==================== block 1
Figure 1. Cell density map (block 1).
13 x 13 tiles, from dark blue (low) to red (high), 0 to 100% covered.
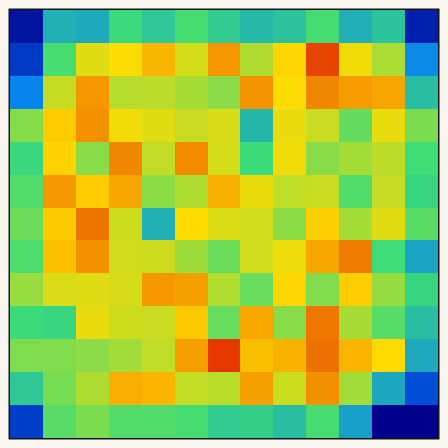

File: config.mk
export PLATFORM = sky130hd
export DESIGN_NAME = instruction_fetch
export DESIGN_NICKNAME = d
export VERILOG_FILES = /design/src/rtl/riscv_pkg.sv /design/src/rtl/fetch_skid_buffer.sv /design/src/rtl/instruction_fetch.sv
export SDC_FILE = /design/constraint.sdc
export NUM_CORES = 1
export LEC_CHECK = 0
export CORE_MARGIN = 2
export CORE_UTILIZATION = 53
export DETAILED_ROUTE_END_ITERATION = 10
export GPL_ROUTABILITY_DRIVEN = 0
export PLACE_DENSITY_LB_ADDON = 0.15
export SYNTH_ARGS = -nofsm -noshare
export SYNTH_HDL_FRONTEND = slang
export SYNTH_SLANG_ARGS = --single-unit
File: constraint.sdc
create_clock -name clk -period 5.5 [get_ports clk]
set_input_delay 1.1 -clock clk [delete_from_list [all_inputs] [get_ports clk]]
set_output_delay 1.1 -clock clk [all_outputs]
set_load 0.05 [all_outputs]
File: src/rtl/riscv_pkg.sv
// -----------------------------------------------------------------------------
// riscv_pkg
//   Shared RV32I constants and types for the front end.
//   - XLEN / INSTR_W   : address and instruction widths (32 only)
//   - NOP_INSTR        : canonical NOP (addi x0, x0, 0) shown on an empty output
//   - PC_STEP          : sequential fetch increment
//   - *_W              : instruction field widths used by the field-decode stage
//   - fetch_pair_t     : {pc, instr} pair carried across the IF/ID boundary
//   - word_align()     : clears the byte-offset bits of an address
// -----------------------------------------------------------------------------
package riscv_pkg;

  localparam int XLEN    = 32;
  localparam int INSTR_W = 32;

  localparam logic [INSTR_W-1:0] NOP_INSTR = 32'h0000_0013;
  localparam logic [XLEN-1:0]    PC_STEP   = 32'd4;

  localparam int OPCODE_W = 7;
  localparam int RD_W     = 5;
  localparam int FUNCT3_W = 3;
  localparam int RS1_W    = 5;
  localparam int RS2_W    = 5;
  localparam int FUNCT7_W = 7;
  localparam int IMM_I_W  = 12;

  typedef struct packed {
    logic [XLEN-1:0]    pc;
    logic [INSTR_W-1:0] instr;
  } fetch_pair_t;

  function automatic logic [XLEN-1:0] word_align(input logic [XLEN-1:0] addr);
    return addr & ~(PC_STEP - 32'd1);
  endfunction

endpackage

File: src/rtl/fetch_skid_buffer.sv
// -----------------------------------------------------------------------------
// fetch_skid_buffer
//   One-entry holding register for a {pc, instr} pair. Catches the single
//   response that is already in flight when the consumer stalls.
//
//   clk        in   clock, rising edge
//   reset      in   synchronous, active-high; empties the buffer
//   flush      in   empties the buffer (dominates push)
//   push       in   write push_data; valid afterwards
//   push_data  in   pair to store
//   pop        in   consumer took the stored pair; empty afterwards
//   valid      out  buffer holds a pair
//   data       out  stored pair
//
//   push and pop in the same cycle replace the entry and keep valid set.
// -----------------------------------------------------------------------------
module fetch_skid_buffer
  import riscv_pkg::*;
(
  input  logic        clk,
  input  logic        reset,
  input  logic        flush,
  input  logic        push,
  input  fetch_pair_t push_data,
  input  logic        pop,
  output logic        valid,
  output fetch_pair_t data
);

  always_ff @(posedge clk) begin
    if (reset) begin
      valid <= 1'b0;
      data  <= '0;
    end else if (flush) begin
      valid <= 1'b0;
    end else if (push) begin
      valid <= 1'b1;
      data  <= push_data;
    end else if (pop) begin
      valid <= 1'b0;
    end
  end

endmodule

File: src/rtl/instruction_fetch.sv
// -----------------------------------------------------------------------------
// instruction_fetch
//   RV32I fetch stage. Owns the PC, issues word reads to a synchronous
//   instruction memory (1-cycle latency) and registers each {pc, instr} pair
//   for the decode stage behind a valid/ready handshake. A one-entry skid
//   buffer absorbs the response that is in flight when decode stalls.
//   Redirects from EX flush everything in flight and restart at the target.
//
//   Parameters
//     XLEN      data/address width (only 32 supported)
//     RESET_PC  PC after reset (4-byte aligned)
//
//   Ports
//     clk          in   clock, rising edge
//     reset        in   synchronous, active-high
//     imem_en      out  read request this cycle
//     imem_addr    out  byte address of request (= pc_q, [1:0]=00)
//     imem_rdata   in   word for the previous cycle's request
//     redirect     in   taken branch/jump: flush and refetch
//     redirect_pc  in   new PC, [1:0] ignored
//     out_valid    out  out_pc/out_instr hold a valid pair
//     out_ready    in   decode accepts when out_valid & out_ready
//     out_pc       out  address of out_instr
//     out_instr    out  raw instruction word
//
//   State is pc_q, inflight_q, skid valid and out_valid; there is no FSM.
//   Latency from issue to out_* is two cycles; throughput one per cycle.
// -----------------------------------------------------------------------------
module instruction_fetch #(
  parameter int               XLEN     = 32,
  parameter logic [XLEN-1:0]  RESET_PC = 32'h0000_0000
) (
  input  logic            clk,
  input  logic            reset,
  output logic            imem_en,
  output logic [XLEN-1:0] imem_addr,
  input  logic [XLEN-1:0] imem_rdata,
  input  logic            redirect,
  input  logic [XLEN-1:0] redirect_pc,
  output logic            out_valid,
  input  logic            out_ready,
  output logic [XLEN-1:0] out_pc,
  output logic [XLEN-1:0] out_instr
);

  import riscv_pkg::*;

  logic [XLEN-1:0]    pc_q;
  logic               inflight_q;
  logic [XLEN-1:0]    inflight_pc_q;

  logic               out_valid_q;
  logic [XLEN-1:0]    out_pc_q;
  logic [INSTR_W-1:0] out_instr_q;

  logic               skid_valid;
  fetch_pair_t        skid_data;

  logic               out_free;
  logic               resp_valid;
  logic               load_out;
  logic               skid_push;
  logic               skid_pop;
  fetch_pair_t        resp_pair;
  fetch_pair_t        out_next;

  // Issuing is blocked whenever a stored pair is waiting, so at most one
  // response can ever be outstanding beyond the output register.
  assign imem_en   = !reset && !redirect && !skid_valid && (out_ready || !out_valid_q);
  assign imem_addr = pc_q;

  assign out_valid = out_valid_q;
  assign out_pc    = out_pc_q;
  assign out_instr = out_instr_q;

  always_comb begin
    out_free        = !out_valid_q || out_ready;
    // A response arriving in a redirect cycle belongs to the old path.
    resp_valid      = inflight_q && !redirect;
    resp_pair.pc    = inflight_pc_q;
    resp_pair.instr = imem_rdata;
    load_out        = out_free && (skid_valid || resp_valid);
    skid_pop        = out_free && skid_valid;
    // Older skid entry goes out first; a simultaneous response takes its place.
    skid_push       = resp_valid && (!out_free || skid_valid);
    out_next        = skid_valid ? skid_data : resp_pair;
  end

  fetch_skid_buffer u_skid (
    .clk       (clk),
    .reset     (reset),
    .flush     (redirect),
    .push      (skid_push),
    .push_data (resp_pair),
    .pop       (skid_pop),
    .valid     (skid_valid),
    .data      (skid_data)
  );

  always_ff @(posedge clk) begin
    if (reset) begin
      pc_q          <= word_align(RESET_PC);
      inflight_q    <= 1'b0;
      inflight_pc_q <= '0;
      out_valid_q   <= 1'b0;
      out_pc_q      <= '0;
      out_instr_q   <= NOP_INSTR;
    end else if (redirect) begin
      pc_q        <= word_align(redirect_pc);
      inflight_q  <= 1'b0;
      out_valid_q <= 1'b0;
    end else begin
      if (imem_en) begin
        pc_q          <= pc_q + PC_STEP;
        inflight_q    <= 1'b1;
        inflight_pc_q <= pc_q;
      end else begin
        inflight_q <= 1'b0;
      end

      if (load_out) begin
        out_valid_q <= 1'b1;
        out_pc_q    <= out_next.pc;
        out_instr_q <= out_next.instr;
      end else if (out_ready) begin
        out_valid_q <= 1'b0;
      end
    end
  end

endmodule

==================== block 2
**config.mk**
```make
export PLATFORM = sky130hd
export DESIGN_NAME = ooo_read_responder
export DESIGN_NICKNAME = d
export VERILOG_FILES = /design/src/rtl/ooo_resp_pkg.sv /design/src/rtl/rr_pick.sv /design/src/rtl/ooo_read_responder.sv
export SDC_FILE = /design/constraint.sdc
export NUM_CORES = 1
export LEC_CHECK = 0
export ABC_AREA = 1
export CAP_MARGIN = 15
export CORE_ASPECT_RATIO = 1.1
export CORE_MARGIN = 3
export CORE_UTILIZATION = 50
export DETAILED_ROUTE_END_ITERATION = 16
export GPL_TIMING_DRIVEN = 0
export PLACE_DENSITY = 0.75
export SLEW_MARGIN = 20
export SYNTH_ARGS = -nofsm -noshare
export SYNTH_HDL_FRONTEND = slang
export SYNTH_SLANG_ARGS = --single-unit
export TNS_END_PERCENT = 10
```
**constraint.sdc**
```tcl
create_clock -name clk -period 3.7 [get_ports clk]
set_input_delay 0.37 -clock clk [delete_from_list [all_inputs] [get_ports clk]]
set_output_delay 0.37 -clock clk [all_outputs]
set_load 0.1 [all_outputs]
```
**src/rtl/ooo_resp_pkg.sv**
```systemverilog
// Shared types and helpers for the out-of-order read responder.
// Holds the latency LFSR step function and its tap mask.
package ooo_resp_pkg;

  localparam logic [15:0] LFSR_TAPS  = 16'hB400;
  localparam logic [15:0] LFSR_RESET = 16'hACE1;

  // x^16+x^14+x^13+x^11+1, shifting toward the MSB
  function automatic logic [15:0] lfsr16_next(input logic [15:0] s);
    return {s[14:0], ^(s & LFSR_TAPS)};
  endfunction

endpackage

```
**src/rtl/rr_pick.sv**
```systemverilog
// Round-robin picker: first set request at or after ptr.
// Produces a one-hot grant and an any-request flag.
module rr_pick #(
  parameter int N = 8,
  localparam int PW = (N > 1) ? $clog2(N) : 1
) (
  input  logic [N-1:0]  req,
  input  logic [PW-1:0] ptr,
  output logic [N-1:0]  grant,
  output logic          any
);

  logic done;

  always_comb begin
    grant = '0;
    done  = 1'b0;
    for (int k = 0; k < N; k++) begin
      if (!done && req[(int'(ptr) + k) % N]) begin
        grant[(int'(ptr) + k) % N] = 1'b1;
        done = 1'b1;
      end
    end
  end

  assign any = |req;

endmodule

```
**src/rtl/ooo_read_responder.sv**
```systemverilog
// AR/R responder returning beats out of order across IDs,
// in order within an ID, with LFSR-driven per-request latency.
module ooo_read_responder
  import ooo_resp_pkg::*;
#(
  parameter int          DATA_WIDTH = 8,
  parameter int          ID_WIDTH   = 4,
  parameter int          DEPTH      = 8,
  parameter int          MIN_LAT    = 0,
  parameter int          LAT_BITS   = 3,
  parameter bit          FIXED_LAT  = 1'b0,
  parameter logic [15:0] LFSR_SEED  = LFSR_RESET
) (
  input  logic                        clk,
  input  logic                        rst_n,
  input  logic [ID_WIDTH-1:0]         s_arid_i,
  input  logic                        s_arvalid_i,
  output logic                        s_arready_o,
  output logic [DATA_WIDTH-1:0]       s_rdata_o,
  output logic [ID_WIDTH-1:0]         s_rid_o,
  output logic                        s_rvalid_o,
  input  logic                        s_rready_i,
  output logic [$clog2(DEPTH+2)-1:0]  pending_o
);

  localparam int CW = $clog2(MIN_LAT + 2**LAT_BITS);
  localparam int AW = $clog2(DEPTH);
  localparam int PW = $clog2(DEPTH + 2);

  typedef struct packed {
    logic [ID_WIDTH-1:0]   id;
    logic [DATA_WIDTH-1:0] data;
    logic [CW-1:0]         cnt;
  } slot_t;

  slot_t                 slot_q  [DEPTH];
  logic [DEPTH-1:0]      age_q   [DEPTH];
  logic [DEPTH-1:0]      valid_q;
  logic [DATA_WIDTH-1:0] seq_q;
  logic [15:0]           lfsr_q;
  logic [AW-1:0]         rr_q;
  logic                  rvalid_q;
  logic [ID_WIDTH-1:0]   rid_q;
  logic [DATA_WIDTH-1:0] rdata_q;

  logic                  acc;
  logic [DEPTH-1:0]      alloc_oh;
  logic                  alloc_found;
  logic [DEPTH-1:0]      elig;
  logic                  blk;
  logic [DEPTH-1:0]      grant;
  logic                  any_elig;
  logic                  load;
  slot_t                 win_slot;
  logic [AW-1:0]         win_idx;
  logic [CW-1:0]         new_cnt;
  logic [PW-1:0]         pop;

  assign s_arready_o = ~&valid_q;
  assign acc         = s_arvalid_i & s_arready_o;

  always_comb begin
    alloc_oh    = '0;
    alloc_found = 1'b0;
    for (int i = 0; i < DEPTH; i++) begin
      if (!valid_q[i] && !alloc_found) begin
        alloc_oh[i] = 1'b1;
        alloc_found = 1'b1;
      end
    end
  end

  // A slot waits behind any older live slot carrying the same id
  always_comb begin
    elig = '0;
    blk  = 1'b0;
    for (int i = 0; i < DEPTH; i++) begin
      blk = 1'b0;
      for (int j = 0; j < DEPTH; j++) begin
        if (valid_q[j] && age_q[j][i] &&
            slot_q[j].id == slot_q[i].id)
          blk = 1'b1;
      end
      elig[i] = valid_q[i] && (slot_q[i].cnt == '0) && !blk;
    end
  end

  rr_pick #(.N(DEPTH)) u_rr_pick (
    .req   (elig),
    .ptr   (rr_q),
    .grant (grant),
    .any   (any_elig)
  );

  assign load = (~rvalid_q | s_rready_i) & any_elig;

  always_comb begin
    win_slot = '0;
    win_idx  = '0;
    for (int i = 0; i < DEPTH; i++) begin
      if (grant[i]) begin
        win_slot = slot_q[i];
        win_idx  = AW'(i);
      end
    end
  end

  always_comb begin
    if (FIXED_LAT)
      new_cnt = CW'(MIN_LAT);
    else
      new_cnt = CW'(MIN_LAT) + CW'(lfsr_q[LAT_BITS-1:0]);
  end

  always_ff @(posedge clk or negedge rst_n) begin
    if (!rst_n) begin
      valid_q <= '0;
      for (int i = 0; i < DEPTH; i++) begin
        slot_q[i] <= '0;
        age_q[i]  <= '0;
      end
    end else begin
      for (int i = 0; i < DEPTH; i++) begin
        if (valid_q[i] && slot_q[i].cnt != '0)
          slot_q[i].cnt <= slot_q[i].cnt - CW'(1);
        if (load && grant[i])
          valid_q[i] <= 1'b0;
        // age column uses pre-free valid; new row starts clear
        for (int j = 0; j < DEPTH; j++) begin
          if (acc && alloc_oh[j])
            age_q[i][j] <= valid_q[i];
          if (acc && alloc_oh[i])
            age_q[i][j] <= 1'b0;
        end
        if (acc && alloc_oh[i]) begin
          valid_q[i]     <= 1'b1;
          slot_q[i].id   <= s_arid_i;
          slot_q[i].data <= seq_q;
          slot_q[i].cnt  <= new_cnt;
        end
      end
    end
  end

  always_ff @(posedge clk or negedge rst_n) begin
    if (!rst_n) begin
      seq_q  <= '0;
      lfsr_q <= LFSR_SEED;
    end else if (acc) begin
      seq_q  <= seq_q + DATA_WIDTH'(1);
      lfsr_q <= lfsr16_next(lfsr_q);
    end
  end

  always_ff @(posedge clk or negedge rst_n) begin
    if (!rst_n) begin
      rvalid_q <= 1'b0;
      rid_q    <= '0;
      rdata_q  <= '0;
      rr_q     <= '0;
    end else if (load) begin
      rvalid_q <= 1'b1;
      rid_q    <= win_slot.id;
      rdata_q  <= win_slot.data;
      rr_q     <= win_idx + AW'(1);
    end else if (s_rready_i) begin
      rvalid_q <= 1'b0;
    end
  end

  always_comb begin
    pop = PW'(rvalid_q);
    for (int i = 0; i < DEPTH; i++)
      pop = pop + PW'(valid_q[i]);
  end

  assign pending_o  = pop;
  assign s_rvalid_o = rvalid_q;
  assign s_rid_o    = rid_q;
  assign s_rdata_o  = rdata_q;

endmodule
```
==================== block 3
$ cat src/rtl/vga_console_writer.sv
`default_nettype none
// =============================================================================
// vga_console_writer : memory-mapped text console feeding the VGA char-RAM port.
// Optional macro VGA_CONSOLE_ROWCLR_EN blanks each newly entered row.  Rev 1.0
// =============================================================================
module vga_console_writer #(
    parameter logic [31:0] BASE_ADDR  = 32'hFFFF_0100,
    parameter int          COLS       = 80,
    parameter int          ROWS       = 30,
    parameter int          FIFO_DEPTH = 16
) (
    input  logic        clk,
    input  logic        rst,
    input  logic        mem_wen,
    input  logic [31:0] dmem_addr,
    input  logic [31:0] dmem_o_data,
    output logic        display_wen,
    output logic [11:0] display_w_addr,
    output logic [7:0]  display_w_data,
    output logic        tx_ready,
    output logic        busy,
    output logic        overflow
);

    localparam int              AW        = $clog2(FIFO_DEPTH);
    localparam int              CW        = (COLS > 1) ? $clog2(COLS) : 1;
    localparam int              RW        = (ROWS > 1) ? $clog2(ROWS) : 1;
    localparam logic [31:0]     CTRL_ADDR = BASE_ADDR + 32'd4;
    localparam logic [AW:0]     DEPTH_C   = (AW+1)'(FIFO_DEPTH);
    localparam logic [CW-1:0]   COL_LAST  = CW'(COLS - 1);
    localparam logic [RW-1:0]   ROW_LAST  = RW'(ROWS - 1);
    localparam logic [11:0]     CELL_LAST = 12'(ROWS * COLS - 1);
    localparam logic [7:0]      SPACE     = 8'h20;
`ifdef VGA_CONSOLE_ROWCLR_EN
    localparam logic [11:0]     ROWCLR_LAST = 12'(COLS - 1);
`endif

    typedef enum logic [1:0] {
        S_IDLE   = 2'd0,
        S_CLEAR  = 2'd1
`ifdef VGA_CONSOLE_ROWCLR_EN
        , S_ROWCLR = 2'd2
`endif
    } state_t;

    state_t          state_q;
    logic [RW-1:0]   row_q;
    logic [CW-1:0]   col_q;
    logic [11:0]     clr_idx_q;
    logic            clear_pend_q;
    logic            overflow_q;
    logic            display_wen_q;
    logic [11:0]     display_w_addr_q;
    logic [7:0]      display_w_data_q;

    logic [7:0]      fifo_mem [FIFO_DEPTH];
    logic [AW-1:0]   wr_ptr_q;
    logic [AW-1:0]   rd_ptr_q;
    logic [AW:0]     count_q;

    logic            tx_store;
    logic            ctrl_store;
    logic            fifo_full;
    logic            fifo_empty;
    logic            pop;
    logic            push;
    logic [7:0]      pop_char;
    logic            printable;
    logic            row_adv;
    logic            unused_data;

    function automatic logic [11:0] cell_addr(input logic [RW-1:0] r, input logic [CW-1:0] c);
        return 12'(r) * 12'(COLS) + 12'(c);
    endfunction

    function automatic logic [RW-1:0] next_row(input logic [RW-1:0] r);
        return (r == ROW_LAST) ? '0 : r + RW'(1);
    endfunction

    assign tx_store    = mem_wen && (dmem_addr == BASE_ADDR);
    assign ctrl_store  = mem_wen && (dmem_addr == CTRL_ADDR);
    assign fifo_full   = (count_q == DEPTH_C);
    assign fifo_empty  = (count_q == '0);
    // A pending clear outranks draining the FIFO.
    assign pop         = (state_q == S_IDLE) && !clear_pend_q && !fifo_empty;
    assign push        = tx_store && (!fifo_full || pop);
    assign pop_char    = fifo_mem[rd_ptr_q];
    assign printable   = (pop_char >= 8'h20) && (pop_char <= 8'h7E);
    assign row_adv     = pop && ((printable && (col_q == COL_LAST)) || (pop_char == 8'h0A));
    assign unused_data = ^dmem_o_data[31:8];

    always_ff @(posedge clk) begin
        if (push) begin
            fifo_mem[wr_ptr_q] <= dmem_o_data[7:0];
        end
    end

    always_ff @(posedge clk or negedge rst) begin
        if (!rst) begin
            wr_ptr_q <= '0;
            rd_ptr_q <= '0;
            count_q  <= '0;
        end else begin
            if (push) wr_ptr_q <= wr_ptr_q + AW'(1);
            if (pop)  rd_ptr_q <= rd_ptr_q + AW'(1);
            case ({push, pop})
                2'b10:   count_q <= count_q + (AW+1)'(1);
                2'b01:   count_q <= count_q - (AW+1)'(1);
                default: count_q <= count_q;
            endcase
        end
    end

    always_ff @(posedge clk or negedge rst) begin
        if (!rst) begin
            state_q          <= S_IDLE;
            row_q            <= '0;
            col_q            <= '0;
            clr_idx_q        <= '0;
            clear_pend_q     <= 1'b0;
            overflow_q       <= 1'b0;
            display_wen_q    <= 1'b0;
            display_w_addr_q <= '0;
            display_w_data_q <= '0;
        end else begin
            display_wen_q <= 1'b0;
            if (ctrl_store && dmem_o_data[1]) overflow_q <= 1'b0;
            if (tx_store && fifo_full && !pop) overflow_q <= 1'b1;

            case (state_q)
                S_IDLE: begin
                    if (clear_pend_q) begin
                        clear_pend_q <= 1'b0;
                        clr_idx_q    <= '0;
                        state_q      <= S_CLEAR;
                    end else if (pop) begin
                        if (printable) begin
                            display_wen_q    <= 1'b1;
                            display_w_addr_q <= cell_addr(row_q, col_q);
                            display_w_data_q <= pop_char;
                            col_q            <= (col_q == COL_LAST) ? '0 : col_q + CW'(1);
                        end else if ((pop_char == 8'h0A) || (pop_char == 8'h0D)) begin
                            col_q <= '0;
                        end else if ((pop_char == 8'h08) && (col_q != '0)) begin
                            col_q            <= col_q - CW'(1);
                            display_wen_q    <= 1'b1;
                            display_w_addr_q <= cell_addr(row_q, col_q - CW'(1));
                            display_w_data_q <= SPACE;
                        end
                        if (row_adv) begin
                            row_q <= next_row(row_q);
`ifdef VGA_CONSOLE_ROWCLR_EN
                            clr_idx_q <= '0;
                            state_q   <= S_ROWCLR;
`endif
                        end
                    end
                end
                S_CLEAR: begin
                    display_wen_q    <= 1'b1;
                    display_w_addr_q <= clr_idx_q;
                    display_w_data_q <= SPACE;
                    if (clr_idx_q == CELL_LAST) begin
                        row_q   <= '0;
                        col_q   <= '0;
                        state_q <= S_IDLE;
                    end else begin
                        clr_idx_q <= clr_idx_q + 12'd1;
                    end
                end
`ifdef VGA_CONSOLE_ROWCLR_EN
                S_ROWCLR: begin
                    // row_q already holds the new row; clr_idx_q walks its columns.
                    display_wen_q    <= 1'b1;
                    display_w_addr_q <= cell_addr(row_q, '0) + clr_idx_q;
                    display_w_data_q <= SPACE;
                    if (clr_idx_q == ROWCLR_LAST) begin
                        state_q <= S_IDLE;
                    end else begin
                        clr_idx_q <= clr_idx_q + 12'd1;
                    end
                end
`endif
                default: state_q <= S_IDLE;
            endcase

            // A request landing on the same edge IDLE consumes the old one must not be lost.
            if (ctrl_store && dmem_o_data[0]) clear_pend_q <= 1'b1;
        end
    end

    assign display_wen    = display_wen_q;
    assign display_w_addr = display_w_addr_q;
    assign display_w_data = display_w_data_q;
    assign overflow       = overflow_q;
    assign tx_ready       = !fifo_full;
    assign busy           = (state_q != S_IDLE) || !fifo_empty || clear_pend_q;

endmodule
`default_nettype wire

$ cat config.mk
export PLATFORM = sky130hd
export DESIGN_NAME = vga_console_writer
export DESIGN_NICKNAME = d
export VERILOG_FILES = /design/src/rtl/vga_console_writer.sv
export SDC_FILE = /design/constraint.sdc
export NUM_CORES = 1
export LEC_CHECK = 0
export ABC_AREA = 1
export CORE_ASPECT_RATIO = 0.75
export CORE_MARGIN = 10
export CORE_UTILIZATION = 62
export CTS_CLUSTER_DIAMETER = 60
export DETAILED_ROUTE_END_ITERATION = 8
export GPL_TIMING_DRIVEN = 0
export HOLD_SLACK_MARGIN = 0.03
export PLACE_DENSITY = 0.85
export SYNTH_ARGS = -nofsm -noshare
export SYNTH_HDL_FRONTEND = slang
export SYNTH_SLANG_ARGS = --single-unit
export TNS_END_PERCENT = 10
$ cat constraint.sdc
create_clock -name clk -period 7.7 [get_ports clk]
set_input_delay 1.54 -clock clk [delete_from_list [all_inputs] [get_ports clk]]
set_output_delay 1.54 -clock clk [all_outputs]
set_load 0.03 [all_outputs]
==================== block 4
[src/rtl/seg_display_pkg.sv]
// Shared definitions for the 7-segment display driver.
//   - Config mode codes (shared with the wave generator's input handler)
//   - Active-low segment glyphs, bit order {g,f,e,d,c,b,a}
//   - Binary-to-BCD converter state encoding
//   - Glyph lookup helpers
package seg_display_pkg;

  // Config mode codes driven by the input handler
  localparam logic [3:0] MODE_FREQ        = 4'd0;
  localparam logic [3:0] MODE_PHASE       = 4'd1;
  localparam logic [3:0] MODE_DUTY        = 4'd2;
  localparam logic [3:0] MODE_SWEEP_RANGE = 4'd3;
  localparam logic [3:0] MODE_SWEEP_SPEED = 4'd4;

  // Converter geometry
  localparam int         BIN_W   = 20;
  localparam int         BCD_W   = 24;
  localparam logic [19:0] BIN_MAX = 20'd999999;

  // Active-low glyphs, {g,f,e,d,c,b,a}
  localparam logic [6:0] GLYPH_0     = 7'h40;
  localparam logic [6:0] GLYPH_1     = 7'h79;
  localparam logic [6:0] GLYPH_2     = 7'h24;
  localparam logic [6:0] GLYPH_3     = 7'h30;
  localparam logic [6:0] GLYPH_4     = 7'h19;
  localparam logic [6:0] GLYPH_5     = 7'h12;
  localparam logic [6:0] GLYPH_6     = 7'h02;
  localparam logic [6:0] GLYPH_7     = 7'h78;
  localparam logic [6:0] GLYPH_8     = 7'h00;
  localparam logic [6:0] GLYPH_9     = 7'h10;
  localparam logic [6:0] GLYPH_F     = 7'h0E;
  localparam logic [6:0] GLYPH_P     = 7'h0C;
  localparam logic [6:0] GLYPH_D     = 7'h21;
  localparam logic [6:0] GLYPH_R     = 7'h2F;
  localparam logic [6:0] GLYPH_S     = 7'h12;
  localparam logic [6:0] GLYPH_DASH  = 7'h3F;
  localparam logic [6:0] GLYPH_BLANK = 7'h7F;

  // Converter FSM
  typedef enum logic [1:0] {
    IDLE  = 2'd0,
    LOAD  = 2'd1,
    SHIFT = 2'd2,
    DONE  = 2'd3
  } conv_state_e;

  function automatic logic [6:0] digit_glyph(input logic [3:0] d);
    logic [6:0] g;
    case (d)
      4'd0:    g = GLYPH_0;
      4'd1:    g = GLYPH_1;
      4'd2:    g = GLYPH_2;
      4'd3:    g = GLYPH_3;
      4'd4:    g = GLYPH_4;
      4'd5:    g = GLYPH_5;
      4'd6:    g = GLYPH_6;
      4'd7:    g = GLYPH_7;
      4'd8:    g = GLYPH_8;
      4'd9:    g = GLYPH_9;
      default: g = GLYPH_DASH;
    endcase
    return g;
  endfunction

  function automatic logic [6:0] mode_glyph(input logic [3:0] m);
    logic [6:0] g;
    case (m)
      MODE_FREQ:        g = GLYPH_F;
      MODE_PHASE:       g = GLYPH_P;
      MODE_DUTY:        g = GLYPH_D;
      MODE_SWEEP_RANGE: g = GLYPH_R;
      MODE_SWEEP_SPEED: g = GLYPH_S;
      default:          g = GLYPH_DASH;
    endcase
    return g;
  endfunction

endpackage

[src/rtl/bin2bcd_seq.sv]
// Sequential double-dabble binary-to-BCD converter.
//   clk, rst_n : clock, asynchronous active-low reset
//   start      : request a conversion (sampled in IDLE)
//   bin        : 20-bit binary input, snapshotted in LOAD and clamped to 999999
//   load       : high for the single LOAD cycle (lets the caller snapshot side data)
//   done       : high for the single DONE cycle; bcd is complete and stable then
//   bcd        : 6-digit packed BCD result, nibble 0 = units
// One conversion takes IDLE + LOAD + 20 x SHIFT + DONE = 23 cycles.
module bin2bcd_seq
  import seg_display_pkg::*;
(
  input  logic              clk,
  input  logic              rst_n,
  input  logic              start,
  input  logic [BIN_W-1:0]  bin,
  output logic              load,
  output logic              done,
  output logic [BCD_W-1:0]  bcd
);

  conv_state_e state, state_next;

  logic [4:0]       shift_cnt;
  logic [BIN_W-1:0] bin_sh;
  logic [BCD_W-1:0] bcd_sh;

  function automatic logic [BCD_W-1:0] dabble(input logic [BCD_W-1:0] b);
    logic [BCD_W-1:0] r;
    r = b;
    for (int k = 0; k < 6; k++) begin
      if (b[4*k +: 4] >= 4'd5) r[4*k +: 4] = b[4*k +: 4] + 4'd3;
    end
    return r;
  endfunction

  always_ff @(posedge clk or negedge rst_n) begin
    if (!rst_n) state <= IDLE;
    else        state <= state_next;
  end

  always_comb begin
    state_next = state;
    load       = 1'b0;
    done       = 1'b0;
    case (state)
      IDLE:  if (start) state_next = LOAD;
      LOAD: begin
        load       = 1'b1;
        state_next = SHIFT;
      end
      SHIFT: if (shift_cnt == 5'd19) state_next = DONE;
      DONE: begin
        done       = 1'b1;
        state_next = IDLE;
      end
      default: state_next = IDLE;
    endcase
  end

  always_ff @(posedge clk or negedge rst_n) begin
    if (!rst_n)              shift_cnt <= '0;
    else if (state == LOAD)  shift_cnt <= '0;
    else if (state == SHIFT) shift_cnt <= shift_cnt + 5'd1;
  end

  // Shift register {bcd, bin}: adjust then shift, once per SHIFT cycle
  always_ff @(posedge clk) begin
    if (state == LOAD) begin
      bin_sh <= (bin > BIN_MAX) ? BIN_MAX : bin;
      bcd_sh <= '0;
    end else if (state == SHIFT) begin
      {bcd_sh, bin_sh} <= {dabble(bcd_sh), bin_sh} << 1;
    end
  end

  assign bcd = bcd_sh;

endmodule

[src/rtl/seg_display_driver.sv]
// 8-digit common-anode 7-segment display driver.
//   clk, rst_n : clock, asynchronous active-low reset
//   value_in   : 20-bit value, shown as 6 decimal digits on digits 5..0
//   mode_in    : config mode, shown as a letter on digit 7 (digit 6 blank)
//   cursor_in  : edited digit 0..5 (dp lit there), 6/7 = no cursor
//   an         : active-low one-hot digit enables
//   seg        : active-low segments {g,f,e,d,c,b,a}
//   dp         : active-low decimal point
// Optional build macro CURSOR_BLINK_EN: blanks the cursor digit's segments
// on alternate half periods of BLINK_HZ (dp stays lit).
module seg_display_driver
  import seg_display_pkg::*;
#(
  parameter int CLK_HZ     = 100000000,
  parameter int REFRESH_HZ = 8000,
  parameter int BLINK_HZ   = 2
) (
  input  logic        clk,
  input  logic        rst_n,
  input  logic [19:0] value_in,
  input  logic [3:0]  mode_in,
  input  logic [2:0]  cursor_in,
  output logic [7:0]  an,
  output logic [6:0]  seg,
  output logic        dp
);

  localparam int DIV   = CLK_HZ / REFRESH_HZ;
  localparam int DIV_W = (DIV > 1) ? $clog2(DIV) : 1;

  // Converter and atomic display register

  logic              conv_load;
  logic              conv_done;
  logic [BCD_W-1:0]  conv_bcd;
  logic [3:0]        mode_snap;
  logic [BCD_W-1:0]  bcd_disp;
  logic [3:0]        mode_disp;

  bin2bcd_seq u_conv (
    .clk   (clk),
    .rst_n (rst_n),
    .start (1'b1),
    .bin   (value_in),
    .load  (conv_load),
    .done  (conv_done),
    .bcd   (conv_bcd)
  );

  // mode is captured with the value so both describe the same sample
  always_ff @(posedge clk) begin
    if (conv_load) mode_snap <= mode_in;
  end

  always_ff @(posedge clk or negedge rst_n) begin
    if (!rst_n) begin
      bcd_disp  <= '0;
      mode_disp <= '0;
    end else if (conv_done) begin
      bcd_disp  <= conv_bcd;
      mode_disp <= mode_snap;
    end
  end

  // Cursor register, updated every cycle independently of the converter

  logic [2:0] cursor_reg;
  logic       cursor_valid;

  always_ff @(posedge clk or negedge rst_n) begin
    if (!rst_n) cursor_reg <= 3'd7;
    else        cursor_reg <= cursor_in;
  end

  assign cursor_valid = (cursor_reg <= 3'd5);

  // Blink phase

  logic blink_on;

`ifdef CURSOR_BLINK_EN
  localparam int HALF   = CLK_HZ / (2 * BLINK_HZ);
  localparam int HALF_W = (HALF > 1) ? $clog2(HALF) : 1;

  logic [HALF_W-1:0] blink_cnt;
  logic              cursor_chg;

  // a new cursor restarts a full ON half period so the edit is visible
  assign cursor_chg = (cursor_in != cursor_reg);

  always_ff @(posedge clk or negedge rst_n) begin
    if (!rst_n) begin
      blink_cnt <= '0;
      blink_on  <= 1'b1;
    end else if (cursor_chg) begin
      blink_cnt <= '0;
      blink_on  <= 1'b1;
    end else if (blink_cnt == HALF_W'(HALF - 1)) begin
      blink_cnt <= '0;
      blink_on  <= ~blink_on;
    end else begin
      blink_cnt <= blink_cnt + 1'b1;
    end
  end
`else
  // without blinking the cursor digit stays lit; BLINK_HZ has no effect here
  localparam logic BLINK_STEADY = (BLINK_HZ > 0) || 1'b1;
  assign blink_on = BLINK_STEADY;
`endif

  // Scan divider

  logic [DIV_W-1:0] div_cnt;
  logic             tick;

  assign tick = (div_cnt == DIV_W'(DIV - 1));

  always_ff @(posedge clk or negedge rst_n) begin
    if (!rst_n)    div_cnt <= '0;
    else if (tick) div_cnt <= '0;
    else           div_cnt <= div_cnt + 1'b1;
  end

  // Digit content for the current scan index

  logic [2:0] scan_idx;
  logic [3:0] nib [8];
  logic [7:0] upper_zero;
  logic       blank_lz;
  logic [6:0] digit_seg;
  logic       digit_dp;

  always_comb begin
    for (int k = 0; k < 6; k++) nib[k] = bcd_disp[4*k +: 4];
    nib[6] = 4'd0;
    nib[7] = 4'd0;
  end

  // upper_zero[k]: nibbles k..5 are all zero
  always_comb begin
    upper_zero    = '0;
    upper_zero[7] = 1'b1;
    upper_zero[6] = 1'b1;
    for (int k = 5; k >= 0; k--) begin
      upper_zero[k] = upper_zero[k+1] & (nib[k] == 4'd0);
    end
  end

  // leading zeros stay visible at and below the cursor so the edited digit
  // and its lower neighbours can be seen; with no cursor, all may blank
  assign blank_lz = (scan_idx != 3'd0) && upper_zero[scan_idx] &&
                    (!cursor_valid || (scan_idx > cursor_reg));

  always_comb begin
    digit_seg = GLYPH_BLANK;
    digit_dp  = 1'b1;
    if (scan_idx <= 3'd5) begin
      digit_seg = blank_lz ? GLYPH_BLANK : digit_glyph(nib[scan_idx]);
      if (cursor_valid && (scan_idx == cursor_reg)) begin
        digit_dp = 1'b0;
        if (!blink_on) digit_seg = GLYPH_BLANK;
      end
    end else if (scan_idx == 3'd7) begin
      digit_seg = mode_glyph(mode_disp);
    end
  end

  // Output register: the digit at scan_idx is presented on the tick,
  // and the index then advances to the next digit

  always_ff @(posedge clk or negedge rst_n) begin
    if (!rst_n) begin
      an       <= 8'hFF;
      seg      <= GLYPH_BLANK;
      dp       <= 1'b1;
      scan_idx <= '0;
    end else if (tick) begin
      an       <= ~(8'd1 << scan_idx);
      seg      <= digit_seg;
      dp       <= digit_dp;
      scan_idx <= scan_idx + 3'd1;
    end
  end

endmodule

[config.mk]
export PLATFORM = sky130hd
export DESIGN_NAME = seg_display_driver
export DESIGN_NICKNAME = d
export VERILOG_FILES = /design/src/rtl/seg_display_pkg.sv /design/src/rtl/bin2bcd_seq.sv /design/src/rtl/seg_display_driver.sv
export SDC_FILE = /design/constraint.sdc
export NUM_CORES = 1
export LEC_CHECK = 0
export ABC_CLOCK_PERIOD_IN_PS = 6900
export CAP_MARGIN = 10
export CORE_UTILIZATION = 60
export DETAILED_ROUTE_END_ITERATION = 12
export PLACE_DENSITY = 0.82
export SYNTH_ARGS = -nofsm -noshare
export SYNTH_HDL_FRONTEND = slang
export SYNTH_SLANG_ARGS = --single-unit
export TNS_END_PERCENT = 30
[constraint.sdc]
create_clock -name clk -period 6.9 [get_ports clk]
set_clock_uncertainty 0.2 [all_clocks]
set_input_delay 1.035 -clock clk [delete_from_list [all_inputs] [get_ports clk]]
set_output_delay 1.035 -clock clk [all_outputs]
set_load 0.005 [all_outputs]

==> layout pictures side by side <==
Gate-type map.
panel A
Scale bar: 50 um.
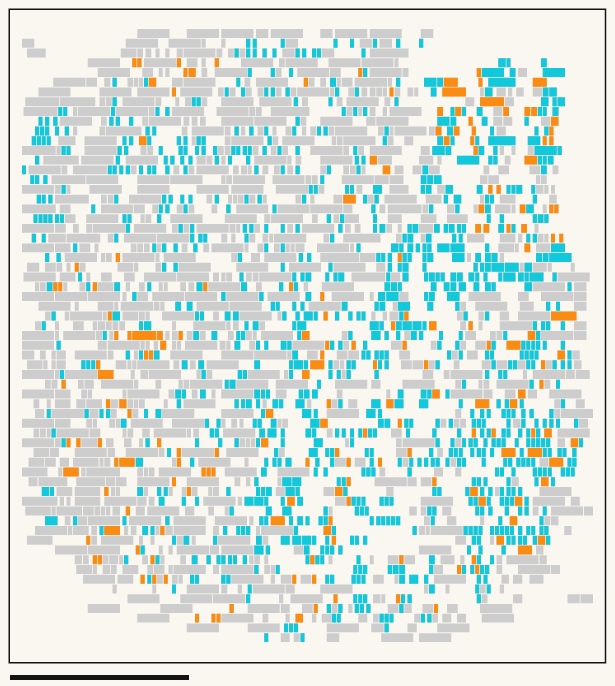
panel B
Scale bar: 50 um.
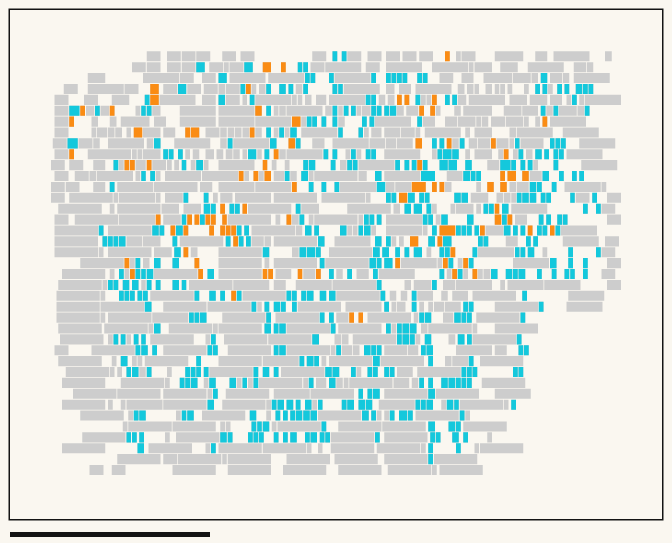
panel C
Scale bar: 50 um.
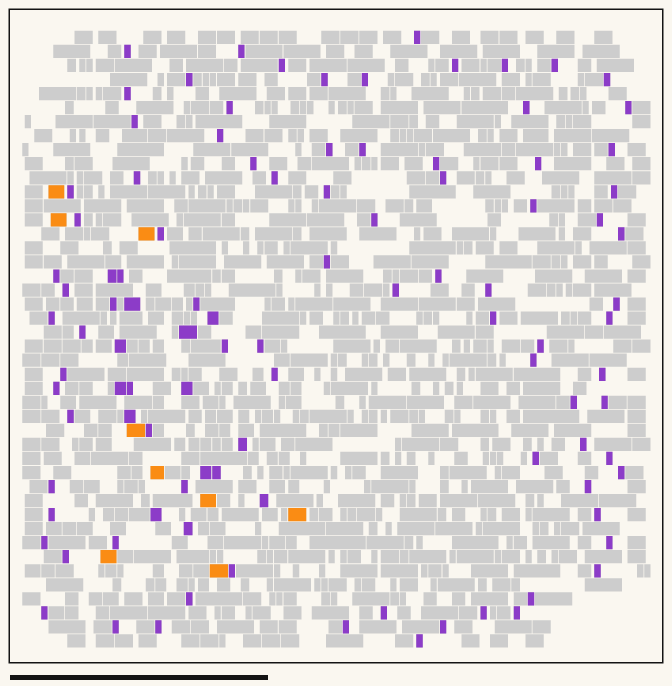
panel D
Scale bar: 20 um.
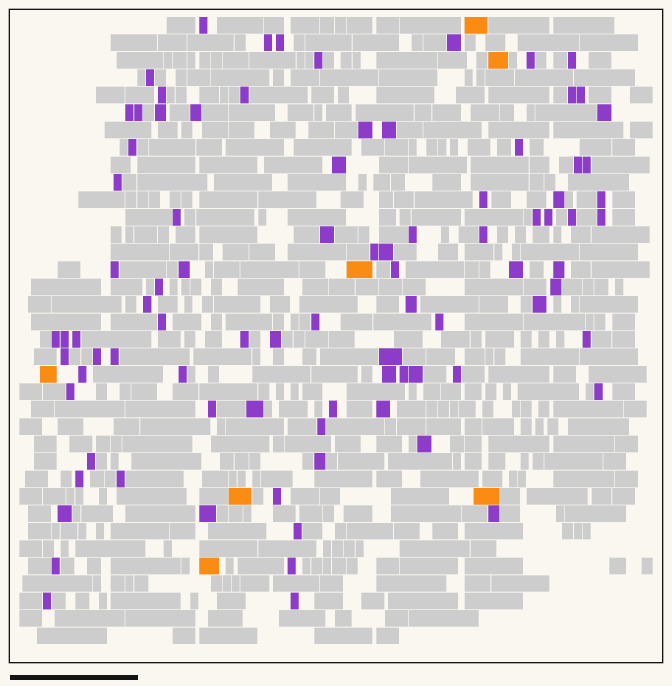
block 2 -> panel A
block 4 -> panel D
block 3 -> panel B
block 1 -> panel C
Of these, most cells: panel A

Figure 2. Clock network drawn from the DEF (block 2).
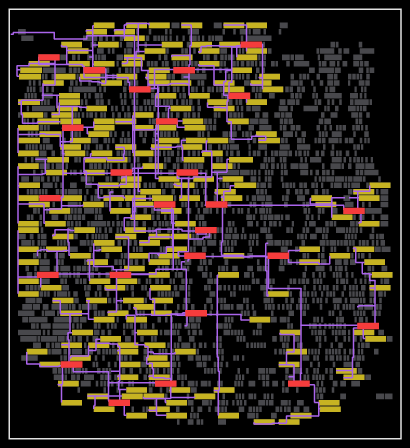
Key: red = cells driving clock nets [count 25]; yellow = flip-flops [count 224]; purple = clock wires [length 3090 um]
Position of the flops: all over the die.

Figure 3. Cell density map (block 2).
17 x 18 tiles, from dark blue (low) to red (high), 0 to 100% covered.
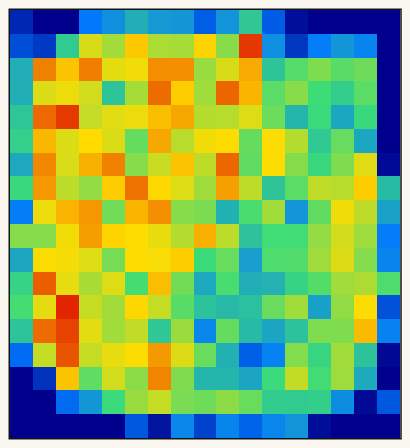
The emptiest ninth of the die: top right. The fullest tile reaches 96%. 7.8% of the tiles are nearly empty. The mean over all tiles is 52%. 17% of the tiles are over 75% full.

==> flow_summary_export.csv, block 2 <==
group,metric,value,unit
status,status,"complete, but fails checks",
status,violations,"setup timing",
flow_run,cap_violations,0,
final_timing,finClkSkew,21.18,ps
route,met2_length,21680,um
route,wl_met3,4598,um
logic_synthesis,top_cell,"nand2_1",
die,die_width,166.0,um
route,viasPerCell,5.699,
final_timing,setup_violations,14,
route,wl_met1,20660,um
worst_setup_path,path_depth,10,
global_routing,grt_pass1_wl,75980,um
finish,inv_count,191,
worst_setup_path,worstReg2RegEnd,"rr_q[2]",
logic_synthesis,synth-simple-area-share,33.74,%
worst_setup_path,crit_slowest_cell,"dfrtp_4",
global_routing,grt_overflow,0,
finish,comb_cells,1475,
worst_setup_path,critPathArrivalTime,3720,ps
global_routing,grt_start_max_net_pins,67,
worst_setup_path,path_delay_family,"adder cells",
final_timing,fin_ws,-393.6,ps
min_path,hp-class,"in2async",
logic_synthesis,syn_area,0.01408,mm2
die,die-height,182.0,um
finish,final-clk-cell-share,5.156,%
logic_synthesis,top_area_cell,"dfrtp_1",
worst_setup_path,path_buffers,5,
finish,layout.nonclk_buf_share,7.325,%
global_routing,met3_usage,5.312,%
finish,drive_gt1_share,13.67,%
die,top_level_ports,26,
block 2: cells in the final DEF, fill, tap and decap left out, drive strengths merged:
cell type and count:
dlygate4sd3 1, o21ai 155, nor3b 6, dlymetal6s2s 1, o22ai 7, clkinv 9
ha 26, nand4 8, o21a 2, nor4 4, nand3 132, fa 5
clkbuf 71, a31oi 7, o211ai 10, buf 89, xor2 42, clkinvlp 5
or2 2, dfstp 8, bufinv 3, nor3 18, dfrtp 216, inv 188
nor2 152, nand3b 29, o32ai 1, clkdlybuf4s50 19, a21oi 98, nand2 761
xnor2 6, a22oi 1, o221ai 3
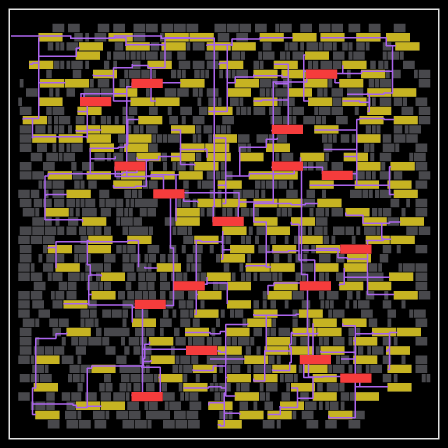
Figure 4: block 1, clock network drawn from the DEF.
Key: yellow = flip-flops [count 187]; red = cells driving clock nets [count 17]; purple = clock wires [length 2080 um]
Position of the flops: all over the die. There are 18 routed clock nets.

Figure 5. Track usage over the die (block 1).
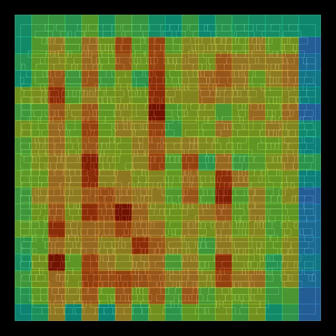
Most Crowded Layer GR: met1
Overall Global Routing Usage: 24.12%
drt wl/cell: 15.50 um
GRT met3 Usage: 4.513%

## Picture notes: Figure 1
1.2% of the tiles are nearly empty. 25% of the tiles are over 75% full. The mean over all tiles is 62%. The fullest tile reaches 94%.

==> flow_summary_export.csv, block 1 <==
group,metric,value,unit
finish,seq_share,36.97,%
finish,inv_count,11,
finish,flops,187,
worst_setup_path,path_delay_family,"buffers and inverters",
final_timing,slew_violations,0,
finish,clkbuf_count,19,
final_timing,finalClockPeriodUsage,65.64,%
status,status,"finished clean",
final_timing,maxSlewHeadroom,24.30,%
place,placedCellCount,1212,
cts,post_cts.repair.setup_buffers,0,
cts,clkSlewWorstSetupHoldPaths,60,ps
worst_setup_path,worstReg2RegEnd,"u_skid.data[49]",
route,viasPerCell,5.643,
final_timing,setup_violations,0,
final_timing,worst_pin_slew,1136,ps
worst_setup_path,path_max_fanout,10,
place,numPortBuffers,159,
finish,layout.area.comb,0.003849,mm2
place,pre_cts_ws,1916,ps
finish,mostFrequentLayoutCell,"nand2_1",
min_path,hp-class,"reg2reg",
cts,cts_buffers,17,
flow_run,warnings,30,
block 1: routing by layer:
metal | global-route usage, % | vias up | routed length (um)
met4 | 7.822 | 0 | 269
met3 | 4.513 | 25 | 1400
li1 | - | 3531 | -
met1 | 35.76 | 3201 | 9166
met5 | 0 | - | 0
met2 | 35.48 | 263 | 8450
block 1: sequential cells by signal, summed over array words and instances (netlist names):
name / count
inflight_q: 1
out_pc: 30
inflight_pc_q: 30
u_skid.data: 62
u_skid.valid: 1
imem_addr: 30
out_valid: 1
out_instr: 32
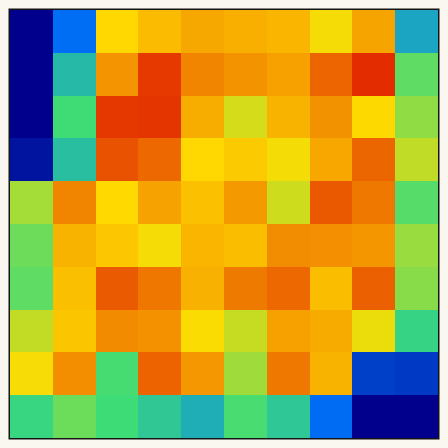
Figure 6: block 4, cell density map.
10 x 10 tiles, from dark blue (low) to red (high), 0 to 100% covered.
The fullest tile reaches 95%. The mean over all tiles is 67%. 5.0% of the tiles are nearly empty. 57% of the tiles are over 75% full.
Initial Util: 61.55%
CORE AREA: 0.009684 mm2
final core occ: 73.57%

Figure 7. Wiring by layer (block 4).
Scale bar: 20 um.
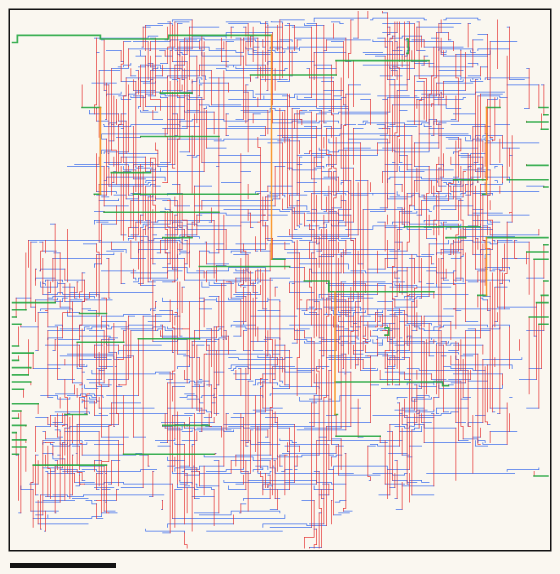
Key: orange = met4 [wire length 109 um]; blue = met1 [wire length 5240 um]; red = met2 [wire length 6560 um]; green = met3 [wire length 448 um]

==> flow_summary_export.csv, block 4 <==
group,metric,value,unit
final_timing,rsz0062_at_grt,"false",
route,drc,0,
logic_synthesis,synth-simple-area-share,13.54,%
logic_synthesis,synth.cellmix.compoundShare,11.02,%
logic_synthesis,xor_share,3.820,%
final_timing,finalSetupTns,0,ps
worst_setup_path,critPathArrivalTime,3160,ps
die,num_rows,36,
die,top_level_ports,45,
logic_synthesis,ys_area,0.005961,mm2
min_path,worstHoldEndpoint,"mode_disp[0]",
finish,final_cell_area,0.007124,mm2
worst_setup_path,reg2regPathDepth,8,
final_timing,min_period,2936,ps
final_timing,setup_violations,0,
route,drt_iter0_drc,182,
place,placedCellCount,732,
worst_setup_path,path_max_fanout,15,
final_timing,hold_ws,280.2,ps
route,viasPerCell,5.668,
logic_synthesis,area_leaders,"dfrtp_1 22%, edfxtp_1 12%, dfstp_2 8.4%",
logic_synthesis,syn-num-nets,638,
global_routing,grt_most_used_layer,"met2",
global_routing,met3_usage,7.453,%
status,status,"finished clean",
finish,n_antenna_cell,0,
global_routing,met1_usage,30.20,%
worst_setup_path,critPathLaunch,"scan_idx[0]",
[block 4: cell type report]
| cell class | count | area [um2] |
|---|---|---|
| Sequential cell | 119 | 3002 |
| Multi-Input combinational cell | 396 | 2703 |
| Fill cell | 645 | 2560 |
| Clock buffer | 24 | 490.5 |
| Timing Repair Buffer | 47 | 478.0 |
| Tap cell | 133 | 166.4 |
| Clock inverter | 8 | 142.6 |
| Inverter | 38 | 142.6 |
[block 4: critical path, stage by stage, from the launching register on]
cell,delay (ps)
dfrtp_1,740
inv_1,250
ha_1,360
nand3_1,80
a22o_1,200
o21ai_0,370
a22oi_4,170
a311oi_1,330
o21ai_0,130
Figure 8. Track usage over the die (block 3).
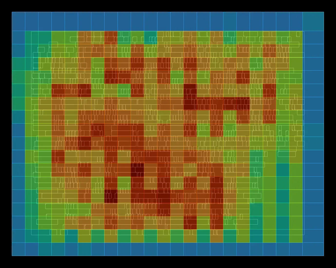
met1 Use GR: 33.03%
Most Crowded Layer GR: met2
GRT met3 Usage: 7.766%
final core occ: 72.70%

Figure 9. Wiring by layer (block 3).
Scale bar: 50 um.
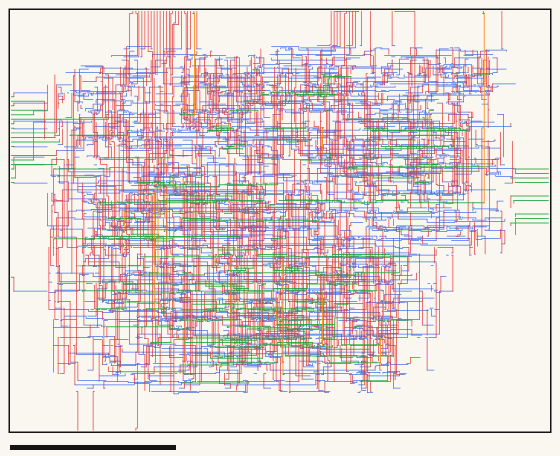
Key: red = met2 [wire length 11300 um]; blue = met1 [wire length 10100 um]; orange = met4 [wire length 382 um]; green = met3 [wire length 3020 um]
Vias: 7732
Routed WL: 24840 um
drt wl/cell: 18.26 um
Overall Global Routing Usage: 24.12%

==> flow_summary_export.csv, block 3 <==
group,metric,value,unit
worst_setup_path,path_delay_family,"simple AND/OR/NAND/NOR gates",
die,die-height,127.2,um
global_routing,grt_util_met2,36.68,%
worst_setup_path,critPathKind,"reg2reg",
finish,syn2layout_area_growth,15.84,%
finish,n_antenna_cell,0,
die,die_width,162.9,um
worst_setup_path,path_buffers,4,
finish,sh_comb_area,30.35,%
logic_synthesis,syn_inst,1056,
global_routing,grt_overflow,0,
place,gp_congestion,0.9445,
place,dp_hpwl,17380,um
global_routing,antenna_found_initial,0,
final_timing,final-hold-violation-count,0,
logic_synthesis,ys_types,42,
worst_setup_path,slowest_delay,420,ps
place,pre_cts_ws,3254,ps
global_routing,grt_start_max_net_pins,40,
final_timing,maxSlewHeadroom,29.48,%
worst_setup_path,worstPathCellList,"inv_2, buf_2, nand3_1, nand3_1, nand3_1, nand2_1, nand2_1, nor2_1, nand2_2, nand3_2, buf_6, buf_6, o21ai_0, ha_1, fa_1, a21oi_1, nor2_1, nand2_1, nor2_1, xor2_1, o21ai_0, nand2_1, nand2_1",
status,status,"finished clean",
die,fp.coreArea,0.01513,mm2
finish,regMostFlops,"fifo_mem",
finish,final-clk-cell-share,5.199,%
-- block 3: path summary, 6_finish.rpt --
kind | startpoint | end | slack (ps) | cells after the start
setup / recovery | rd_ptr_q[1] | display_w_addr[10] | 3700 | 23
hold / removal | display_w_addr[5] | display_w_addr[5] | 470 | 2
setup reg to reg | rd_ptr_q[1] | display_w_addr[10] | 3700 | 23
hold reg to reg | display_w_addr[5] | display_w_addr[5] | 470 | 2
max in group asynchronous | rst | clr_idx_q[2] | 6020 | 2
min in group asynchronous | rst | row_q[3] | 1070 | 1

==================== block 5
Figure 10. Gate-type map (block 5).
Scale bar: 20 um.
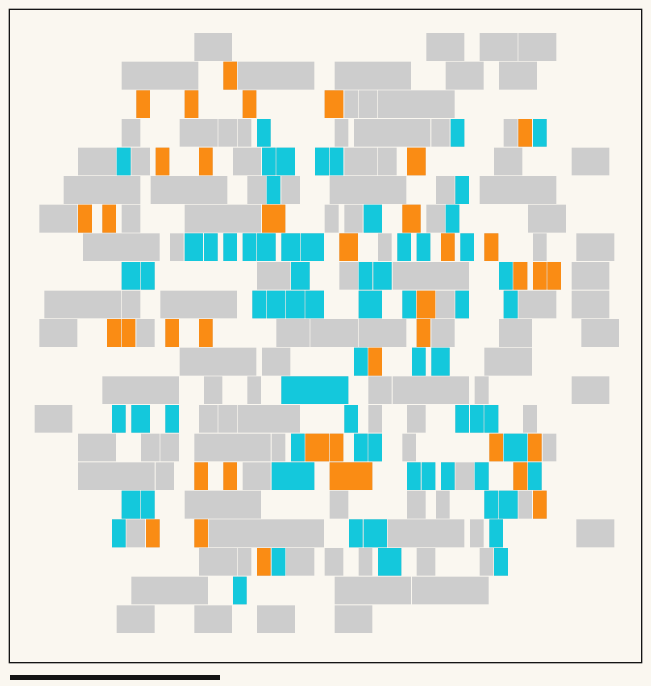

--- config.mk ---
export PLATFORM = sky130hd
export DESIGN_NAME = prog_jmp_counter
export DESIGN_NICKNAME = d
export VERILOG_FILES = /design/src/rtl/prog_jmp_counter.sv
export SDC_FILE = /design/constraint.sdc
export NUM_CORES = 1
export LEC_CHECK = 0
export ABC_AREA = 1
export CORE_AREA = 2 2 58 60
export CTS_BUF_LIST = sky130_fd_sc_hd__clkbuf_2 sky130_fd_sc_hd__clkbuf_4 sky130_fd_sc_hd__clkbuf_8
export DETAILED_ROUTE_END_ITERATION = 6
export DIE_AREA = 0 0 60 62
export PLACE_DENSITY = 0.65
export RECOVER_POWER = 25
export SLEW_MARGIN = 0
export SYNTH_ARGS = -nofsm -noshare
export SYNTH_HDL_FRONTEND = slang
export SYNTH_SLANG_ARGS = --single-unit
--- constraint.sdc ---
create_clock -name clk -period 3.85 [get_ports clk]
set_input_delay 0.385 -clock clk [delete_from_list [all_inputs] [get_ports clk]]
set_output_delay 0.385 -clock clk [all_outputs]
set_load 0.03 [all_outputs]
--- src/rtl/prog_jmp_counter.sv ---
// Up/down counter with a programmable jump table and jump/wrap pulses.
// Optional JMP_CNT_STATS_EN adds a saturating jump counter with clear.
module prog_jmp_counter #(
  parameter int WIDTH     = 4,
  parameter int MAX_VAL   = 15,
  parameter int NUM_JUMPS = 2,
  parameter int RST_FROM  = 5,
  parameter int RST_TO    = 9,
  localparam int IDXW     = (NUM_JUMPS > 1) ? $clog2(NUM_JUMPS) : 1
) (
  input  logic             clk,
  input  logic             resetN,
  input  logic             en,
  input  logic             dir,
  input  logic             load,
  input  logic [WIDTH-1:0] load_val,
  input  logic             wr_en,
  input  logic [IDXW-1:0]  wr_idx,
  input  logic [WIDTH-1:0] wr_from,
  input  logic [WIDTH-1:0] wr_to,
  input  logic             wr_valid,
`ifdef JMP_CNT_STATS_EN
  input  logic             stats_clr,
  output logic [15:0]      jump_cnt,
`endif
  output logic [WIDTH-1:0] count,
  output logic             jumped,
  output logic             wrapped
);

  localparam logic [WIDTH-1:0] MAXV = WIDTH'(MAX_VAL);

  logic [WIDTH-1:0] count_q, count_d;
  logic             jumped_q, jumped_d;
  logic             wrapped_q, wrapped_d;

  logic [NUM_JUMPS-1:0]            vld_q, vld_d;
  logic [NUM_JUMPS-1:0][WIDTH-1:0] from_q, from_d;
  logic [NUM_JUMPS-1:0][WIDTH-1:0] to_q, to_d;

  logic             hit;
  logic [WIDTH-1:0] tgt;
  logic             wr_ok;

  // Lowest matching valid entry wins; uses the table as it was before this edge.
  always_comb begin
    hit = 1'b0;
    tgt = '0;
    for (int i = 0; i < NUM_JUMPS; i++) begin
      if (!hit && vld_q[i] && from_q[i] == count_q) begin
        hit = 1'b1;
        tgt = to_q[i];
      end
    end
    if (tgt > MAXV) tgt = MAXV;
  end

  always_comb begin
    count_d   = count_q;
    jumped_d  = 1'b0;
    wrapped_d = 1'b0;
    if (load) begin
      count_d = (load_val > MAXV) ? MAXV : load_val;
    end else if (en) begin
      if (dir) begin
        if (hit) begin
          count_d  = tgt;
          jumped_d = 1'b1;
        end else if (count_q == MAXV) begin
          count_d   = '0;
          wrapped_d = 1'b1;
        end else begin
          count_d = count_q + 1'b1;
        end
      end else begin
        if (count_q == '0) begin
          count_d   = MAXV;
          wrapped_d = 1'b1;
        end else begin
          count_d = count_q - 1'b1;
        end
      end
    end
  end

  assign wr_ok = wr_en && (32'(wr_idx) < 32'(NUM_JUMPS));

  always_comb begin
    vld_d  = vld_q;
    from_d = from_q;
    to_d   = to_q;
    if (wr_ok) begin
      vld_d[wr_idx]  = wr_valid;
      from_d[wr_idx] = wr_from;
      to_d[wr_idx]   = wr_to;
    end
  end

  always_ff @(posedge clk) begin
    if (!resetN) begin
      count_q   <= '0;
      jumped_q  <= 1'b0;
      wrapped_q <= 1'b0;
      vld_q     <= NUM_JUMPS'(1);
      from_q    <= '0;
      to_q      <= '0;
      from_q[0] <= WIDTH'(RST_FROM);
      to_q[0]   <= WIDTH'(RST_TO);
    end else begin
      count_q   <= count_d;
      jumped_q  <= jumped_d;
      wrapped_q <= wrapped_d;
      vld_q     <= vld_d;
      from_q    <= from_d;
      to_q      <= to_d;
    end
  end

  assign count   = count_q;
  assign jumped  = jumped_q;
  assign wrapped = wrapped_q;

`ifdef JMP_CNT_STATS_EN
  logic [15:0] jcnt_q, jcnt_d;

  always_comb begin
    jcnt_d = jcnt_q;
    if (load || stats_clr) begin
      jcnt_d = '0;
    end else if (jumped_d && jcnt_q != 16'hFFFF) begin
      jcnt_d = jcnt_q + 16'd1;
    end
  end

  always_ff @(posedge clk) begin
    if (!resetN) jcnt_q <= '0;
    else         jcnt_q <= jcnt_d;
  end

  assign jump_cnt = jcnt_q;
`endif

endmodule
==================== block 6
[config.mk]
export PLATFORM = sky130hd
export DESIGN_NAME = instruction_mem_loader_flat
export DESIGN_NICKNAME = d
export VERILOG_FILES = /design/src/rtl/instruction_mem_loader_if.sv /design/src/rtl/instruction_mem_loader.sv /design/src/flat_wrapper.sv
export SDC_FILE = /design/constraint.sdc
export NUM_CORES = 1
export LEC_CHECK = 0
export ABC_CLOCK_PERIOD_IN_PS = 1900
export CAP_MARGIN = 5
export CORE_ASPECT_RATIO = 1.75
export CORE_UTILIZATION = 51
export CTS_BUF_LIST = sky130_fd_sc_hd__clkbuf_4
export DETAILED_ROUTE_END_ITERATION = 10
export GPL_TIMING_DRIVEN = 0
export PLACE_DENSITY = 0.92
export SLEW_MARGIN = 20
export SYNTH_ARGS = -nofsm -noshare
export SYNTH_HDL_FRONTEND = slang
export SYNTH_SLANG_ARGS = --single-unit
[constraint.sdc]
create_clock -name clk -period 1.9 [get_ports clk]
set_clock_uncertainty 0.1 [all_clocks]
set_input_delay 0.57 -clock clk [delete_from_list [all_inputs] [get_ports clk]]
set_output_delay 0.57 -clock clk [all_outputs]
set_load 0.05 [all_outputs]
[src/rtl/instruction_mem_loader_if.sv]
// Loader bus: word handshake and session control in, nibble write port and status out.
interface instruction_mem_loader_if #(
  parameter int unsigned ADDR_WIDTH  = 10,
  parameter int unsigned COUNT_WIDTH = 8
);
  logic                   start;
  logic [ADDR_WIDTH-1:0]  baseAddress;
  logic [COUNT_WIDTH-1:0] wordCount;
  logic                   wordValid;
  logic [31:0]            wordData;
  logic                   wordReady;
  logic                   memWriteEnable;
  logic [ADDR_WIDTH-1:0]  memWriteAddress;
  logic [3:0]             memWriteData;
  logic                   busy;
  logic                   done;
  logic                   overflowError;

  modport master (
    output start, baseAddress, wordCount, wordValid, wordData,
    input  wordReady, memWriteEnable, memWriteAddress, memWriteData,
           busy, done, overflowError
  );

  modport slave (
    input  start, baseAddress, wordCount, wordValid, wordData,
    output wordReady, memWriteEnable, memWriteAddress, memWriteData,
           busy, done, overflowError
  );
endinterface

[src/rtl/instruction_mem_loader.sv]
// Program loader: accepts 32-bit words and writes them into 4-bit instruction
// memory as eight little-endian nibble writes at consecutive wrapping addresses.
module instruction_mem_loader #(
  parameter int unsigned MEM_DEPTH        = 1024,
  parameter int unsigned ADDR_WIDTH       = 10,
  parameter int unsigned NIBBLES_PER_WORD = 8,
  parameter int unsigned COUNT_WIDTH      = 8
) (
  input  logic                      clk,
  input  logic                      reset,
  instruction_mem_loader_if.slave   bus
);

  localparam int unsigned NIB_W = (NIBBLES_PER_WORD > 1) ? $clog2(NIBBLES_PER_WORD) : 1;

  typedef enum logic [1:0] {
    IDLE      = 2'd0,
    WAIT_WORD = 2'd1,
    WRITE     = 2'd2,
    DONE      = 2'd3
  } state_e;

  state_e                 state_q, state_d;
  logic [ADDR_WIDTH-1:0]  ptr_q, ptr_d;
  logic [COUNT_WIDTH-1:0] rem_q, rem_d;
  logic [NIB_W-1:0]       nib_q, nib_d;
  logic [31:0]            word_q, word_d;
  logic                   ovf_q, ovf_d;
  logic                   ready_q, ready_d;
  logic                   we_q, we_d;
  logic                   busy_q, busy_d;
  logic                   done_q, done_d;

  // Next-state and next-output logic; status flops mirror the state being entered.
  always_comb begin
    state_d = state_q;
    ptr_d   = ptr_q;
    rem_d   = rem_q;
    nib_d   = nib_q;
    word_d  = word_q;
    ovf_d   = ovf_q;

    case (state_q)
      IDLE: begin
        if (bus.start) begin
          ptr_d   = bus.baseAddress;
          rem_d   = bus.wordCount;
          ovf_d   = 1'b0;
          nib_d   = '0;
          state_d = (bus.wordCount != '0) ? WAIT_WORD : DONE;
        end
      end
      WAIT_WORD: begin
        if (bus.wordValid && ready_q) begin
          word_d  = bus.wordData;
          nib_d   = '0;
          state_d = WRITE;
        end
      end
      WRITE: begin
        // Shift the next nibble into the low bits for the following write.
        word_d = word_q >> 4;
        if (ptr_q == ADDR_WIDTH'(MEM_DEPTH - 1)) begin
          ptr_d = '0;
          ovf_d = 1'b1;
        end else begin
          ptr_d = ptr_q + ADDR_WIDTH'(1);
        end
        if (nib_q == NIB_W'(NIBBLES_PER_WORD - 1)) begin
          nib_d   = '0;
          rem_d   = rem_q - COUNT_WIDTH'(1);
          state_d = (rem_q == COUNT_WIDTH'(1)) ? DONE : WAIT_WORD;
        end else begin
          nib_d = nib_q + NIB_W'(1);
        end
      end
      DONE: begin
        state_d = IDLE;
      end
      default: begin
        state_d = IDLE;
      end
    endcase

    ready_d = (state_d == WAIT_WORD);
    we_d    = (state_d == WRITE);
    busy_d  = (state_d != IDLE);
    done_d  = (state_d == DONE);
  end

  always_ff @(posedge clk) begin
    if (reset) begin
      state_q <= IDLE;
      ptr_q   <= '0;
      rem_q   <= '0;
      nib_q   <= '0;
      word_q  <= '0;
      ovf_q   <= 1'b0;
      ready_q <= 1'b0;
      we_q    <= 1'b0;
      busy_q  <= 1'b0;
      done_q  <= 1'b0;
    end else begin
      state_q <= state_d;
      ptr_q   <= ptr_d;
      rem_q   <= rem_d;
      nib_q   <= nib_d;
      word_q  <= word_d;
      ovf_q   <= ovf_d;
      ready_q <= ready_d;
      we_q    <= we_d;
      busy_q  <= busy_d;
      done_q  <= done_d;
    end
  end

  assign bus.wordReady       = ready_q;
  assign bus.memWriteEnable  = we_q;
  assign bus.memWriteAddress = ptr_q;
  assign bus.memWriteData    = word_q[3:0];
  assign bus.busy            = busy_q;
  assign bus.done            = done_q;
  assign bus.overflowError   = ovf_q;

endmodule

[src/flat_wrapper.sv]
// flat-port wrapper written by rule: the top's interface ports become plain ports
module instruction_mem_loader_flat 
#(
  parameter int unsigned MEM_DEPTH        = 1024,
  parameter int unsigned ADDR_WIDTH       = 10,
  parameter int unsigned NIBBLES_PER_WORD = 8,
  parameter int unsigned COUNT_WIDTH      = 8
)
  (clk, reset, bus_start, bus_baseAddress, bus_wordCount, bus_wordValid, bus_wordData, bus_wordReady, bus_memWriteEnable, bus_memWriteAddress, bus_memWriteData, bus_busy, bus_done, bus_overflowError);
  instruction_mem_loader_if #(.ADDR_WIDTH(ADDR_WIDTH), .COUNT_WIDTH(COUNT_WIDTH)) bus_i ();
  input  logic clk;
  input  logic reset;
  input wire logic [$bits(bus_i.start)-1:0] bus_start;
  input wire logic [$bits(bus_i.baseAddress)-1:0] bus_baseAddress;
  input wire logic [$bits(bus_i.wordCount)-1:0] bus_wordCount;
  input wire logic [$bits(bus_i.wordValid)-1:0] bus_wordValid;
  input wire logic [$bits(bus_i.wordData)-1:0] bus_wordData;
  output wire logic [$bits(bus_i.wordReady)-1:0] bus_wordReady;
  output wire logic [$bits(bus_i.memWriteEnable)-1:0] bus_memWriteEnable;
  output wire logic [$bits(bus_i.memWriteAddress)-1:0] bus_memWriteAddress;
  output wire logic [$bits(bus_i.memWriteData)-1:0] bus_memWriteData;
  output wire logic [$bits(bus_i.busy)-1:0] bus_busy;
  output wire logic [$bits(bus_i.done)-1:0] bus_done;
  output wire logic [$bits(bus_i.overflowError)-1:0] bus_overflowError;
  assign bus_i.start = bus_start;
  assign bus_i.baseAddress = bus_baseAddress;
  assign bus_i.wordCount = bus_wordCount;
  assign bus_i.wordValid = bus_wordValid;
  assign bus_i.wordData = bus_wordData;
  assign bus_wordReady = bus_i.wordReady;
  assign bus_memWriteEnable = bus_i.memWriteEnable;
  assign bus_memWriteAddress = bus_i.memWriteAddress;
  assign bus_memWriteData = bus_i.memWriteData;
  assign bus_busy = bus_i.busy;
  assign bus_done = bus_i.done;
  assign bus_overflowError = bus_i.overflowError;
  instruction_mem_loader #(.MEM_DEPTH(MEM_DEPTH), .ADDR_WIDTH(ADDR_WIDTH), .NIBBLES_PER_WORD(NIBBLES_PER_WORD), .COUNT_WIDTH(COUNT_WIDTH)) u_core (.clk(clk), .reset(reset), .bus(bus_i));
endmodule
Figure 11. Cell density map (block 5).
6 x 6 tiles, from dark blue (low) to red (high), 0 to 100% covered.
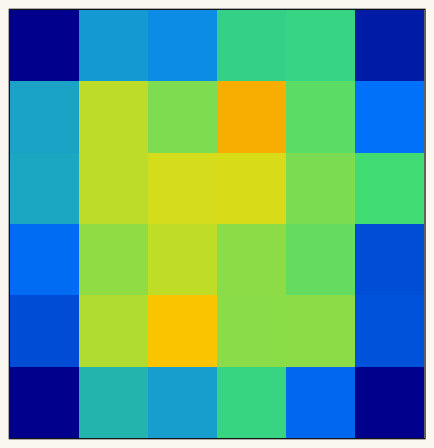
The emptiest ninth of the die: bottom right. The fullest tile reaches 80%. The mean over all tiles is 43%. The densest ninth of the die: middle. 8.3% of the tiles are nearly empty.

## Picture notes: Figure 10
Key: orange = NOR gates [cells 38]; cyan = NAND gates [cells 69]
multi-input gate share of total cell area: 43.83%
Post-Layout Cell Count: 269

==> flow_summary_export.csv, block 5 <==
group,metric,value,unit
power,pwr-share-seq,46.8,%
worst_setup_path,slowest_delay,760,ps
finish,fin_nets,247,
global_routing,first_global_vias,1057,
worst_setup_path,crit_path_end_kind,"output port",
logic_synthesis,synth-simple-area-share,35.63,%
worst_setup_path,crit_slowest_cell,"clkdlybuf4s50_1",
worst_setup_path,critPathKind,"reg2out",
logic_synthesis,edf_count,0,
die,die-height,62,um
cts,clock.latency.late_pin,320,ps
logic_synthesis,synth.cellmix.compoundShare,13.95,%
finish,seq_share,28.87,%
logic_synthesis,ys_cells,199,
logic_synthesis,synth.logic.top_family,"simple AND/OR/NAND/NOR gates",
route,drtPass1Iterations,4,
final_timing,maxSlewHeadroom,60.68,%
power,p_leak,0.7267,nW
logic_synthesis,synthArstFlopShare,0,%
power,p_clk,0.000183,W
global_routing,grt_most_used_layer,"met2",
cts,ctsHoldBuffers,0,
route,num_vias,1262,
finish,final_cell_area,0.001664,mm2
finish,comb_cells,147,
status,status,"finished clean",
power,power_combinational,0.000139,W
global_routing,antenna_found_initial,0,
power,pg_seq,0.000284,W
global_routing,grt_overflow,0,
finish,layout.area.comb,729.5,um2
min_path,hold_depth,2,
place,gp_congestion,0.8203,
worst_setup_path,reg2regPathDepth,12,
cts,clock-sinks,24,
route,viasPerCell,4.691,
final_timing,finClkSkew,13.00,ps
die,taps,46,
final_timing,final-hold-violation-count,0,
die,top_level_ports,26,
final_timing,min_period,2108,ps
power,switching_share,28.62,%
[block 5: through the flow]
| step | util (%) | std cells | hold WS [ps] | setup WS (ps) |
|---|---|---|---|---|
| floorplan | - | 199 | 429.2 | 2246 |
| global placement | 50.69 | 265 | 449.2 | 1914 |
| detailed placement | 50.69 | 265 | 448.9 | 1885 |
| CTS | 52.34 | 269 | 483.0 | 1719 |
| global route | 52.34 | 269 | 491.0 | 1653 |
| finish | 52.34 | 269 | 478.8 | 1742 |
[block 5: registers in the layout (all words and copies together), names as in the netlist]
signal,count
jumped,1
wrapped,1
from_q,8
vld_q,2
count,4
to_q,8
Figure 12. Track usage over the die (block 6).
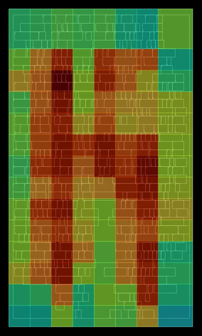
met2 Track Usage GR: 54.45%
Most Crowded Layer GR: met2
met1 Use GR: 31.33%
drt wl/cell: 16.38 um

==> flow_summary_export.csv, block 6 <==
group,metric,value,unit
status,status,"finished clean",
logic_synthesis,synth.logic.top_family,"simple AND/OR/NAND/NOR gates",
global_routing,grt_pass1_wl,13810,um
logic_synthesis,syn_area_per_cell,7.819,um2
cts,clock.latency.late_pin,410,ps
die,die-height,102.6,um
worst_setup_path,slowest_delay,550,ps
logic_synthesis,syn-num-nets,436,
power,intPower,0.001996,W
power,p_switching,0.0008879,W
logic_synthesis,xor_share,0,%
logic_synthesis,ys.flops,60,
die,top_level_ports,73,
final_timing,slew_violations,0,
worst_setup_path,critPathLaunch,"bus_wordValid",
finish,inv_count,10,
final_timing,clock.fmax,534.1,MHz
route,ant_nets,0,
power,p_clk,0.000885,W
finish,final-clk-cell-share,3.287,%
worst_setup_path,worstPathRequired,2110,ps
cts,clock-sinks,60,
die,fp_util,52.78,%
finish,comb_cells,273,
## block 6: layer usage
| metal | global-route usage (%) | up-vias | routed length (um) |
|---|---|---|---|
| met3 | 5.270 | 45 | 564 |
| li1 | - | 1522 | - |
| met2 | 54.45 | 157 | 4703 |
| met5 | 0 | - | 0 |
| met4 | 18.50 | 0 | 434 |
| met1 | 31.33 | 1527 | 3174 |
## block 6: worst max-delay path, delay by kind of cell
kind                   cells  cell delay (ps)
AND-OR/OR-AND              1              270
AND/OR/NAND/NOR            2              310
buffers and inverters      3              930

==================== block 7
Figure 13. Track usage over the die (block 7).
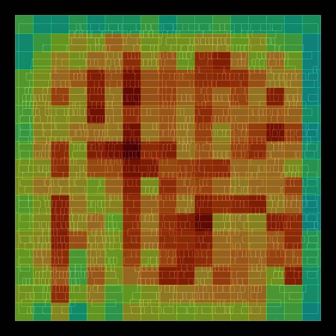

===== src/rtl/rom_image_streamer.sv =====
// Streams a ROM image (address 0 .. 2**ADDR_WIDTH-1) onto a valid/ready bus with frame/line flags.
// Optional: define ROM_IMAGE_STREAMER_LOOP_EN to repeat frames back-to-back forever after one start.
module rom_image_streamer #(
  parameter int ADDR_WIDTH = 13,
  parameter int DATA_WIDTH = 32,
  parameter int RD_LATENCY = 2,
  parameter int LINE_WORDS = 64,
  parameter int FIFO_DEPTH = 4
) (
  input  logic                  clk,
  input  logic                  rst_n,
  input  logic                  start,
  output logic [ADDR_WIDTH-1:0] rom_addr,
  output logic                  rom_rd_en,
  input  logic [DATA_WIDTH-1:0] rom_rd_data,
  output logic [DATA_WIDTH-1:0] m_data,
  output logic                  m_valid,
  input  logic                  m_ready,
  output logic                  m_sof,
  output logic                  m_eol,
  output logic                  m_eof,
  output logic                  busy
);

`ifdef ROM_IMAGE_STREAMER_LOOP_EN
  localparam bit LOOP_EN = 1'b1;
`else
  localparam bit LOOP_EN = 1'b0;
`endif

  localparam int PW  = $clog2(FIFO_DEPTH);
  localparam int CW  = PW + 1;
  localparam int LCW = (LINE_WORDS > 1) ? $clog2(LINE_WORDS) : 1;
  localparam int CRW = $clog2(FIFO_DEPTH + RD_LATENCY + 2) + 1;
  localparam logic [ADDR_WIDTH-1:0] LAST_ADDR = '1;

  typedef enum logic [1:0] {
    ST_IDLE  = 2'd0,
    ST_RUN   = 2'd1,
    ST_DRAIN = 2'd2
  } state_e;

  state_e                  state_q;
  logic [ADDR_WIDTH-1:0]   addr_q;
  logic                    rd_en_q;
  logic [LCW-1:0]          line_q;
  logic                    busy_q;
  logic [RD_LATENCY-1:0]   vld_pipe_q;
  logic [2:0]              flg_pipe_q [RD_LATENCY];
  logic [DATA_WIDTH-1:0]   mem_q [FIFO_DEPTH];
  logic [2:0]              fmem_q [FIFO_DEPTH];
  logic [PW-1:0]           wr_ptr_q;
  logic [PW-1:0]           rd_ptr_q;
  logic [CW-1:0]           cnt_q;

  logic                    push_s;
  logic                    pop_s;
  logic [CRW-1:0]          inflight_s;
  logic [CRW-1:0]          outstanding_s;
  logic                    credit_ok_s;
  logic                    is_last_s;
  logic                    is_eol_s;
  logic [2:0]              issue_flags_s;
  logic [ADDR_WIDTH-1:0]   addr_nxt_s;
  logic [LCW-1:0]          line_nxt_s;

  // Credit check counts the word being issued now plus every read still in the ROM pipeline.
  always_comb begin
    pop_s      = (cnt_q != {CW{1'b0}}) && m_ready;
    push_s     = vld_pipe_q[RD_LATENCY-1];
    inflight_s = CRW'(rd_en_q);
    for (int i = 0; i < RD_LATENCY; i++) begin
      inflight_s = inflight_s + CRW'(vld_pipe_q[i]);
    end
    outstanding_s = CRW'(cnt_q) + inflight_s - CRW'(pop_s);
    credit_ok_s   = (outstanding_s < CRW'(FIFO_DEPTH));
    is_last_s     = (addr_q == LAST_ADDR);
    is_eol_s      = (line_q == LCW'(LINE_WORDS - 1)) || is_last_s;
    issue_flags_s = {is_last_s, is_eol_s, (addr_q == {ADDR_WIDTH{1'b0}})};
    addr_nxt_s    = addr_q + ADDR_WIDTH'(1'b1);
    line_nxt_s    = is_eol_s ? {LCW{1'b0}} : (line_q + LCW'(1'b1));
  end

  // Frame control FSM; also owns the registered ROM read port.
  always_ff @(posedge clk or negedge rst_n) begin
    if (!rst_n) begin
      state_q <= ST_IDLE;
      addr_q  <= {ADDR_WIDTH{1'b0}};
      rd_en_q <= 1'b0;
      line_q  <= {LCW{1'b0}};
      busy_q  <= 1'b0;
    end else begin
      case (state_q)
        ST_IDLE: begin
          rd_en_q <= start;
          if (start) begin
            state_q <= ST_RUN;
            addr_q  <= {ADDR_WIDTH{1'b0}};
            line_q  <= {LCW{1'b0}};
            busy_q  <= 1'b1;
          end
        end
        ST_RUN: begin
          if (rd_en_q) begin
            addr_q <= addr_nxt_s;
            line_q <= line_nxt_s;
          end
          if (rd_en_q && is_last_s && !LOOP_EN) begin
            state_q <= ST_DRAIN;
            rd_en_q <= 1'b0;
          end else begin
            rd_en_q <= credit_ok_s;
          end
        end
        ST_DRAIN: begin
          rd_en_q <= 1'b0;
          if (pop_s && fmem_q[rd_ptr_q][2]) begin
            state_q <= ST_IDLE;
            busy_q  <= 1'b0;
          end
        end
        default: begin
          state_q <= ST_IDLE;
          rd_en_q <= 1'b0;
          busy_q  <= 1'b0;
        end
      endcase
    end
  end

  // Flag pipeline tracks each read through the ROM latency, then lands data and flags in the FIFO.
  always_ff @(posedge clk or negedge rst_n) begin
    if (!rst_n) begin
      vld_pipe_q <= {RD_LATENCY{1'b0}};
      for (int i = 0; i < RD_LATENCY; i++) flg_pipe_q[i] <= 3'b000;
      for (int i = 0; i < FIFO_DEPTH; i++) begin
        mem_q[i]  <= {DATA_WIDTH{1'b0}};
        fmem_q[i] <= 3'b000;
      end
      wr_ptr_q <= {PW{1'b0}};
      rd_ptr_q <= {PW{1'b0}};
      cnt_q    <= {CW{1'b0}};
    end else begin
      vld_pipe_q[0] <= rd_en_q;
      flg_pipe_q[0] <= issue_flags_s;
      for (int i = 1; i < RD_LATENCY; i++) begin
        vld_pipe_q[i] <= vld_pipe_q[i-1];
        flg_pipe_q[i] <= flg_pipe_q[i-1];
      end
      if (push_s) begin
        mem_q[wr_ptr_q]  <= rom_rd_data;
        fmem_q[wr_ptr_q] <= flg_pipe_q[RD_LATENCY-1];
        wr_ptr_q         <= wr_ptr_q + PW'(1'b1);
      end
      if (pop_s) begin
        rd_ptr_q <= rd_ptr_q + PW'(1'b1);
      end
      case ({push_s, pop_s})
        2'b10:   cnt_q <= cnt_q + CW'(1'b1);
        2'b01:   cnt_q <= cnt_q - CW'(1'b1);
        default: cnt_q <= cnt_q;
      endcase
    end
  end

  assign rom_addr  = addr_q;
  assign rom_rd_en = rd_en_q;
  assign busy      = busy_q;
  assign m_valid   = (cnt_q != {CW{1'b0}});
  assign m_data    = mem_q[rd_ptr_q];
  assign m_sof     = fmem_q[rd_ptr_q][0];
  assign m_eol     = fmem_q[rd_ptr_q][1];
  assign m_eof     = fmem_q[rd_ptr_q][2];

endmodule


===== config.mk =====
export PLATFORM = sky130hd
export DESIGN_NAME = rom_image_streamer
export DESIGN_NICKNAME = d
export VERILOG_FILES = /design/src/rtl/rom_image_streamer.sv
export SDC_FILE = /design/constraint.sdc
export NUM_CORES = 1
export LEC_CHECK = 0
export ABC_AREA = 1
export CAP_MARGIN = 20
export CORE_UTILIZATION = 60
export DETAILED_ROUTE_END_ITERATION = 7
export GPL_TIMING_DRIVEN = 0
export PLACE_DENSITY = 0.84
export SYNTH_ARGS = -nofsm -noshare
export SYNTH_HDL_FRONTEND = slang
export SYNTH_SLANG_ARGS = --single-unit

===== constraint.sdc =====
create_clock -name clk -period 4.05 [get_ports clk]
set_input_delay 0.81 -clock clk [delete_from_list [all_inputs] [get_ports clk]]
set_output_delay 0.81 -clock clk [all_outputs]
set_load 0.05 [all_outputs]

==================== block 8
--- src/rtl/fetch_align.sv ---
// Fetch/realign stage: word reads feed a 6-halfword parcel FIFO; one RV32 or RVC instruction per cycle into IF/ID.
// IF/ID loads the cycle after a response is captured; hz holds IF/ID, dbg/mem_hold freeze all but response capture.
module fetch_align #(
  parameter int                ADDR_W   = 32,
  parameter logic [ADDR_W-1:0] RESET_PC = '0
) (
  input  logic              clk,
  input  logic              Rst,
  input  logic              dbg,
  input  logic              mem_hold,
  input  logic              hz,
  input  logic              branch,
  input  logic [ADDR_W-1:0] branoff,
  output logic              imem_en,
  output logic [ADDR_W-1:0] imem_addr,
  input  logic [31:0]       imem_rdata,
  output logic [31:0]       ins,
  output logic              comp_sig,
  output logic [ADDR_W-1:0] IF_ID_pres_addr
);

  localparam logic [ADDR_W-1:0] INC2 = ADDR_W'(2);
  localparam logic [ADDR_W-1:0] INC4 = ADDR_W'(4);

  logic [ADDR_W-1:0] fetch_pc_q, fetch_pc_d;
  logic [ADDR_W-1:0] head_pc_q, head_pc_d;
  logic [ADDR_W-1:0] pres_q, pres_d;
  logic [31:0]       ins_q, ins_d;
  logic              comp_q, comp_d;
  logic [95:0]       pbuf_q, pbuf_d;
  logic [2:0]        hcnt_q, hcnt_d;
  logic              inflight_q;
  logic              skip_lo_q, skip_lo_d;

  logic              freeze, branch_eff, issue, drop, capture, flush;
  logic              avail32, avail16;
  logic [3:0]        occ, hcnt_sum;
  logic [ADDR_W-1:0] br_word;
  logic [1:0]        pop_n, app_n;
  logic [2:0]        keep;
  logic [31:0]       app_dat, app_mask;
  logic [95:0]       shifted, app_vec, app_vmask;

  always_comb begin
    freeze     = dbg | mem_hold;
    branch_eff = branch & ~hz & ~freeze;
    br_word    = {branoff[ADDR_W-1:2], 2'b00};
    occ        = {1'b0, hcnt_q} + {2'b00, inflight_q, 1'b0};
    issue      = ~freeze & ~branch_eff & (occ <= 4'd4);
    imem_en    = ~Rst & (branch_eff | issue);
    imem_addr  = branch_eff ? br_word : fetch_pc_q;
    // The stale response of a redirected fetch arrives in the redirect cycle itself.
    drop       = branch_eff & inflight_q;
    capture    = inflight_q & ~drop;
    avail32    = (hcnt_q >= 3'd2) && (pbuf_q[1:0] == 2'b11);
    avail16    = (hcnt_q >= 3'd1) && (pbuf_q[1:0] != 2'b11);
  end

  always_comb begin
    ins_d     = ins_q;
    comp_d    = comp_q;
    pres_d    = pres_q;
    head_pc_d = head_pc_q;
    skip_lo_d = skip_lo_q;
    pop_n     = 2'd0;
    flush     = 1'b0;
    app_n     = 2'd0;
    app_dat   = '0;
    app_mask  = '0;

    if (capture) begin
      if (skip_lo_q) begin
        app_n     = 2'd1;
        app_dat   = {16'h0000, imem_rdata[31:16]};
        app_mask  = 32'h0000_FFFF;
        skip_lo_d = 1'b0;
      end else begin
        app_n    = 2'd2;
        app_dat  = imem_rdata;
        app_mask = 32'hFFFF_FFFF;
      end
    end

    if (!freeze) begin
      if (branch_eff) begin
        ins_d     = '0;
        comp_d    = 1'b0;
        flush     = 1'b1;
        skip_lo_d = branoff[1];
        head_pc_d = branoff;
      end else if (!hz) begin
        if (avail32) begin
          ins_d     = pbuf_q[31:0];
          comp_d    = 1'b0;
          pres_d    = head_pc_q;
          pop_n     = 2'd2;
          head_pc_d = head_pc_q + INC4;
        end else if (avail16) begin
          ins_d     = {16'h0000, pbuf_q[15:0]};
          comp_d    = 1'b1;
          pres_d    = head_pc_q;
          pop_n     = 2'd1;
          head_pc_d = head_pc_q + INC2;
        end else begin
          ins_d  = '0;
          comp_d = 1'b0;
        end
      end
    end

    if (branch_eff)  fetch_pc_d = br_word + INC4;
    else if (issue)  fetch_pc_d = fetch_pc_q + INC4;
    else             fetch_pc_d = fetch_pc_q;

    // Pop from the head, then drop new parcels in just above the survivors.
    keep      = hcnt_q - {1'b0, pop_n};
    shifted   = pbuf_q >> {pop_n, 4'b0000};
    app_vec   = {64'h0, app_dat} << {keep, 4'b0000};
    app_vmask = {64'h0, app_mask} << {keep, 4'b0000};
    pbuf_d    = (shifted & ~app_vmask) | app_vec;
    hcnt_sum  = {1'b0, keep} + {2'b00, app_n};
    hcnt_d    = flush ? 3'd0 : hcnt_sum[2:0];
  end

  always_ff @(posedge clk) begin
    if (Rst) begin
      fetch_pc_q <= RESET_PC & ~ADDR_W'(3);
      head_pc_q  <= RESET_PC;
      skip_lo_q  <= RESET_PC[1];
      pres_q     <= '0;
      ins_q      <= '0;
      comp_q     <= 1'b0;
      pbuf_q     <= '0;
      hcnt_q     <= 3'd0;
      inflight_q <= 1'b0;
    end else begin
      fetch_pc_q <= fetch_pc_d;
      head_pc_q  <= head_pc_d;
      skip_lo_q  <= skip_lo_d;
      pres_q     <= pres_d;
      ins_q      <= ins_d;
      comp_q     <= comp_d;
      pbuf_q     <= pbuf_d;
      hcnt_q     <= hcnt_d;
      inflight_q <= imem_en;
    end
  end

  // The issue throttle guarantees room for every in-flight word.
  always_ff @(posedge clk) begin
    if (!Rst && !flush) assert (hcnt_sum <= 4'd6);
  end

  assign ins             = ins_q;
  assign comp_sig        = comp_q;
  assign IF_ID_pres_addr = pres_q;

endmodule

--- config.mk ---
export PLATFORM = sky130hd
export DESIGN_NAME = fetch_align
export DESIGN_NICKNAME = d
export VERILOG_FILES = /design/src/rtl/fetch_align.sv
export SDC_FILE = /design/constraint.sdc
export NUM_CORES = 1
export LEC_CHECK = 0
export ABC_AREA = 1
export CELL_PAD_IN_SITES_DETAIL_PLACEMENT = 1
export CELL_PAD_IN_SITES_GLOBAL_PLACEMENT = 1
export CORE_MARGIN = 3
export CORE_UTILIZATION = 35
export DETAILED_ROUTE_END_ITERATION = 12
export GPL_ROUTABILITY_DRIVEN = 1
export PLACE_DENSITY = 0.8
export SLEW_MARGIN = 25
export SYNTH_ARGS = -nofsm -noshare
export SYNTH_HDL_FRONTEND = slang
export SYNTH_SLANG_ARGS = --single-unit
--- constraint.sdc ---
create_clock -name clk -period 3.7 [get_ports clk]
set_input_delay 0.925 -clock clk [delete_from_list [all_inputs] [get_ports clk]]
set_output_delay 0.925 -clock clk [all_outputs]
set_load 0.02 [all_outputs]
==================== block 9
File: config.mk
export PLATFORM = sky130hd
export DESIGN_NAME = spi_flash_reader
export DESIGN_NICKNAME = d
export VERILOG_FILES = /design/src/rtl/spi_flash_reader.sv
export SDC_FILE = /design/constraint.sdc
export NUM_CORES = 1
export LEC_CHECK = 0
export CORE_UTILIZATION = 30
export CTS_CLUSTER_DIAMETER = 200
export CTS_CLUSTER_SIZE = 12
export DETAILED_ROUTE_END_ITERATION = 6
export PLACE_DENSITY = 0.6
export SETUP_SLACK_MARGIN = 0.1
export SLEW_MARGIN = 20
export SYNTH_ARGS = -nofsm -noshare
export SYNTH_HDL_FRONTEND = slang
export SYNTH_SLANG_ARGS = --single-unit
File: constraint.sdc
create_clock -name clk -period 3.95 [get_ports clk]
set_input_delay 0.79 -clock clk [delete_from_list [all_inputs] [get_ports clk]]
set_output_delay 0.79 -clock clk [all_outputs]
set_load 0.02 [all_outputs]
File: src/rtl/spi_flash_reader.sv
// SPI NOR flash reader: issues READ (0x03) + 24-bit address in SPI mode 0 and
// streams back up to 256 bytes, with abort, chip-select hold-off and done pulse.
module spi_flash_reader #(
    parameter int CLK_DIV = 2,
    parameter int CS_IDLE = 4
) (
    input  logic        clk,
    input  logic        rst,
    input  logic        start,
    input  logic [23:0] flash_addr,
    input  logic [8:0]  read_len,
    input  logic        abort,
    output logic        busy,
    output logic [7:0]  data_out,
    output logic        data_valid,
    output logic        done,
    output logic        flash_cs,
    output logic        spi_clk,
    output logic        spi_mosi,
    input  logic        spi_miso
);

    typedef enum logic [2:0] {
        IDLE,
        CMD,
        ADDR,
        DATA,
        CS_HOLD,
        DONE
    } state_t;

    localparam logic [7:0] CMD_READ  = 8'h03;
    localparam logic [7:0] DIV_LAST  = 8'(CLK_DIV - 1);
    localparam logic [7:0] HOLD_LAST = 8'(CS_IDLE - 1);

    state_t      state;
    state_t      state_next;
    logic [7:0]  div_cnt;
    logic [4:0]  bit_cnt;
    logic [4:0]  bit_cnt_reload;
    logic [8:0]  byte_cnt;
    logic [7:0]  hold_cnt;
    logic [30:0] tx_sr;
    logic [6:0]  rx_sr;
    logic        abort_pend;

    logic        active;
    logic        div_tc;
    logic        rise;
    logic        fall;
    logic        phase_end;
    logic        last_bit;
    logic        abort_req;
    logic        stop;

    assign busy = (state != IDLE);
    assign done = (state == DONE);

    // Bit-timing events; a bit ends on the edge that takes spi_clk high->low.
    assign active    = (state == CMD) || (state == ADDR) || (state == DATA);
    assign div_tc    = (div_cnt == DIV_LAST);
    assign rise      = active && div_tc && !spi_clk;
    assign fall      = active && div_tc && spi_clk;
    assign phase_end = fall && (bit_cnt == 5'd0);
    assign last_bit  = (state == DATA) && phase_end && (byte_cnt == 9'd0);
    assign abort_req = active && (abort || abort_pend);
    // An abort lands immediately while spi_clk is low, else at the end of the high phase.
    assign stop      = active && (last_bit || (abort_req && (!spi_clk || div_tc)));

    always_comb begin
        bit_cnt_reload = 5'd7;
        if (state == CMD) begin
            bit_cnt_reload = 5'd23;
        end
    end

    always_comb begin
        // NOTE: assign every combinational output a default first so no path infers a latch.
        state_next = state;
        unique case (state)
            IDLE: begin
                // Zero-length requests spend one cycle in CS_HOLD so done lands two cycles after start.
                if (start) begin
                    state_next = (read_len == 9'd0) ? CS_HOLD : CMD;
                end
            end
            CMD: begin
                if (stop) begin
                    state_next = CS_HOLD;
                end else if (phase_end) begin
                    state_next = ADDR;
                end
            end
            ADDR: begin
                if (stop) begin
                    state_next = CS_HOLD;
                end else if (phase_end) begin
                    state_next = DATA;
                end
            end
            DATA: begin
                if (stop) begin
                    state_next = CS_HOLD;
                end
            end
            CS_HOLD: begin
                if (hold_cnt == 8'd0) begin
                    state_next = DONE;
                end
            end
            DONE: begin
                state_next = IDLE;
            end
            default: begin
                state_next = IDLE;
            end
        endcase
    end

    always_ff @(posedge clk) begin
        // NOTE: registers use non-blocking assignments so every flop samples pre-edge values.
        if (rst) begin
            state <= IDLE;
        end else begin
            state <= state_next;
        end
    end

    always_ff @(posedge clk) begin
        if (rst) begin
            flash_cs   <= 1'b1;
            spi_clk    <= 1'b0;
            spi_mosi   <= 1'b0;
            data_out   <= 8'h00;
            data_valid <= 1'b0;
            div_cnt    <= 8'd0;
            bit_cnt    <= 5'd0;
            byte_cnt   <= 9'd0;
            hold_cnt   <= 8'd0;
            tx_sr      <= '0;
            rx_sr      <= '0;
            abort_pend <= 1'b0;
        end else begin
            data_valid <= 1'b0;
            if (state == IDLE && start) begin
                flash_cs   <= (read_len == 9'd0);
                spi_clk    <= 1'b0;
                spi_mosi   <= (read_len == 9'd0) ? 1'b0 : CMD_READ[7];
                tx_sr      <= {CMD_READ[6:0], flash_addr};
                bit_cnt    <= 5'd7;
                byte_cnt   <= read_len;
                div_cnt    <= 8'd0;
                hold_cnt   <= 8'd0;
                abort_pend <= 1'b0;
            end else if (stop) begin
                flash_cs   <= 1'b1;
                spi_clk    <= 1'b0;
                spi_mosi   <= 1'b0;
                div_cnt    <= 8'd0;
                hold_cnt   <= HOLD_LAST;
                abort_pend <= 1'b0;
            end else if (active) begin
                if (abort) begin
                    abort_pend <= 1'b1;
                end
                if (div_tc) begin
                    div_cnt <= 8'd0;
                    spi_clk <= !spi_clk;
                end else begin
                    div_cnt <= div_cnt + 8'd1;
                end
                if (rise && state == DATA) begin
                    rx_sr <= {rx_sr[5:0], spi_miso};
                    if (bit_cnt == 5'd0) begin
                        data_out   <= {rx_sr, spi_miso};
                        data_valid <= 1'b1;
                        byte_cnt   <= byte_cnt - 9'd1;
                    end
                end
                // Zeros shift in behind the address, so MOSI idles low through DATA.
                if (fall) begin
                    spi_mosi <= tx_sr[30];
                    tx_sr    <= {tx_sr[29:0], 1'b0};
                    bit_cnt  <= phase_end ? bit_cnt_reload : bit_cnt - 5'd1;
                end
            end else if (state == CS_HOLD && hold_cnt != 8'd0) begin
                hold_cnt <= hold_cnt - 8'd1;
            end
        end
    end

endmodule


==> notes/layouts.md <==
Pictures saved along the way, in no particular order.

Wiring by layer.
shot_01.png
Scale bar: 20 um.
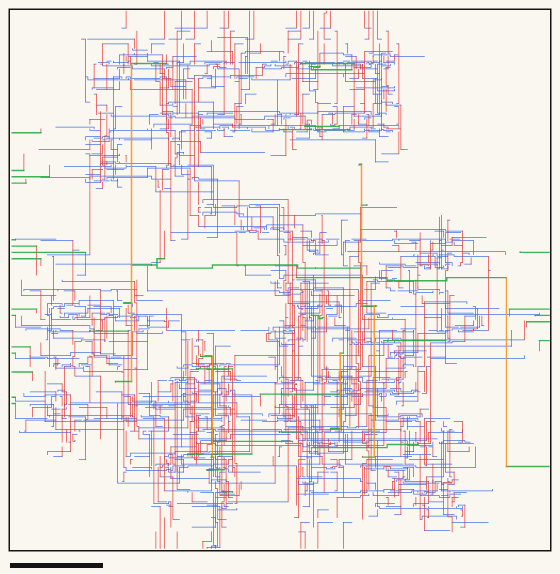
shot_02.png
Scale bar: 50 um.
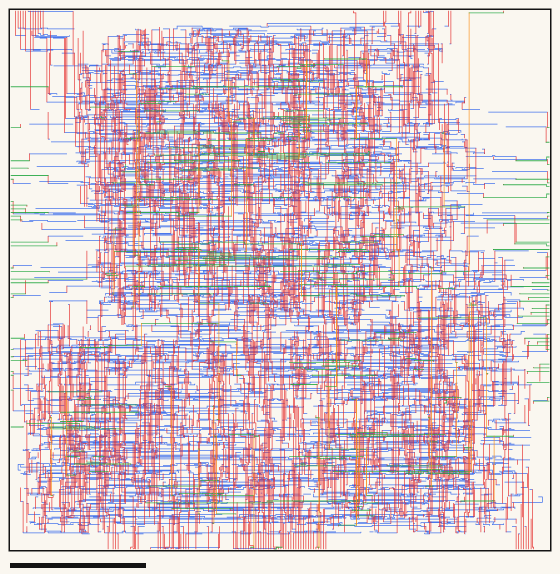
shot_03.png
Scale bar: 20 um.
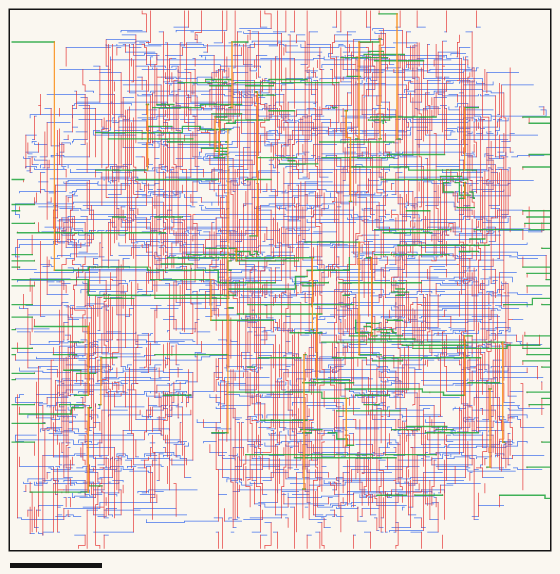
For block 7, see shot_03.png.
For block 9, see shot_01.png.
For block 8, see shot_02.png.

Key to shot_01.png:
Key: red = met2 [wire length 4130 um]; orange = met4 [wire length 211 um]; blue = met1 [wire length 4600 um]; green = met3 [wire length 381 um]

Figure 14. Gate-type map (block 9).
Scale bar: 20 um.
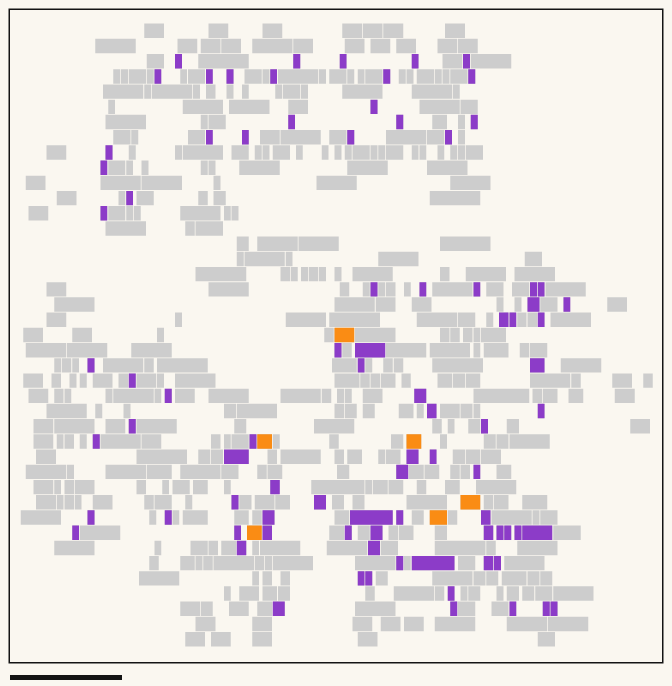
Key: orange = AND-OR and OR-AND gates [cells 6]; purple = NOR gates [cells 85, where all over the die]

==> flow_summary_export.csv, block 9 <==
group,metric,value,unit
status,status,"finished clean",
logic_synthesis,synthMuxAreaShare,2.540,%
global_routing,grt_start_max_net_pins,60,
final_timing,setup_violations,0,
worst_setup_path,path_max_fanout,13,
final_timing,slew_violations,0,
global_routing,antenna_found_initial,0,
worst_setup_path,crit_path_start_kind,"input port",
logic_synthesis,ys.flops,84,
die,taps,172,
power,power_density,513.0,mW/mm2
logic_synthesis,synthArstFlopShare,0,%
worst_setup_path,path_depth,6,
route,drt_iter0_drc,256,
logic_synthesis,yosysSeqAreaShare,42.68,%
cts,cts_buffers,9,
die,top_level_ports,52,
die,die-height,116.6,um
finish,syn2layout_area_growth,23.72,%
worst_setup_path,reg2regPathDepth,6,
die,fp.coreArea,0.01272,mm2
logic_synthesis,top_area_cell,"dfxtp_1",
power,switching_share,33.33,%
finish,regMostFlops,"tx_sr",
finish,seq_share,34.50,%
worst_setup_path,path_delay_family,"simple AND/OR/NAND/NOR gates",
finish,n_all_buffers,57,
cts,post_cts.repair.setup_buffers,0,
min_path,min-delay-start,"tx_sr[28]",
min_path,worstHoldEndpoint,"tx_sr[28]",
cts,cts_root_buf,"clkbuf_16",
finish,inv_count,12,
route,top_layer,"met4",
finish,mostFrequentLayoutCell,"nand2_1",
worst_setup_path,slowest_delay,520,ps
finish,layout.area.comb,0.002112,mm2
global_routing,grt_overflow,0,
die,num_rows,41,
finish,mostFrequentLayoutCells,"94 x nand2_1, 84 x dfxtp_1, 62 x nor2_1",
logic_synthesis,syn_inst,481,
logic_synthesis,ys_cells,481,
logic_synthesis,edf_count,0,
worst_setup_path,timing.rr.start,"div_cnt[0]",
min_path,hold_depth,2,
worst_setup_path,crit_path_end,"byte_cnt[3]",
worst_setup_path,worstPathRequired,4210,ps
cts,clkSlewWorstSetupHoldPaths,60,ps
finish,largest_reg_flops,31,
finish,comb_cells,357,
finish,sh_comb_area,43.33,%
logic_synthesis,xor_share,2.890,%
power,pg_seq,0.00106,W
logic_synthesis,yosys_warnings,0,
global_routing,grt_pass1_wl,15320,um
flow_run,warnings,30,
power,intPower,0.001667,W
flow_run,cap_violations,0,
finish,fin_nets,567,
die,chipArea,0.01360,mm2
logic_synthesis,ys_types,48,
global_routing,grt_most_used_layer,"met2",
logic_synthesis,top_cell,"nand2_1",
cts,ctsHoldBuffers,0,
==> block 9: tightest hold or removal path: stages (launching register included) <==
cell and delay (ps):
dfxtp_1 310, nand2_1 50, a21oi_1 50
==> block 9: per-stage QoR <==
step / cell area [um2] / setup slack, ps / instances / hold WS [ps]
6_report: 4875 / 1186 / 698 / 454.0
5_1_grt: 4875 / 979.5 / 698 / 473.1
4_1_cts: 4875 / 1191 / 698 / 455.0
3_5_place_dp: 4604 / 842.9 / 682 / 445.2
3_3_place_gp: 4604 / 871.8 / 682 / 437.9
2_1_floorplan: 3940 / 1700 / 481 / 431.2
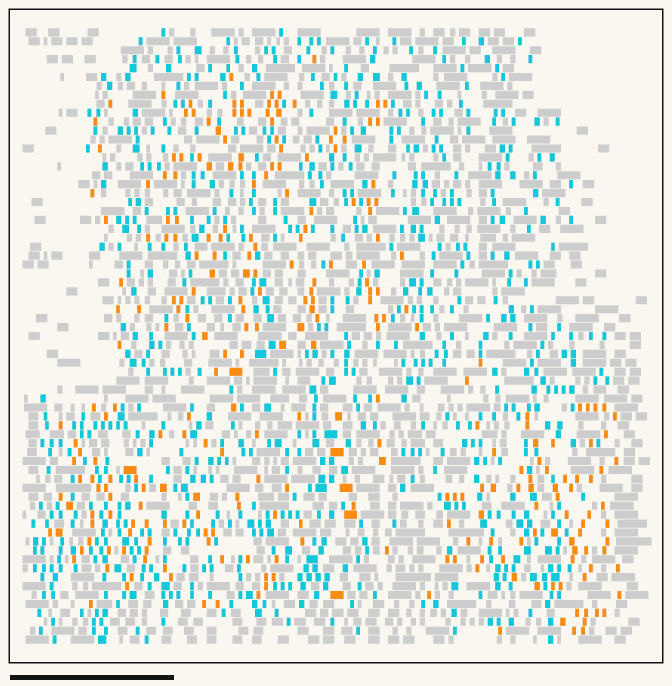
Figure 15: block 8, gate-type map.
Scale bar: 50 um.
Key: cyan = NAND gates [cells 725, where all over the die]; orange = NOR gates [cells 281, where all over the die]

==> flow_summary_export.csv, block 8 <==
group,metric,value,unit
status,status,"finished clean",
final_timing,hold_ws,465.7,ps
logic_synthesis,syn_inst,2054,
finish,sh_comb_area,42.29,%
logic_synthesis,synthDominantCellAreaShare,35.17,%
finish,seq_share,26.59,%
logic_synthesis,area_leaders,"dfxtp_1 35%, nand2_1 15%, a21oi_1 8.7%",
cts,clock.latency.late_pin,560,ps
logic_synthesis,synthMuxAreaShare,0.1542,%
worst_setup_path,worstPathRequired,2770,ps
finish,mostFrequentLayoutCell,"nand2_1",
global_routing,gr-usage-all-layers,27.82,%
route,drt_iter0_drc,1152,
route,finalWirelength,56030,um
place,placedCellCount,2727,
min_path,worstHoldEndpoint,"ins[10]",
cts,cts_tree,"built",
worst_setup_path,crit_slowest_cell,"clkdlybuf4s50_1",
die,taps,461,
die,fp_util,35.96,%
flow_run,warnings,32,
finish,seqCellArea,0.004564,mm2
worst_setup_path,critPathKind,"in2out",
worst_setup_path,crit_path_start_kind,"input port",
route,viasPerCell,5.521,
cts,clkSlewWorstSetupHoldPaths,60,ps
logic_synthesis,yosys_warnings,0,
global_routing,met3_usage,4.014,%
final_timing,worst_pin_slew,903.0,ps
logic_synthesis,top_area_cell,"dfxtp_1",
route,num_vias,15340,
logic_synthesis,ys_area,0.01298,mm2
final_timing,finClkSkew,13.43,ps
final_timing,fin_ws,73.88,ps
logic_synthesis,synth.cellmix.compoundShare,21.06,%
route,wl_met3,3330,um
logic_synthesis,adder_share,0.7905,%
logic_synthesis,xor_share,1.273,%
finish,syn2layout_area_growth,32.28,%
global_routing,antenna_found_initial,0,
logic_synthesis,top_cells_by_count,"534 x nand2_1, 248 x nor2_1, 228 x dfxtp_1",
global_routing,grt_overflow,0,
route,drc,0,
worst_setup_path,timing.rr.start,"hcnt_q[2]",
global_routing,grt_pass1_wl,87130,um
worst_setup_path,path_max_fanout,15,
logic_synthesis,synth.logic.top_family,"simple AND/OR/NAND/NOR gates",
logic_synthesis,ys.flops,228,
route,wire_per_inst,20.17,um
power,fin_total_pwr,0.006346,W
finish,layout.area.comb,0.007259,mm2
final_timing,final-hold-violation-count,0,
global_routing,met1_usage,39.78,%
power,p_leak,6.804,nW
cts,cts_buffers,28,
power,vdd_ir_drop_max,0.3461,mV
die,die-height,198.6,um
power,intPower,0.004632,W
-- block 8: cell families after synthesis --
| group | Yosys count |
|---|---|
| other | 1 |
| flip-flops | 228 |
| multiplexers | 2 |
| AND-OR/OR-AND | 498 |
| AND/OR/NAND/NOR | 1011 |
| buffers and inverters | 289 |
| XOR/XNOR | 18 |
| adder cells (fa/ha/maj) | 7 |
-- block 8: power by group through the flow --
stage,registers [W],clock network (W),logic [W]
after floorplan,0.00260,0,0.000414
after global placement,0.00262,0,0.000804
after detailed placement,0.00262,0,0.000821
after CTS,0.00257,0.00300,0.000816
after global routing,0.00258,0.00310,0.000890
final,0.00257,0.00295,0.000822
Figure 16. Clock network drawn from the DEF (block 7).
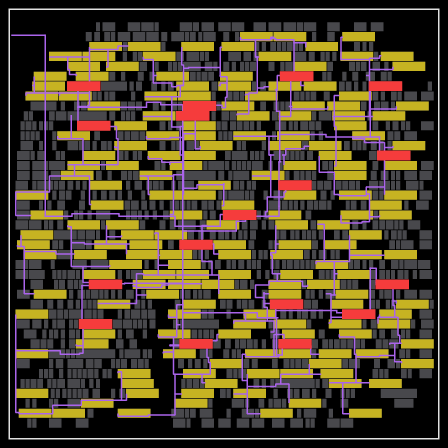
Key: yellow = flip-flops [count 178]; purple = clock wires [length 1960 um]; red = cells driving clock nets [count 17]
There are 18 routed clock nets. Position of the flops: all over the die.
Power Clock: 0.00183 W
worst skew pair latency: 440 ps

Notes on Figure 13 above:
Most Crowded Layer GR: met2
met1 Use GR: 39.91%
final core occ: 76.16%
drt wl/cell: 17.07 um
Overall Global Routing Usage: 31.83%

==> flow_summary_export.csv, block 7 <==
group,metric,value,unit
status,status,"finished clean",
worst_setup_path,critPathLaunch,"rd_ptr_q[1]",
worst_setup_path,crit_path_end_kind,"output port",
logic_synthesis,top_cells_by_count,"215 x o21ai_0, 203 x nand2_1, 178 x dfrtp_1",
route,viasPerCell,5.765,
global_routing,met3_usage,7.316,%
finish,seqCellArea,0.004454,mm2
worst_setup_path,timing.rr.start,"cnt_q[0]",
cts,cts_buffers,17,
cts,cts_tree,"built",
die,top_level_ports,87,
power,pg_seq,0.00178,W
finish,n_antenna_cell,0,
die,taps,172,
logic_synthesis,ys_area,0.007999,mm2
die,num_rows,41,
finish,n_fill_cell,931,
finish,mostFrequentLayoutCells,"215 x o21ai_0, 203 x nand2_1, 178 x dfrtp_1",
power,p_comb_share,2.5,%
place,placedCellCount,1196,
final_timing,maxSlewHeadroom,58.71,%
flow_run,warnings,30,
route,drtPass1Iterations,6,
finish,layout.area.comb,0.003027,mm2
worst_setup_path,critPathKind,"reg2out",
logic_synthesis,adder_share,2.221,%
global_routing,first_global_vias,7070,
power,intPower,0.002939,W
cts,clkSlewWorstSetupHoldPaths,70,ps
global_routing,grt_overflow,0,
worst_setup_path,crit_path_end,"m_data[30]",
worst_setup_path,critPathArrivalTime,2930,ps
die,die-height,117.5,um
final_timing,fin_ws,307.4,ps
cts,ctsHoldBuffers,0,
logic_synthesis,synth.logic.top_family,"AND-OR/OR-AND gates",
final_timing,setup_violations,0,
block 7: sequential cells by signal, summed over array words and instances, names as in the netlist, 2 cells and up:
name,count
line_q,6
rom_addr,13
rd_ptr_q,2
cnt_q,3
state_q,2
vld_pipe_q,2
mem_q,128
wr_ptr_q,2
fmem_q,12
flg_pipe_q,6
block 7: worst max-delay path, stage by stage (launching register included):
cell	delay [ps]
dfrtp_1	360
buf_2	180
inv_1	250
clkbuf_1	420
o21ai_0	210
o22ai_1	220
clkdlybuf4s50_1	850

==================== block 10
Figure 17. Gate-type map (block 10).
Scale bar: 50 um.
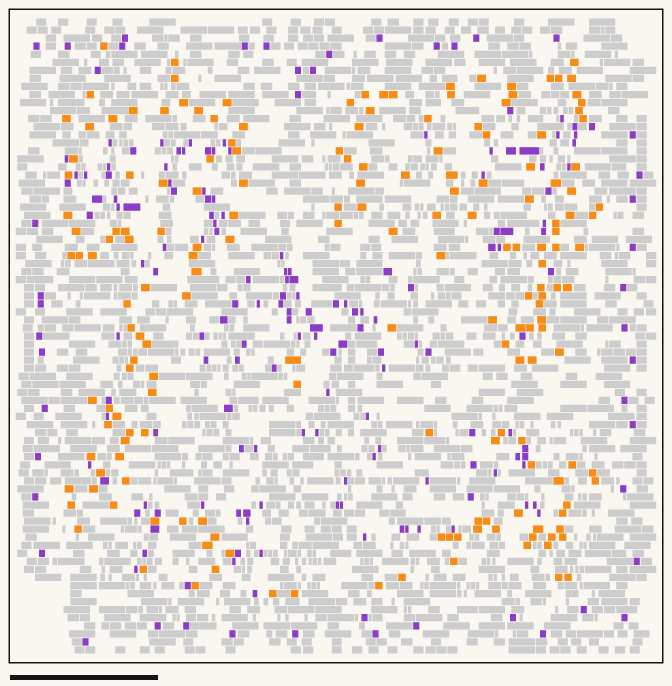
Figure 18. Wiring by layer (block 10).
Scale bar: 50 um.
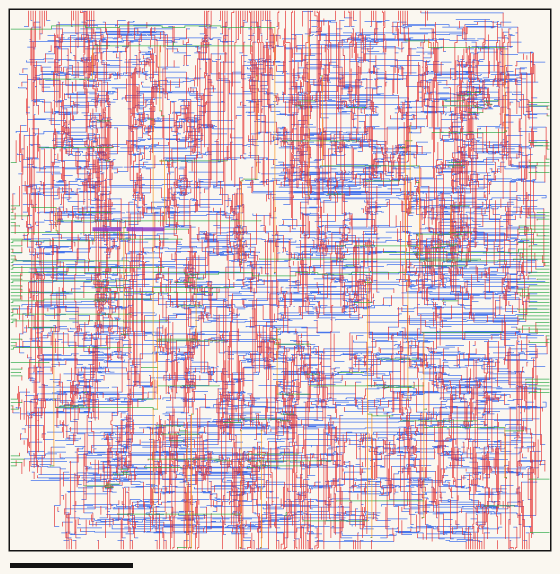
<file path="config.mk">
export PLATFORM = sky130hd
export DESIGN_NAME = tile_scheduler_flat
export DESIGN_NICKNAME = d
export VERILOG_FILES = /design/src/rtl/tile_scheduler_if.sv /design/src/rtl/tile_scheduler.sv /design/src/flat_wrapper.sv
export SDC_FILE = /design/constraint.sdc
export NUM_CORES = 1
export LEC_CHECK = 0
export CAP_MARGIN = 20
export CELL_PAD_IN_SITES_DETAIL_PLACEMENT = 0
export CELL_PAD_IN_SITES_GLOBAL_PLACEMENT = 1
export CORE_MARGIN = 1.5
export CORE_UTILIZATION = 45
export CTS_CLUSTER_SIZE = 14
export DETAILED_ROUTE_END_ITERATION = 10
export PLACE_DENSITY_LB_ADDON = 0.05
export SYNTH_ARGS = -nofsm -noshare
export SYNTH_HDL_FRONTEND = slang
export SYNTH_SLANG_ARGS = --single-unit
</file>
<file path="constraint.sdc">
create_clock -name clk_gated -period 5.8 [get_ports clk_gated]
set_input_delay 1.45 -clock clk_gated [delete_from_list [all_inputs] [get_ports clk_gated]]
set_output_delay 1.45 -clock clk_gated [all_outputs]
set_load 0.05 [all_outputs]
</file>
<file path="src/rtl/tile_scheduler_if.sv">
// Scheduler-facing bundle: CSR job control, DMA and core handshakes,
// tile indices and job status. The scheduler uses the slave view.
interface tile_scheduler_if #(
   parameter int CNT_W = 16
);
   logic              start_pulse;
   logic              abort_pulse;
   logic [31:0]       M, N, K;
   logic [31:0]       Tm, Tn, Tk;
   logic              wdma_start;
   logic              wdma_done;
   logic              adma_start;
   logic              adma_done;
   logic              tile_start;
   logic              tile_done;
   logic              acc_clear;
   logic              k_last;
   logic [CNT_W-1:0]  m_idx, n_idx, k_idx;
   logic              bank_sel;
   logic              busy;
   logic              done_pulse;
   logic              err_pulse;

   modport slave (
      input  start_pulse, abort_pulse, M, N, K, Tm, Tn, Tk,
             wdma_done, adma_done, tile_done,
      output wdma_start, adma_start, tile_start, acc_clear, k_last,
             m_idx, n_idx, k_idx, bank_sel, busy, done_pulse, err_pulse
   );

   modport master (
      output start_pulse, abort_pulse, M, N, K, Tm, Tn, Tk,
             wdma_done, adma_done, tile_done,
      input  wdma_start, adma_start, tile_start, acc_clear, k_last,
             m_idx, n_idx, k_idx, bank_sel, busy, done_pulse, err_pulse
   );
endinterface

</file>
<file path="src/rtl/tile_scheduler.sv">
// Tiled GEMM job sequencer: walks tiles in m -> n -> k order, launching
// both DMAs, waiting for both, then launching the core for each tile.
module tile_scheduler #(
   parameter int CNT_W = 16
) (
   input  logic            clk_gated,
   input  logic            rst_n,
   tile_scheduler_if.slave bus
);
   typedef enum logic [2:0] {IDLE, LOAD, WAIT_LOAD, COMPUTE, WAIT_COMP} state_t;

   state_t            state;
   logic [31:0]       m_dim, n_dim, k_dim, tm, tn, tk;
   logic [31:0]       m_off, n_off, k_off;
   logic [CNT_W-1:0]  m_idx, n_idx, k_idx;
   logic              wdone_l, adone_l;
   logic              bank_sel, busy;
   logic              wdma_start, adma_start, tile_start, acc_clear, k_last;
   logic              done_pulse, err_pulse;

   logic              m_is_last, n_is_last, k_is_last, job_last;
   logic              dims_ok, w_ok, a_ok;

   // 33-bit compare so off+T cannot wrap; covers non-divisible dimensions
   assign m_is_last = ({1'b0, m_off} + {1'b0, tm}) >= {1'b0, m_dim};
   assign n_is_last = ({1'b0, n_off} + {1'b0, tn}) >= {1'b0, n_dim};
   assign k_is_last = ({1'b0, k_off} + {1'b0, tk}) >= {1'b0, k_dim};
   assign job_last  = m_is_last & n_is_last & k_is_last;

   assign dims_ok = (bus.M != '0) && (bus.N != '0) && (bus.K != '0) &&
                    (bus.Tm != '0) && (bus.Tn != '0) && (bus.Tk != '0);

   // a done arriving this cycle counts together with an earlier latched one
   assign w_ok = wdone_l | bus.wdma_done;
   assign a_ok = adone_l | bus.adma_done;

   // job FSM with registered pulse outputs, indices and offsets
   always_ff @(posedge clk_gated or negedge rst_n) begin
      if (!rst_n) begin
         state      <= IDLE;
         {m_dim, n_dim, k_dim, tm, tn, tk} <= '0;
         {m_off, n_off, k_off} <= '0;
         m_idx      <= '0;
         n_idx      <= '0;
         k_idx      <= '0;
         wdone_l    <= 1'b0;
         adone_l    <= 1'b0;
         bank_sel   <= 1'b0;
         busy       <= 1'b0;
         wdma_start <= 1'b0;
         adma_start <= 1'b0;
         tile_start <= 1'b0;
         acc_clear  <= 1'b0;
         k_last     <= 1'b0;
         done_pulse <= 1'b0;
         err_pulse  <= 1'b0;
      end else begin
         wdma_start <= 1'b0;
         adma_start <= 1'b0;
         tile_start <= 1'b0;
         acc_clear  <= 1'b0;
         k_last     <= 1'b0;
         done_pulse <= 1'b0;
         err_pulse  <= 1'b0;
         if (bus.abort_pulse) begin
            // abort dominates; in IDLE it only swallows a coincident start
            if (state != IDLE) begin
               state    <= IDLE;
               busy     <= 1'b0;
               {m_off, n_off, k_off} <= '0;
               m_idx    <= '0;
               n_idx    <= '0;
               k_idx    <= '0;
               bank_sel <= 1'b0;
               wdone_l  <= 1'b0;
               adone_l  <= 1'b0;
            end
         end else begin
            if (bus.start_pulse && state != IDLE)
               err_pulse <= 1'b1;
            case (state)
               IDLE: begin
                  if (bus.start_pulse) begin
                     if (dims_ok) begin
                        m_dim      <= bus.M;
                        n_dim      <= bus.N;
                        k_dim      <= bus.K;
                        tm         <= bus.Tm;
                        tn         <= bus.Tn;
                        tk         <= bus.Tk;
                        {m_off, n_off, k_off} <= '0;
                        m_idx      <= '0;
                        n_idx      <= '0;
                        k_idx      <= '0;
                        bank_sel   <= 1'b0;
                        busy       <= 1'b1;
                        wdma_start <= 1'b1;
                        adma_start <= 1'b1;
                        state      <= LOAD;
                     end else begin
                        err_pulse  <= 1'b1;
                     end
                  end
               end
               LOAD: begin
                  wdone_l <= 1'b0;
                  adone_l <= 1'b0;
                  state   <= WAIT_LOAD;
               end
               WAIT_LOAD: begin
                  if (bus.wdma_done) wdone_l <= 1'b1;
                  if (bus.adma_done) adone_l <= 1'b1;
                  if (w_ok && a_ok) begin
                     tile_start <= 1'b1;
                     acc_clear  <= (k_idx == '0);
                     k_last     <= k_is_last;
                     state      <= COMPUTE;
                  end
               end
               COMPUTE: state <= WAIT_COMP;
               WAIT_COMP: begin
                  if (bus.tile_done) begin
                     bank_sel <= ~bank_sel;
                     if (!k_is_last) begin
                        k_idx <= k_idx + CNT_W'(1);
                        k_off <= k_off + tk;
                     end else if (!n_is_last) begin
                        k_idx <= '0;
                        k_off <= '0;
                        n_idx <= n_idx + CNT_W'(1);
                        n_off <= n_off + tn;
                     end else if (!m_is_last) begin
                        k_idx <= '0;
                        k_off <= '0;
                        n_idx <= '0;
                        n_off <= '0;
                        m_idx <= m_idx + CNT_W'(1);
                        m_off <= m_off + tm;
                     end
                     if (job_last) begin
                        done_pulse <= 1'b1;
                        busy       <= 1'b0;
                        state      <= IDLE;
                     end else begin
                        wdma_start <= 1'b1;
                        adma_start <= 1'b1;
                        state      <= LOAD;
                     end
                  end
               end
               default: state <= IDLE;
            endcase
         end
      end
   end

   assign bus.wdma_start = wdma_start;
   assign bus.adma_start = adma_start;
   assign bus.tile_start = tile_start;
   assign bus.acc_clear  = acc_clear;
   assign bus.k_last     = k_last;
   assign bus.m_idx      = m_idx;
   assign bus.n_idx      = n_idx;
   assign bus.k_idx      = k_idx;
   assign bus.bank_sel   = bank_sel;
   assign bus.busy       = busy;
   assign bus.done_pulse = done_pulse;
   assign bus.err_pulse  = err_pulse;
endmodule

</file>
<file path="src/flat_wrapper.sv">
// flat-port wrapper written by rule: the top's interface ports become plain ports
module tile_scheduler_flat 
#(
   parameter int CNT_W = 16
)
  (clk_gated, rst_n, bus_start_pulse, bus_abort_pulse, bus_M, bus_N, bus_K, bus_Tm, bus_Tn, bus_Tk, bus_wdma_done, bus_adma_done, bus_tile_done, bus_wdma_start, bus_adma_start, bus_tile_start, bus_acc_clear, bus_k_last, bus_m_idx, bus_n_idx, bus_k_idx, bus_bank_sel, bus_busy, bus_done_pulse, bus_err_pulse);
  tile_scheduler_if #(.CNT_W(CNT_W)) bus_i ();
  input  logic clk_gated;
  input  logic rst_n;
  input wire logic [$bits(bus_i.start_pulse)-1:0] bus_start_pulse;
  input wire logic [$bits(bus_i.abort_pulse)-1:0] bus_abort_pulse;
  input wire logic [$bits(bus_i.M)-1:0] bus_M;
  input wire logic [$bits(bus_i.N)-1:0] bus_N;
  input wire logic [$bits(bus_i.K)-1:0] bus_K;
  input wire logic [$bits(bus_i.Tm)-1:0] bus_Tm;
  input wire logic [$bits(bus_i.Tn)-1:0] bus_Tn;
  input wire logic [$bits(bus_i.Tk)-1:0] bus_Tk;
  input wire logic [$bits(bus_i.wdma_done)-1:0] bus_wdma_done;
  input wire logic [$bits(bus_i.adma_done)-1:0] bus_adma_done;
  input wire logic [$bits(bus_i.tile_done)-1:0] bus_tile_done;
  output wire logic [$bits(bus_i.wdma_start)-1:0] bus_wdma_start;
  output wire logic [$bits(bus_i.adma_start)-1:0] bus_adma_start;
  output wire logic [$bits(bus_i.tile_start)-1:0] bus_tile_start;
  output wire logic [$bits(bus_i.acc_clear)-1:0] bus_acc_clear;
  output wire logic [$bits(bus_i.k_last)-1:0] bus_k_last;
  output wire logic [$bits(bus_i.m_idx)-1:0] bus_m_idx;
  output wire logic [$bits(bus_i.n_idx)-1:0] bus_n_idx;
  output wire logic [$bits(bus_i.k_idx)-1:0] bus_k_idx;
  output wire logic [$bits(bus_i.bank_sel)-1:0] bus_bank_sel;
  output wire logic [$bits(bus_i.busy)-1:0] bus_busy;
  output wire logic [$bits(bus_i.done_pulse)-1:0] bus_done_pulse;
  output wire logic [$bits(bus_i.err_pulse)-1:0] bus_err_pulse;
  assign bus_i.start_pulse = bus_start_pulse;
  assign bus_i.abort_pulse = bus_abort_pulse;
  assign bus_i.M = bus_M;
  assign bus_i.N = bus_N;
  assign bus_i.K = bus_K;
  assign bus_i.Tm = bus_Tm;
  assign bus_i.Tn = bus_Tn;
  assign bus_i.Tk = bus_Tk;
  assign bus_i.wdma_done = bus_wdma_done;
  assign bus_i.adma_done = bus_adma_done;
  assign bus_i.tile_done = bus_tile_done;
  assign bus_wdma_start = bus_i.wdma_start;
  assign bus_adma_start = bus_i.adma_start;
  assign bus_tile_start = bus_i.tile_start;
  assign bus_acc_clear = bus_i.acc_clear;
  assign bus_k_last = bus_i.k_last;
  assign bus_m_idx = bus_i.m_idx;
  assign bus_n_idx = bus_i.n_idx;
  assign bus_k_idx = bus_i.k_idx;
  assign bus_bank_sel = bus_i.bank_sel;
  assign bus_busy = bus_i.busy;
  assign bus_done_pulse = bus_i.done_pulse;
  assign bus_err_pulse = bus_i.err_pulse;
  tile_scheduler #(.CNT_W(CNT_W)) u_core (.clk_gated(clk_gated), .rst_n(rst_n), .bus(bus_i));
endmodule
</file>
==> flow_summary_export.csv <==
group,metric,value,unit
status,status,"complete, but fails checks",
status,violations,"slew limit",
min_path,hold_depth,2,
final_timing,worst_pin_slew,1508,ps
final_timing,slew_violations,27,
place,numPortBuffers,255,
worst_setup_path,path_depth,23,
worst_setup_path,crit_path_end_kind,"flop",
logic_synthesis,yosysSeqAreaShare,41.09,%
min_path,hp-class,"reg2reg",
finish,n_fill_cell,4169,
route,wl_met3,3114,um
cts,clock.latency.late_pin,570,ps
finish,drive_gt1_share,15.98,%
finish,mostFrequentLayoutCells,"349 x dfrtp_1, 254 x clkdlybuf4s50_1, 193 x mux2_2",
global_routing,grt_overflow,0,
route,drt_iter0_drc,974,
worst_setup_path,reg2regPathDepth,23,
power,p_leak,12.15,nW
worst_setup_path,worstPathCellList,"ha_4, a211oi_2, o211ai_1, a2111o_1, a31oi_4, o2111ai_2, o211ai_1, nor2_1, a21o_1, a221o_1, xor2_1, ha_1, a211oi_1, nand2_1, a211oi_1, o31ai_1, a41oi_2, buf_4, a2111oi_4, or2_4, buf_12, or4_1, a21oi_1",
flow_run,warnings,30,
worst_setup_path,slowest_delay,510,ps
global_routing,grt_pass1_wl,91320,um
finish,n_antenna_cell,0,
logic_synthesis,synth.logic.top_family,"AND-OR/OR-AND gates",
die,num_rows,79,
logic_synthesis,yosys_warnings,0,
final_timing,final-hold-violation-count,0,
worst_setup_path,path_buffers,2,
cts,cts_root_buf,"clkbuf_16",
logic_synthesis,edf_count,0,
logic_synthesis,ys.flops,349,
worst_setup_path,worstReg2RegEnd,"u_core.bus.k_idx[6]",
logic_synthesis,xor_share,3.585,%
logic_synthesis,top_cell,"dfrtp_1",
About Figure 17:
Key: orange = AND-OR and OR-AND gates [cells 180, where all over the die]; purple = NOR gates [cells 195, where all over the die]

About Figure 18:
Key: green = met3 [wire length 3110 um]; blue = met1 [wire length 27.4 mm]; red = met2 [wire length 27.8 mm]; orange = met4 [wire length 1370 um]; purple = met5 [wire length 23.9 um]
Overall Global Routing Usage: 24.26%
Routed WL: 59780 um
Vias: 16910

report_power, final:
| part | internal [W] | leakage (nW) | total (W) | switching [W] |
|---|---|---|---|---|
| clock network | 0.00144 | 0.626 | 0.00248 | 0.00104 |
| logic | 0.00162 | 7.08 | 0.00349 | 0.00187 |
| registers | 0.00290 | 4.44 | 0.00321 | 0.000311 |
area by class of cell:
cell class	instances	area [um2]	share of cell area, %
multi-input cells	1515	11920	45.16
flip-flops and latches	349	8733	33.09
repair buffers	318	3228	12.23
clock buffers	54	1125	4.262
well taps	607	759.5	2.878
inverters	133	499.2	1.892
clock inverters	15	127.6	0.4836


==> layout pictures side by side <==
Cell density map.
Plate I
12 x 12 tiles, from dark blue (low) to red (high), 0 to 100% covered.
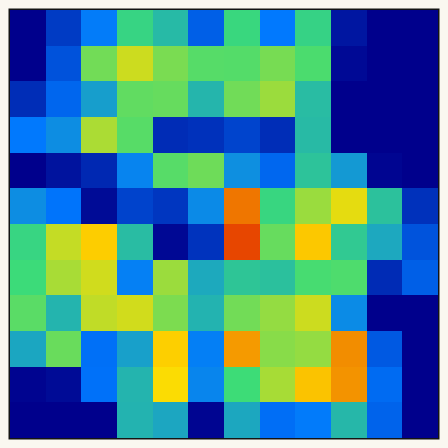
Plate II
22 x 22 tiles, from dark blue (low) to red (high), 0 to 100% covered.
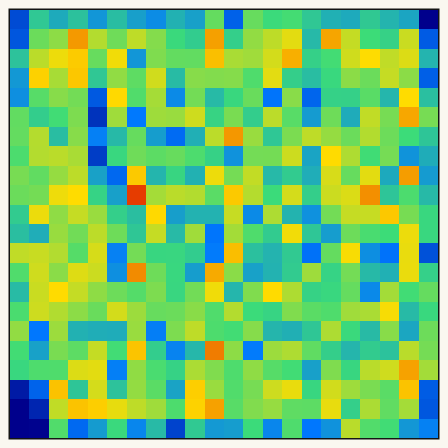
Plate III
12 x 12 tiles, from dark blue (low) to red (high), 0 to 100% covered.
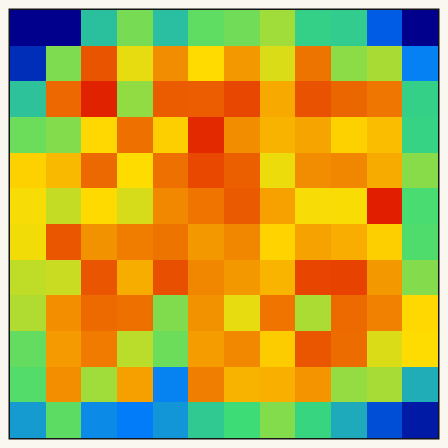
Plate IV
20 x 20 tiles, from dark blue (low) to red (high), 0 to 100% covered.
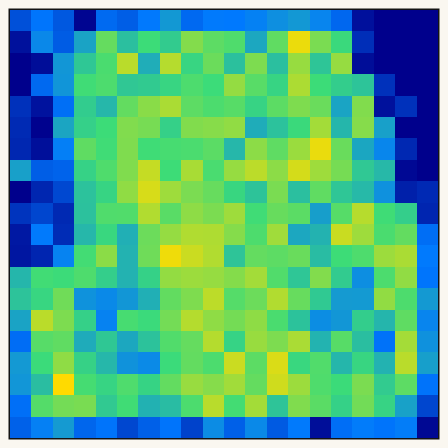
Plate V
16 x 13 tiles, from dark blue (low) to red (high), 0 to 100% covered.
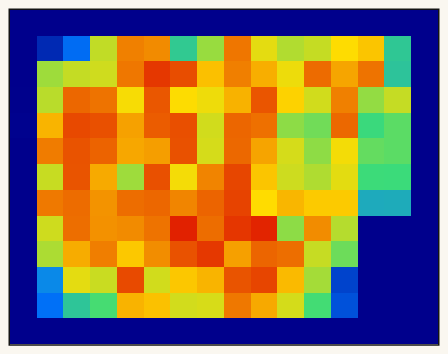
Plate VI
6 x 10 tiles, from dark blue (low) to red (high), 0 to 100% covered.
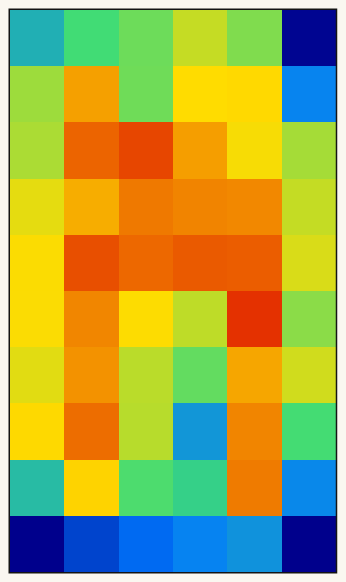
The one with the lowest utilization is Plate I.
Plate I -> block 9
Plate VI -> block 6
Plate V -> block 3
Plate II -> block 10
Plate III -> block 7
Plate IV -> block 8

Key to Plate V:
The fullest tile reaches 96%. The densest ninth of the die: middle. 30% of the tiles are nearly empty.


==> notes/layouts.md <==
Pictures saved along the way, in no particular order.

Track usage over the die.
image #1
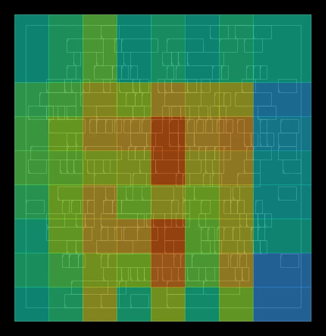
image #2
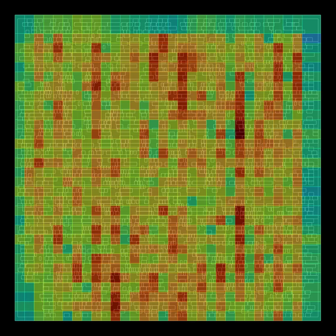
image #3
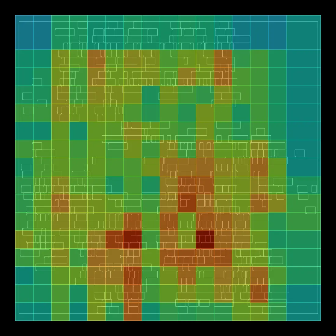
image #4
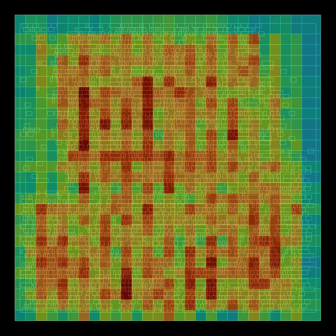
image #5
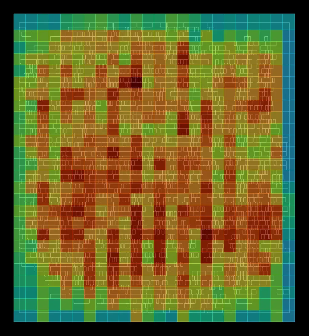
image #6
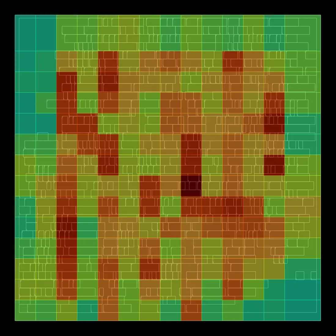
Block 5 is image #1.
Block 10 is image #2.
Block 4 is image #6.
Block 8 is image #4.
Block 2 is image #5.
Block 9 is image #3.

Power is estimated from default activity; no workload was simulated.
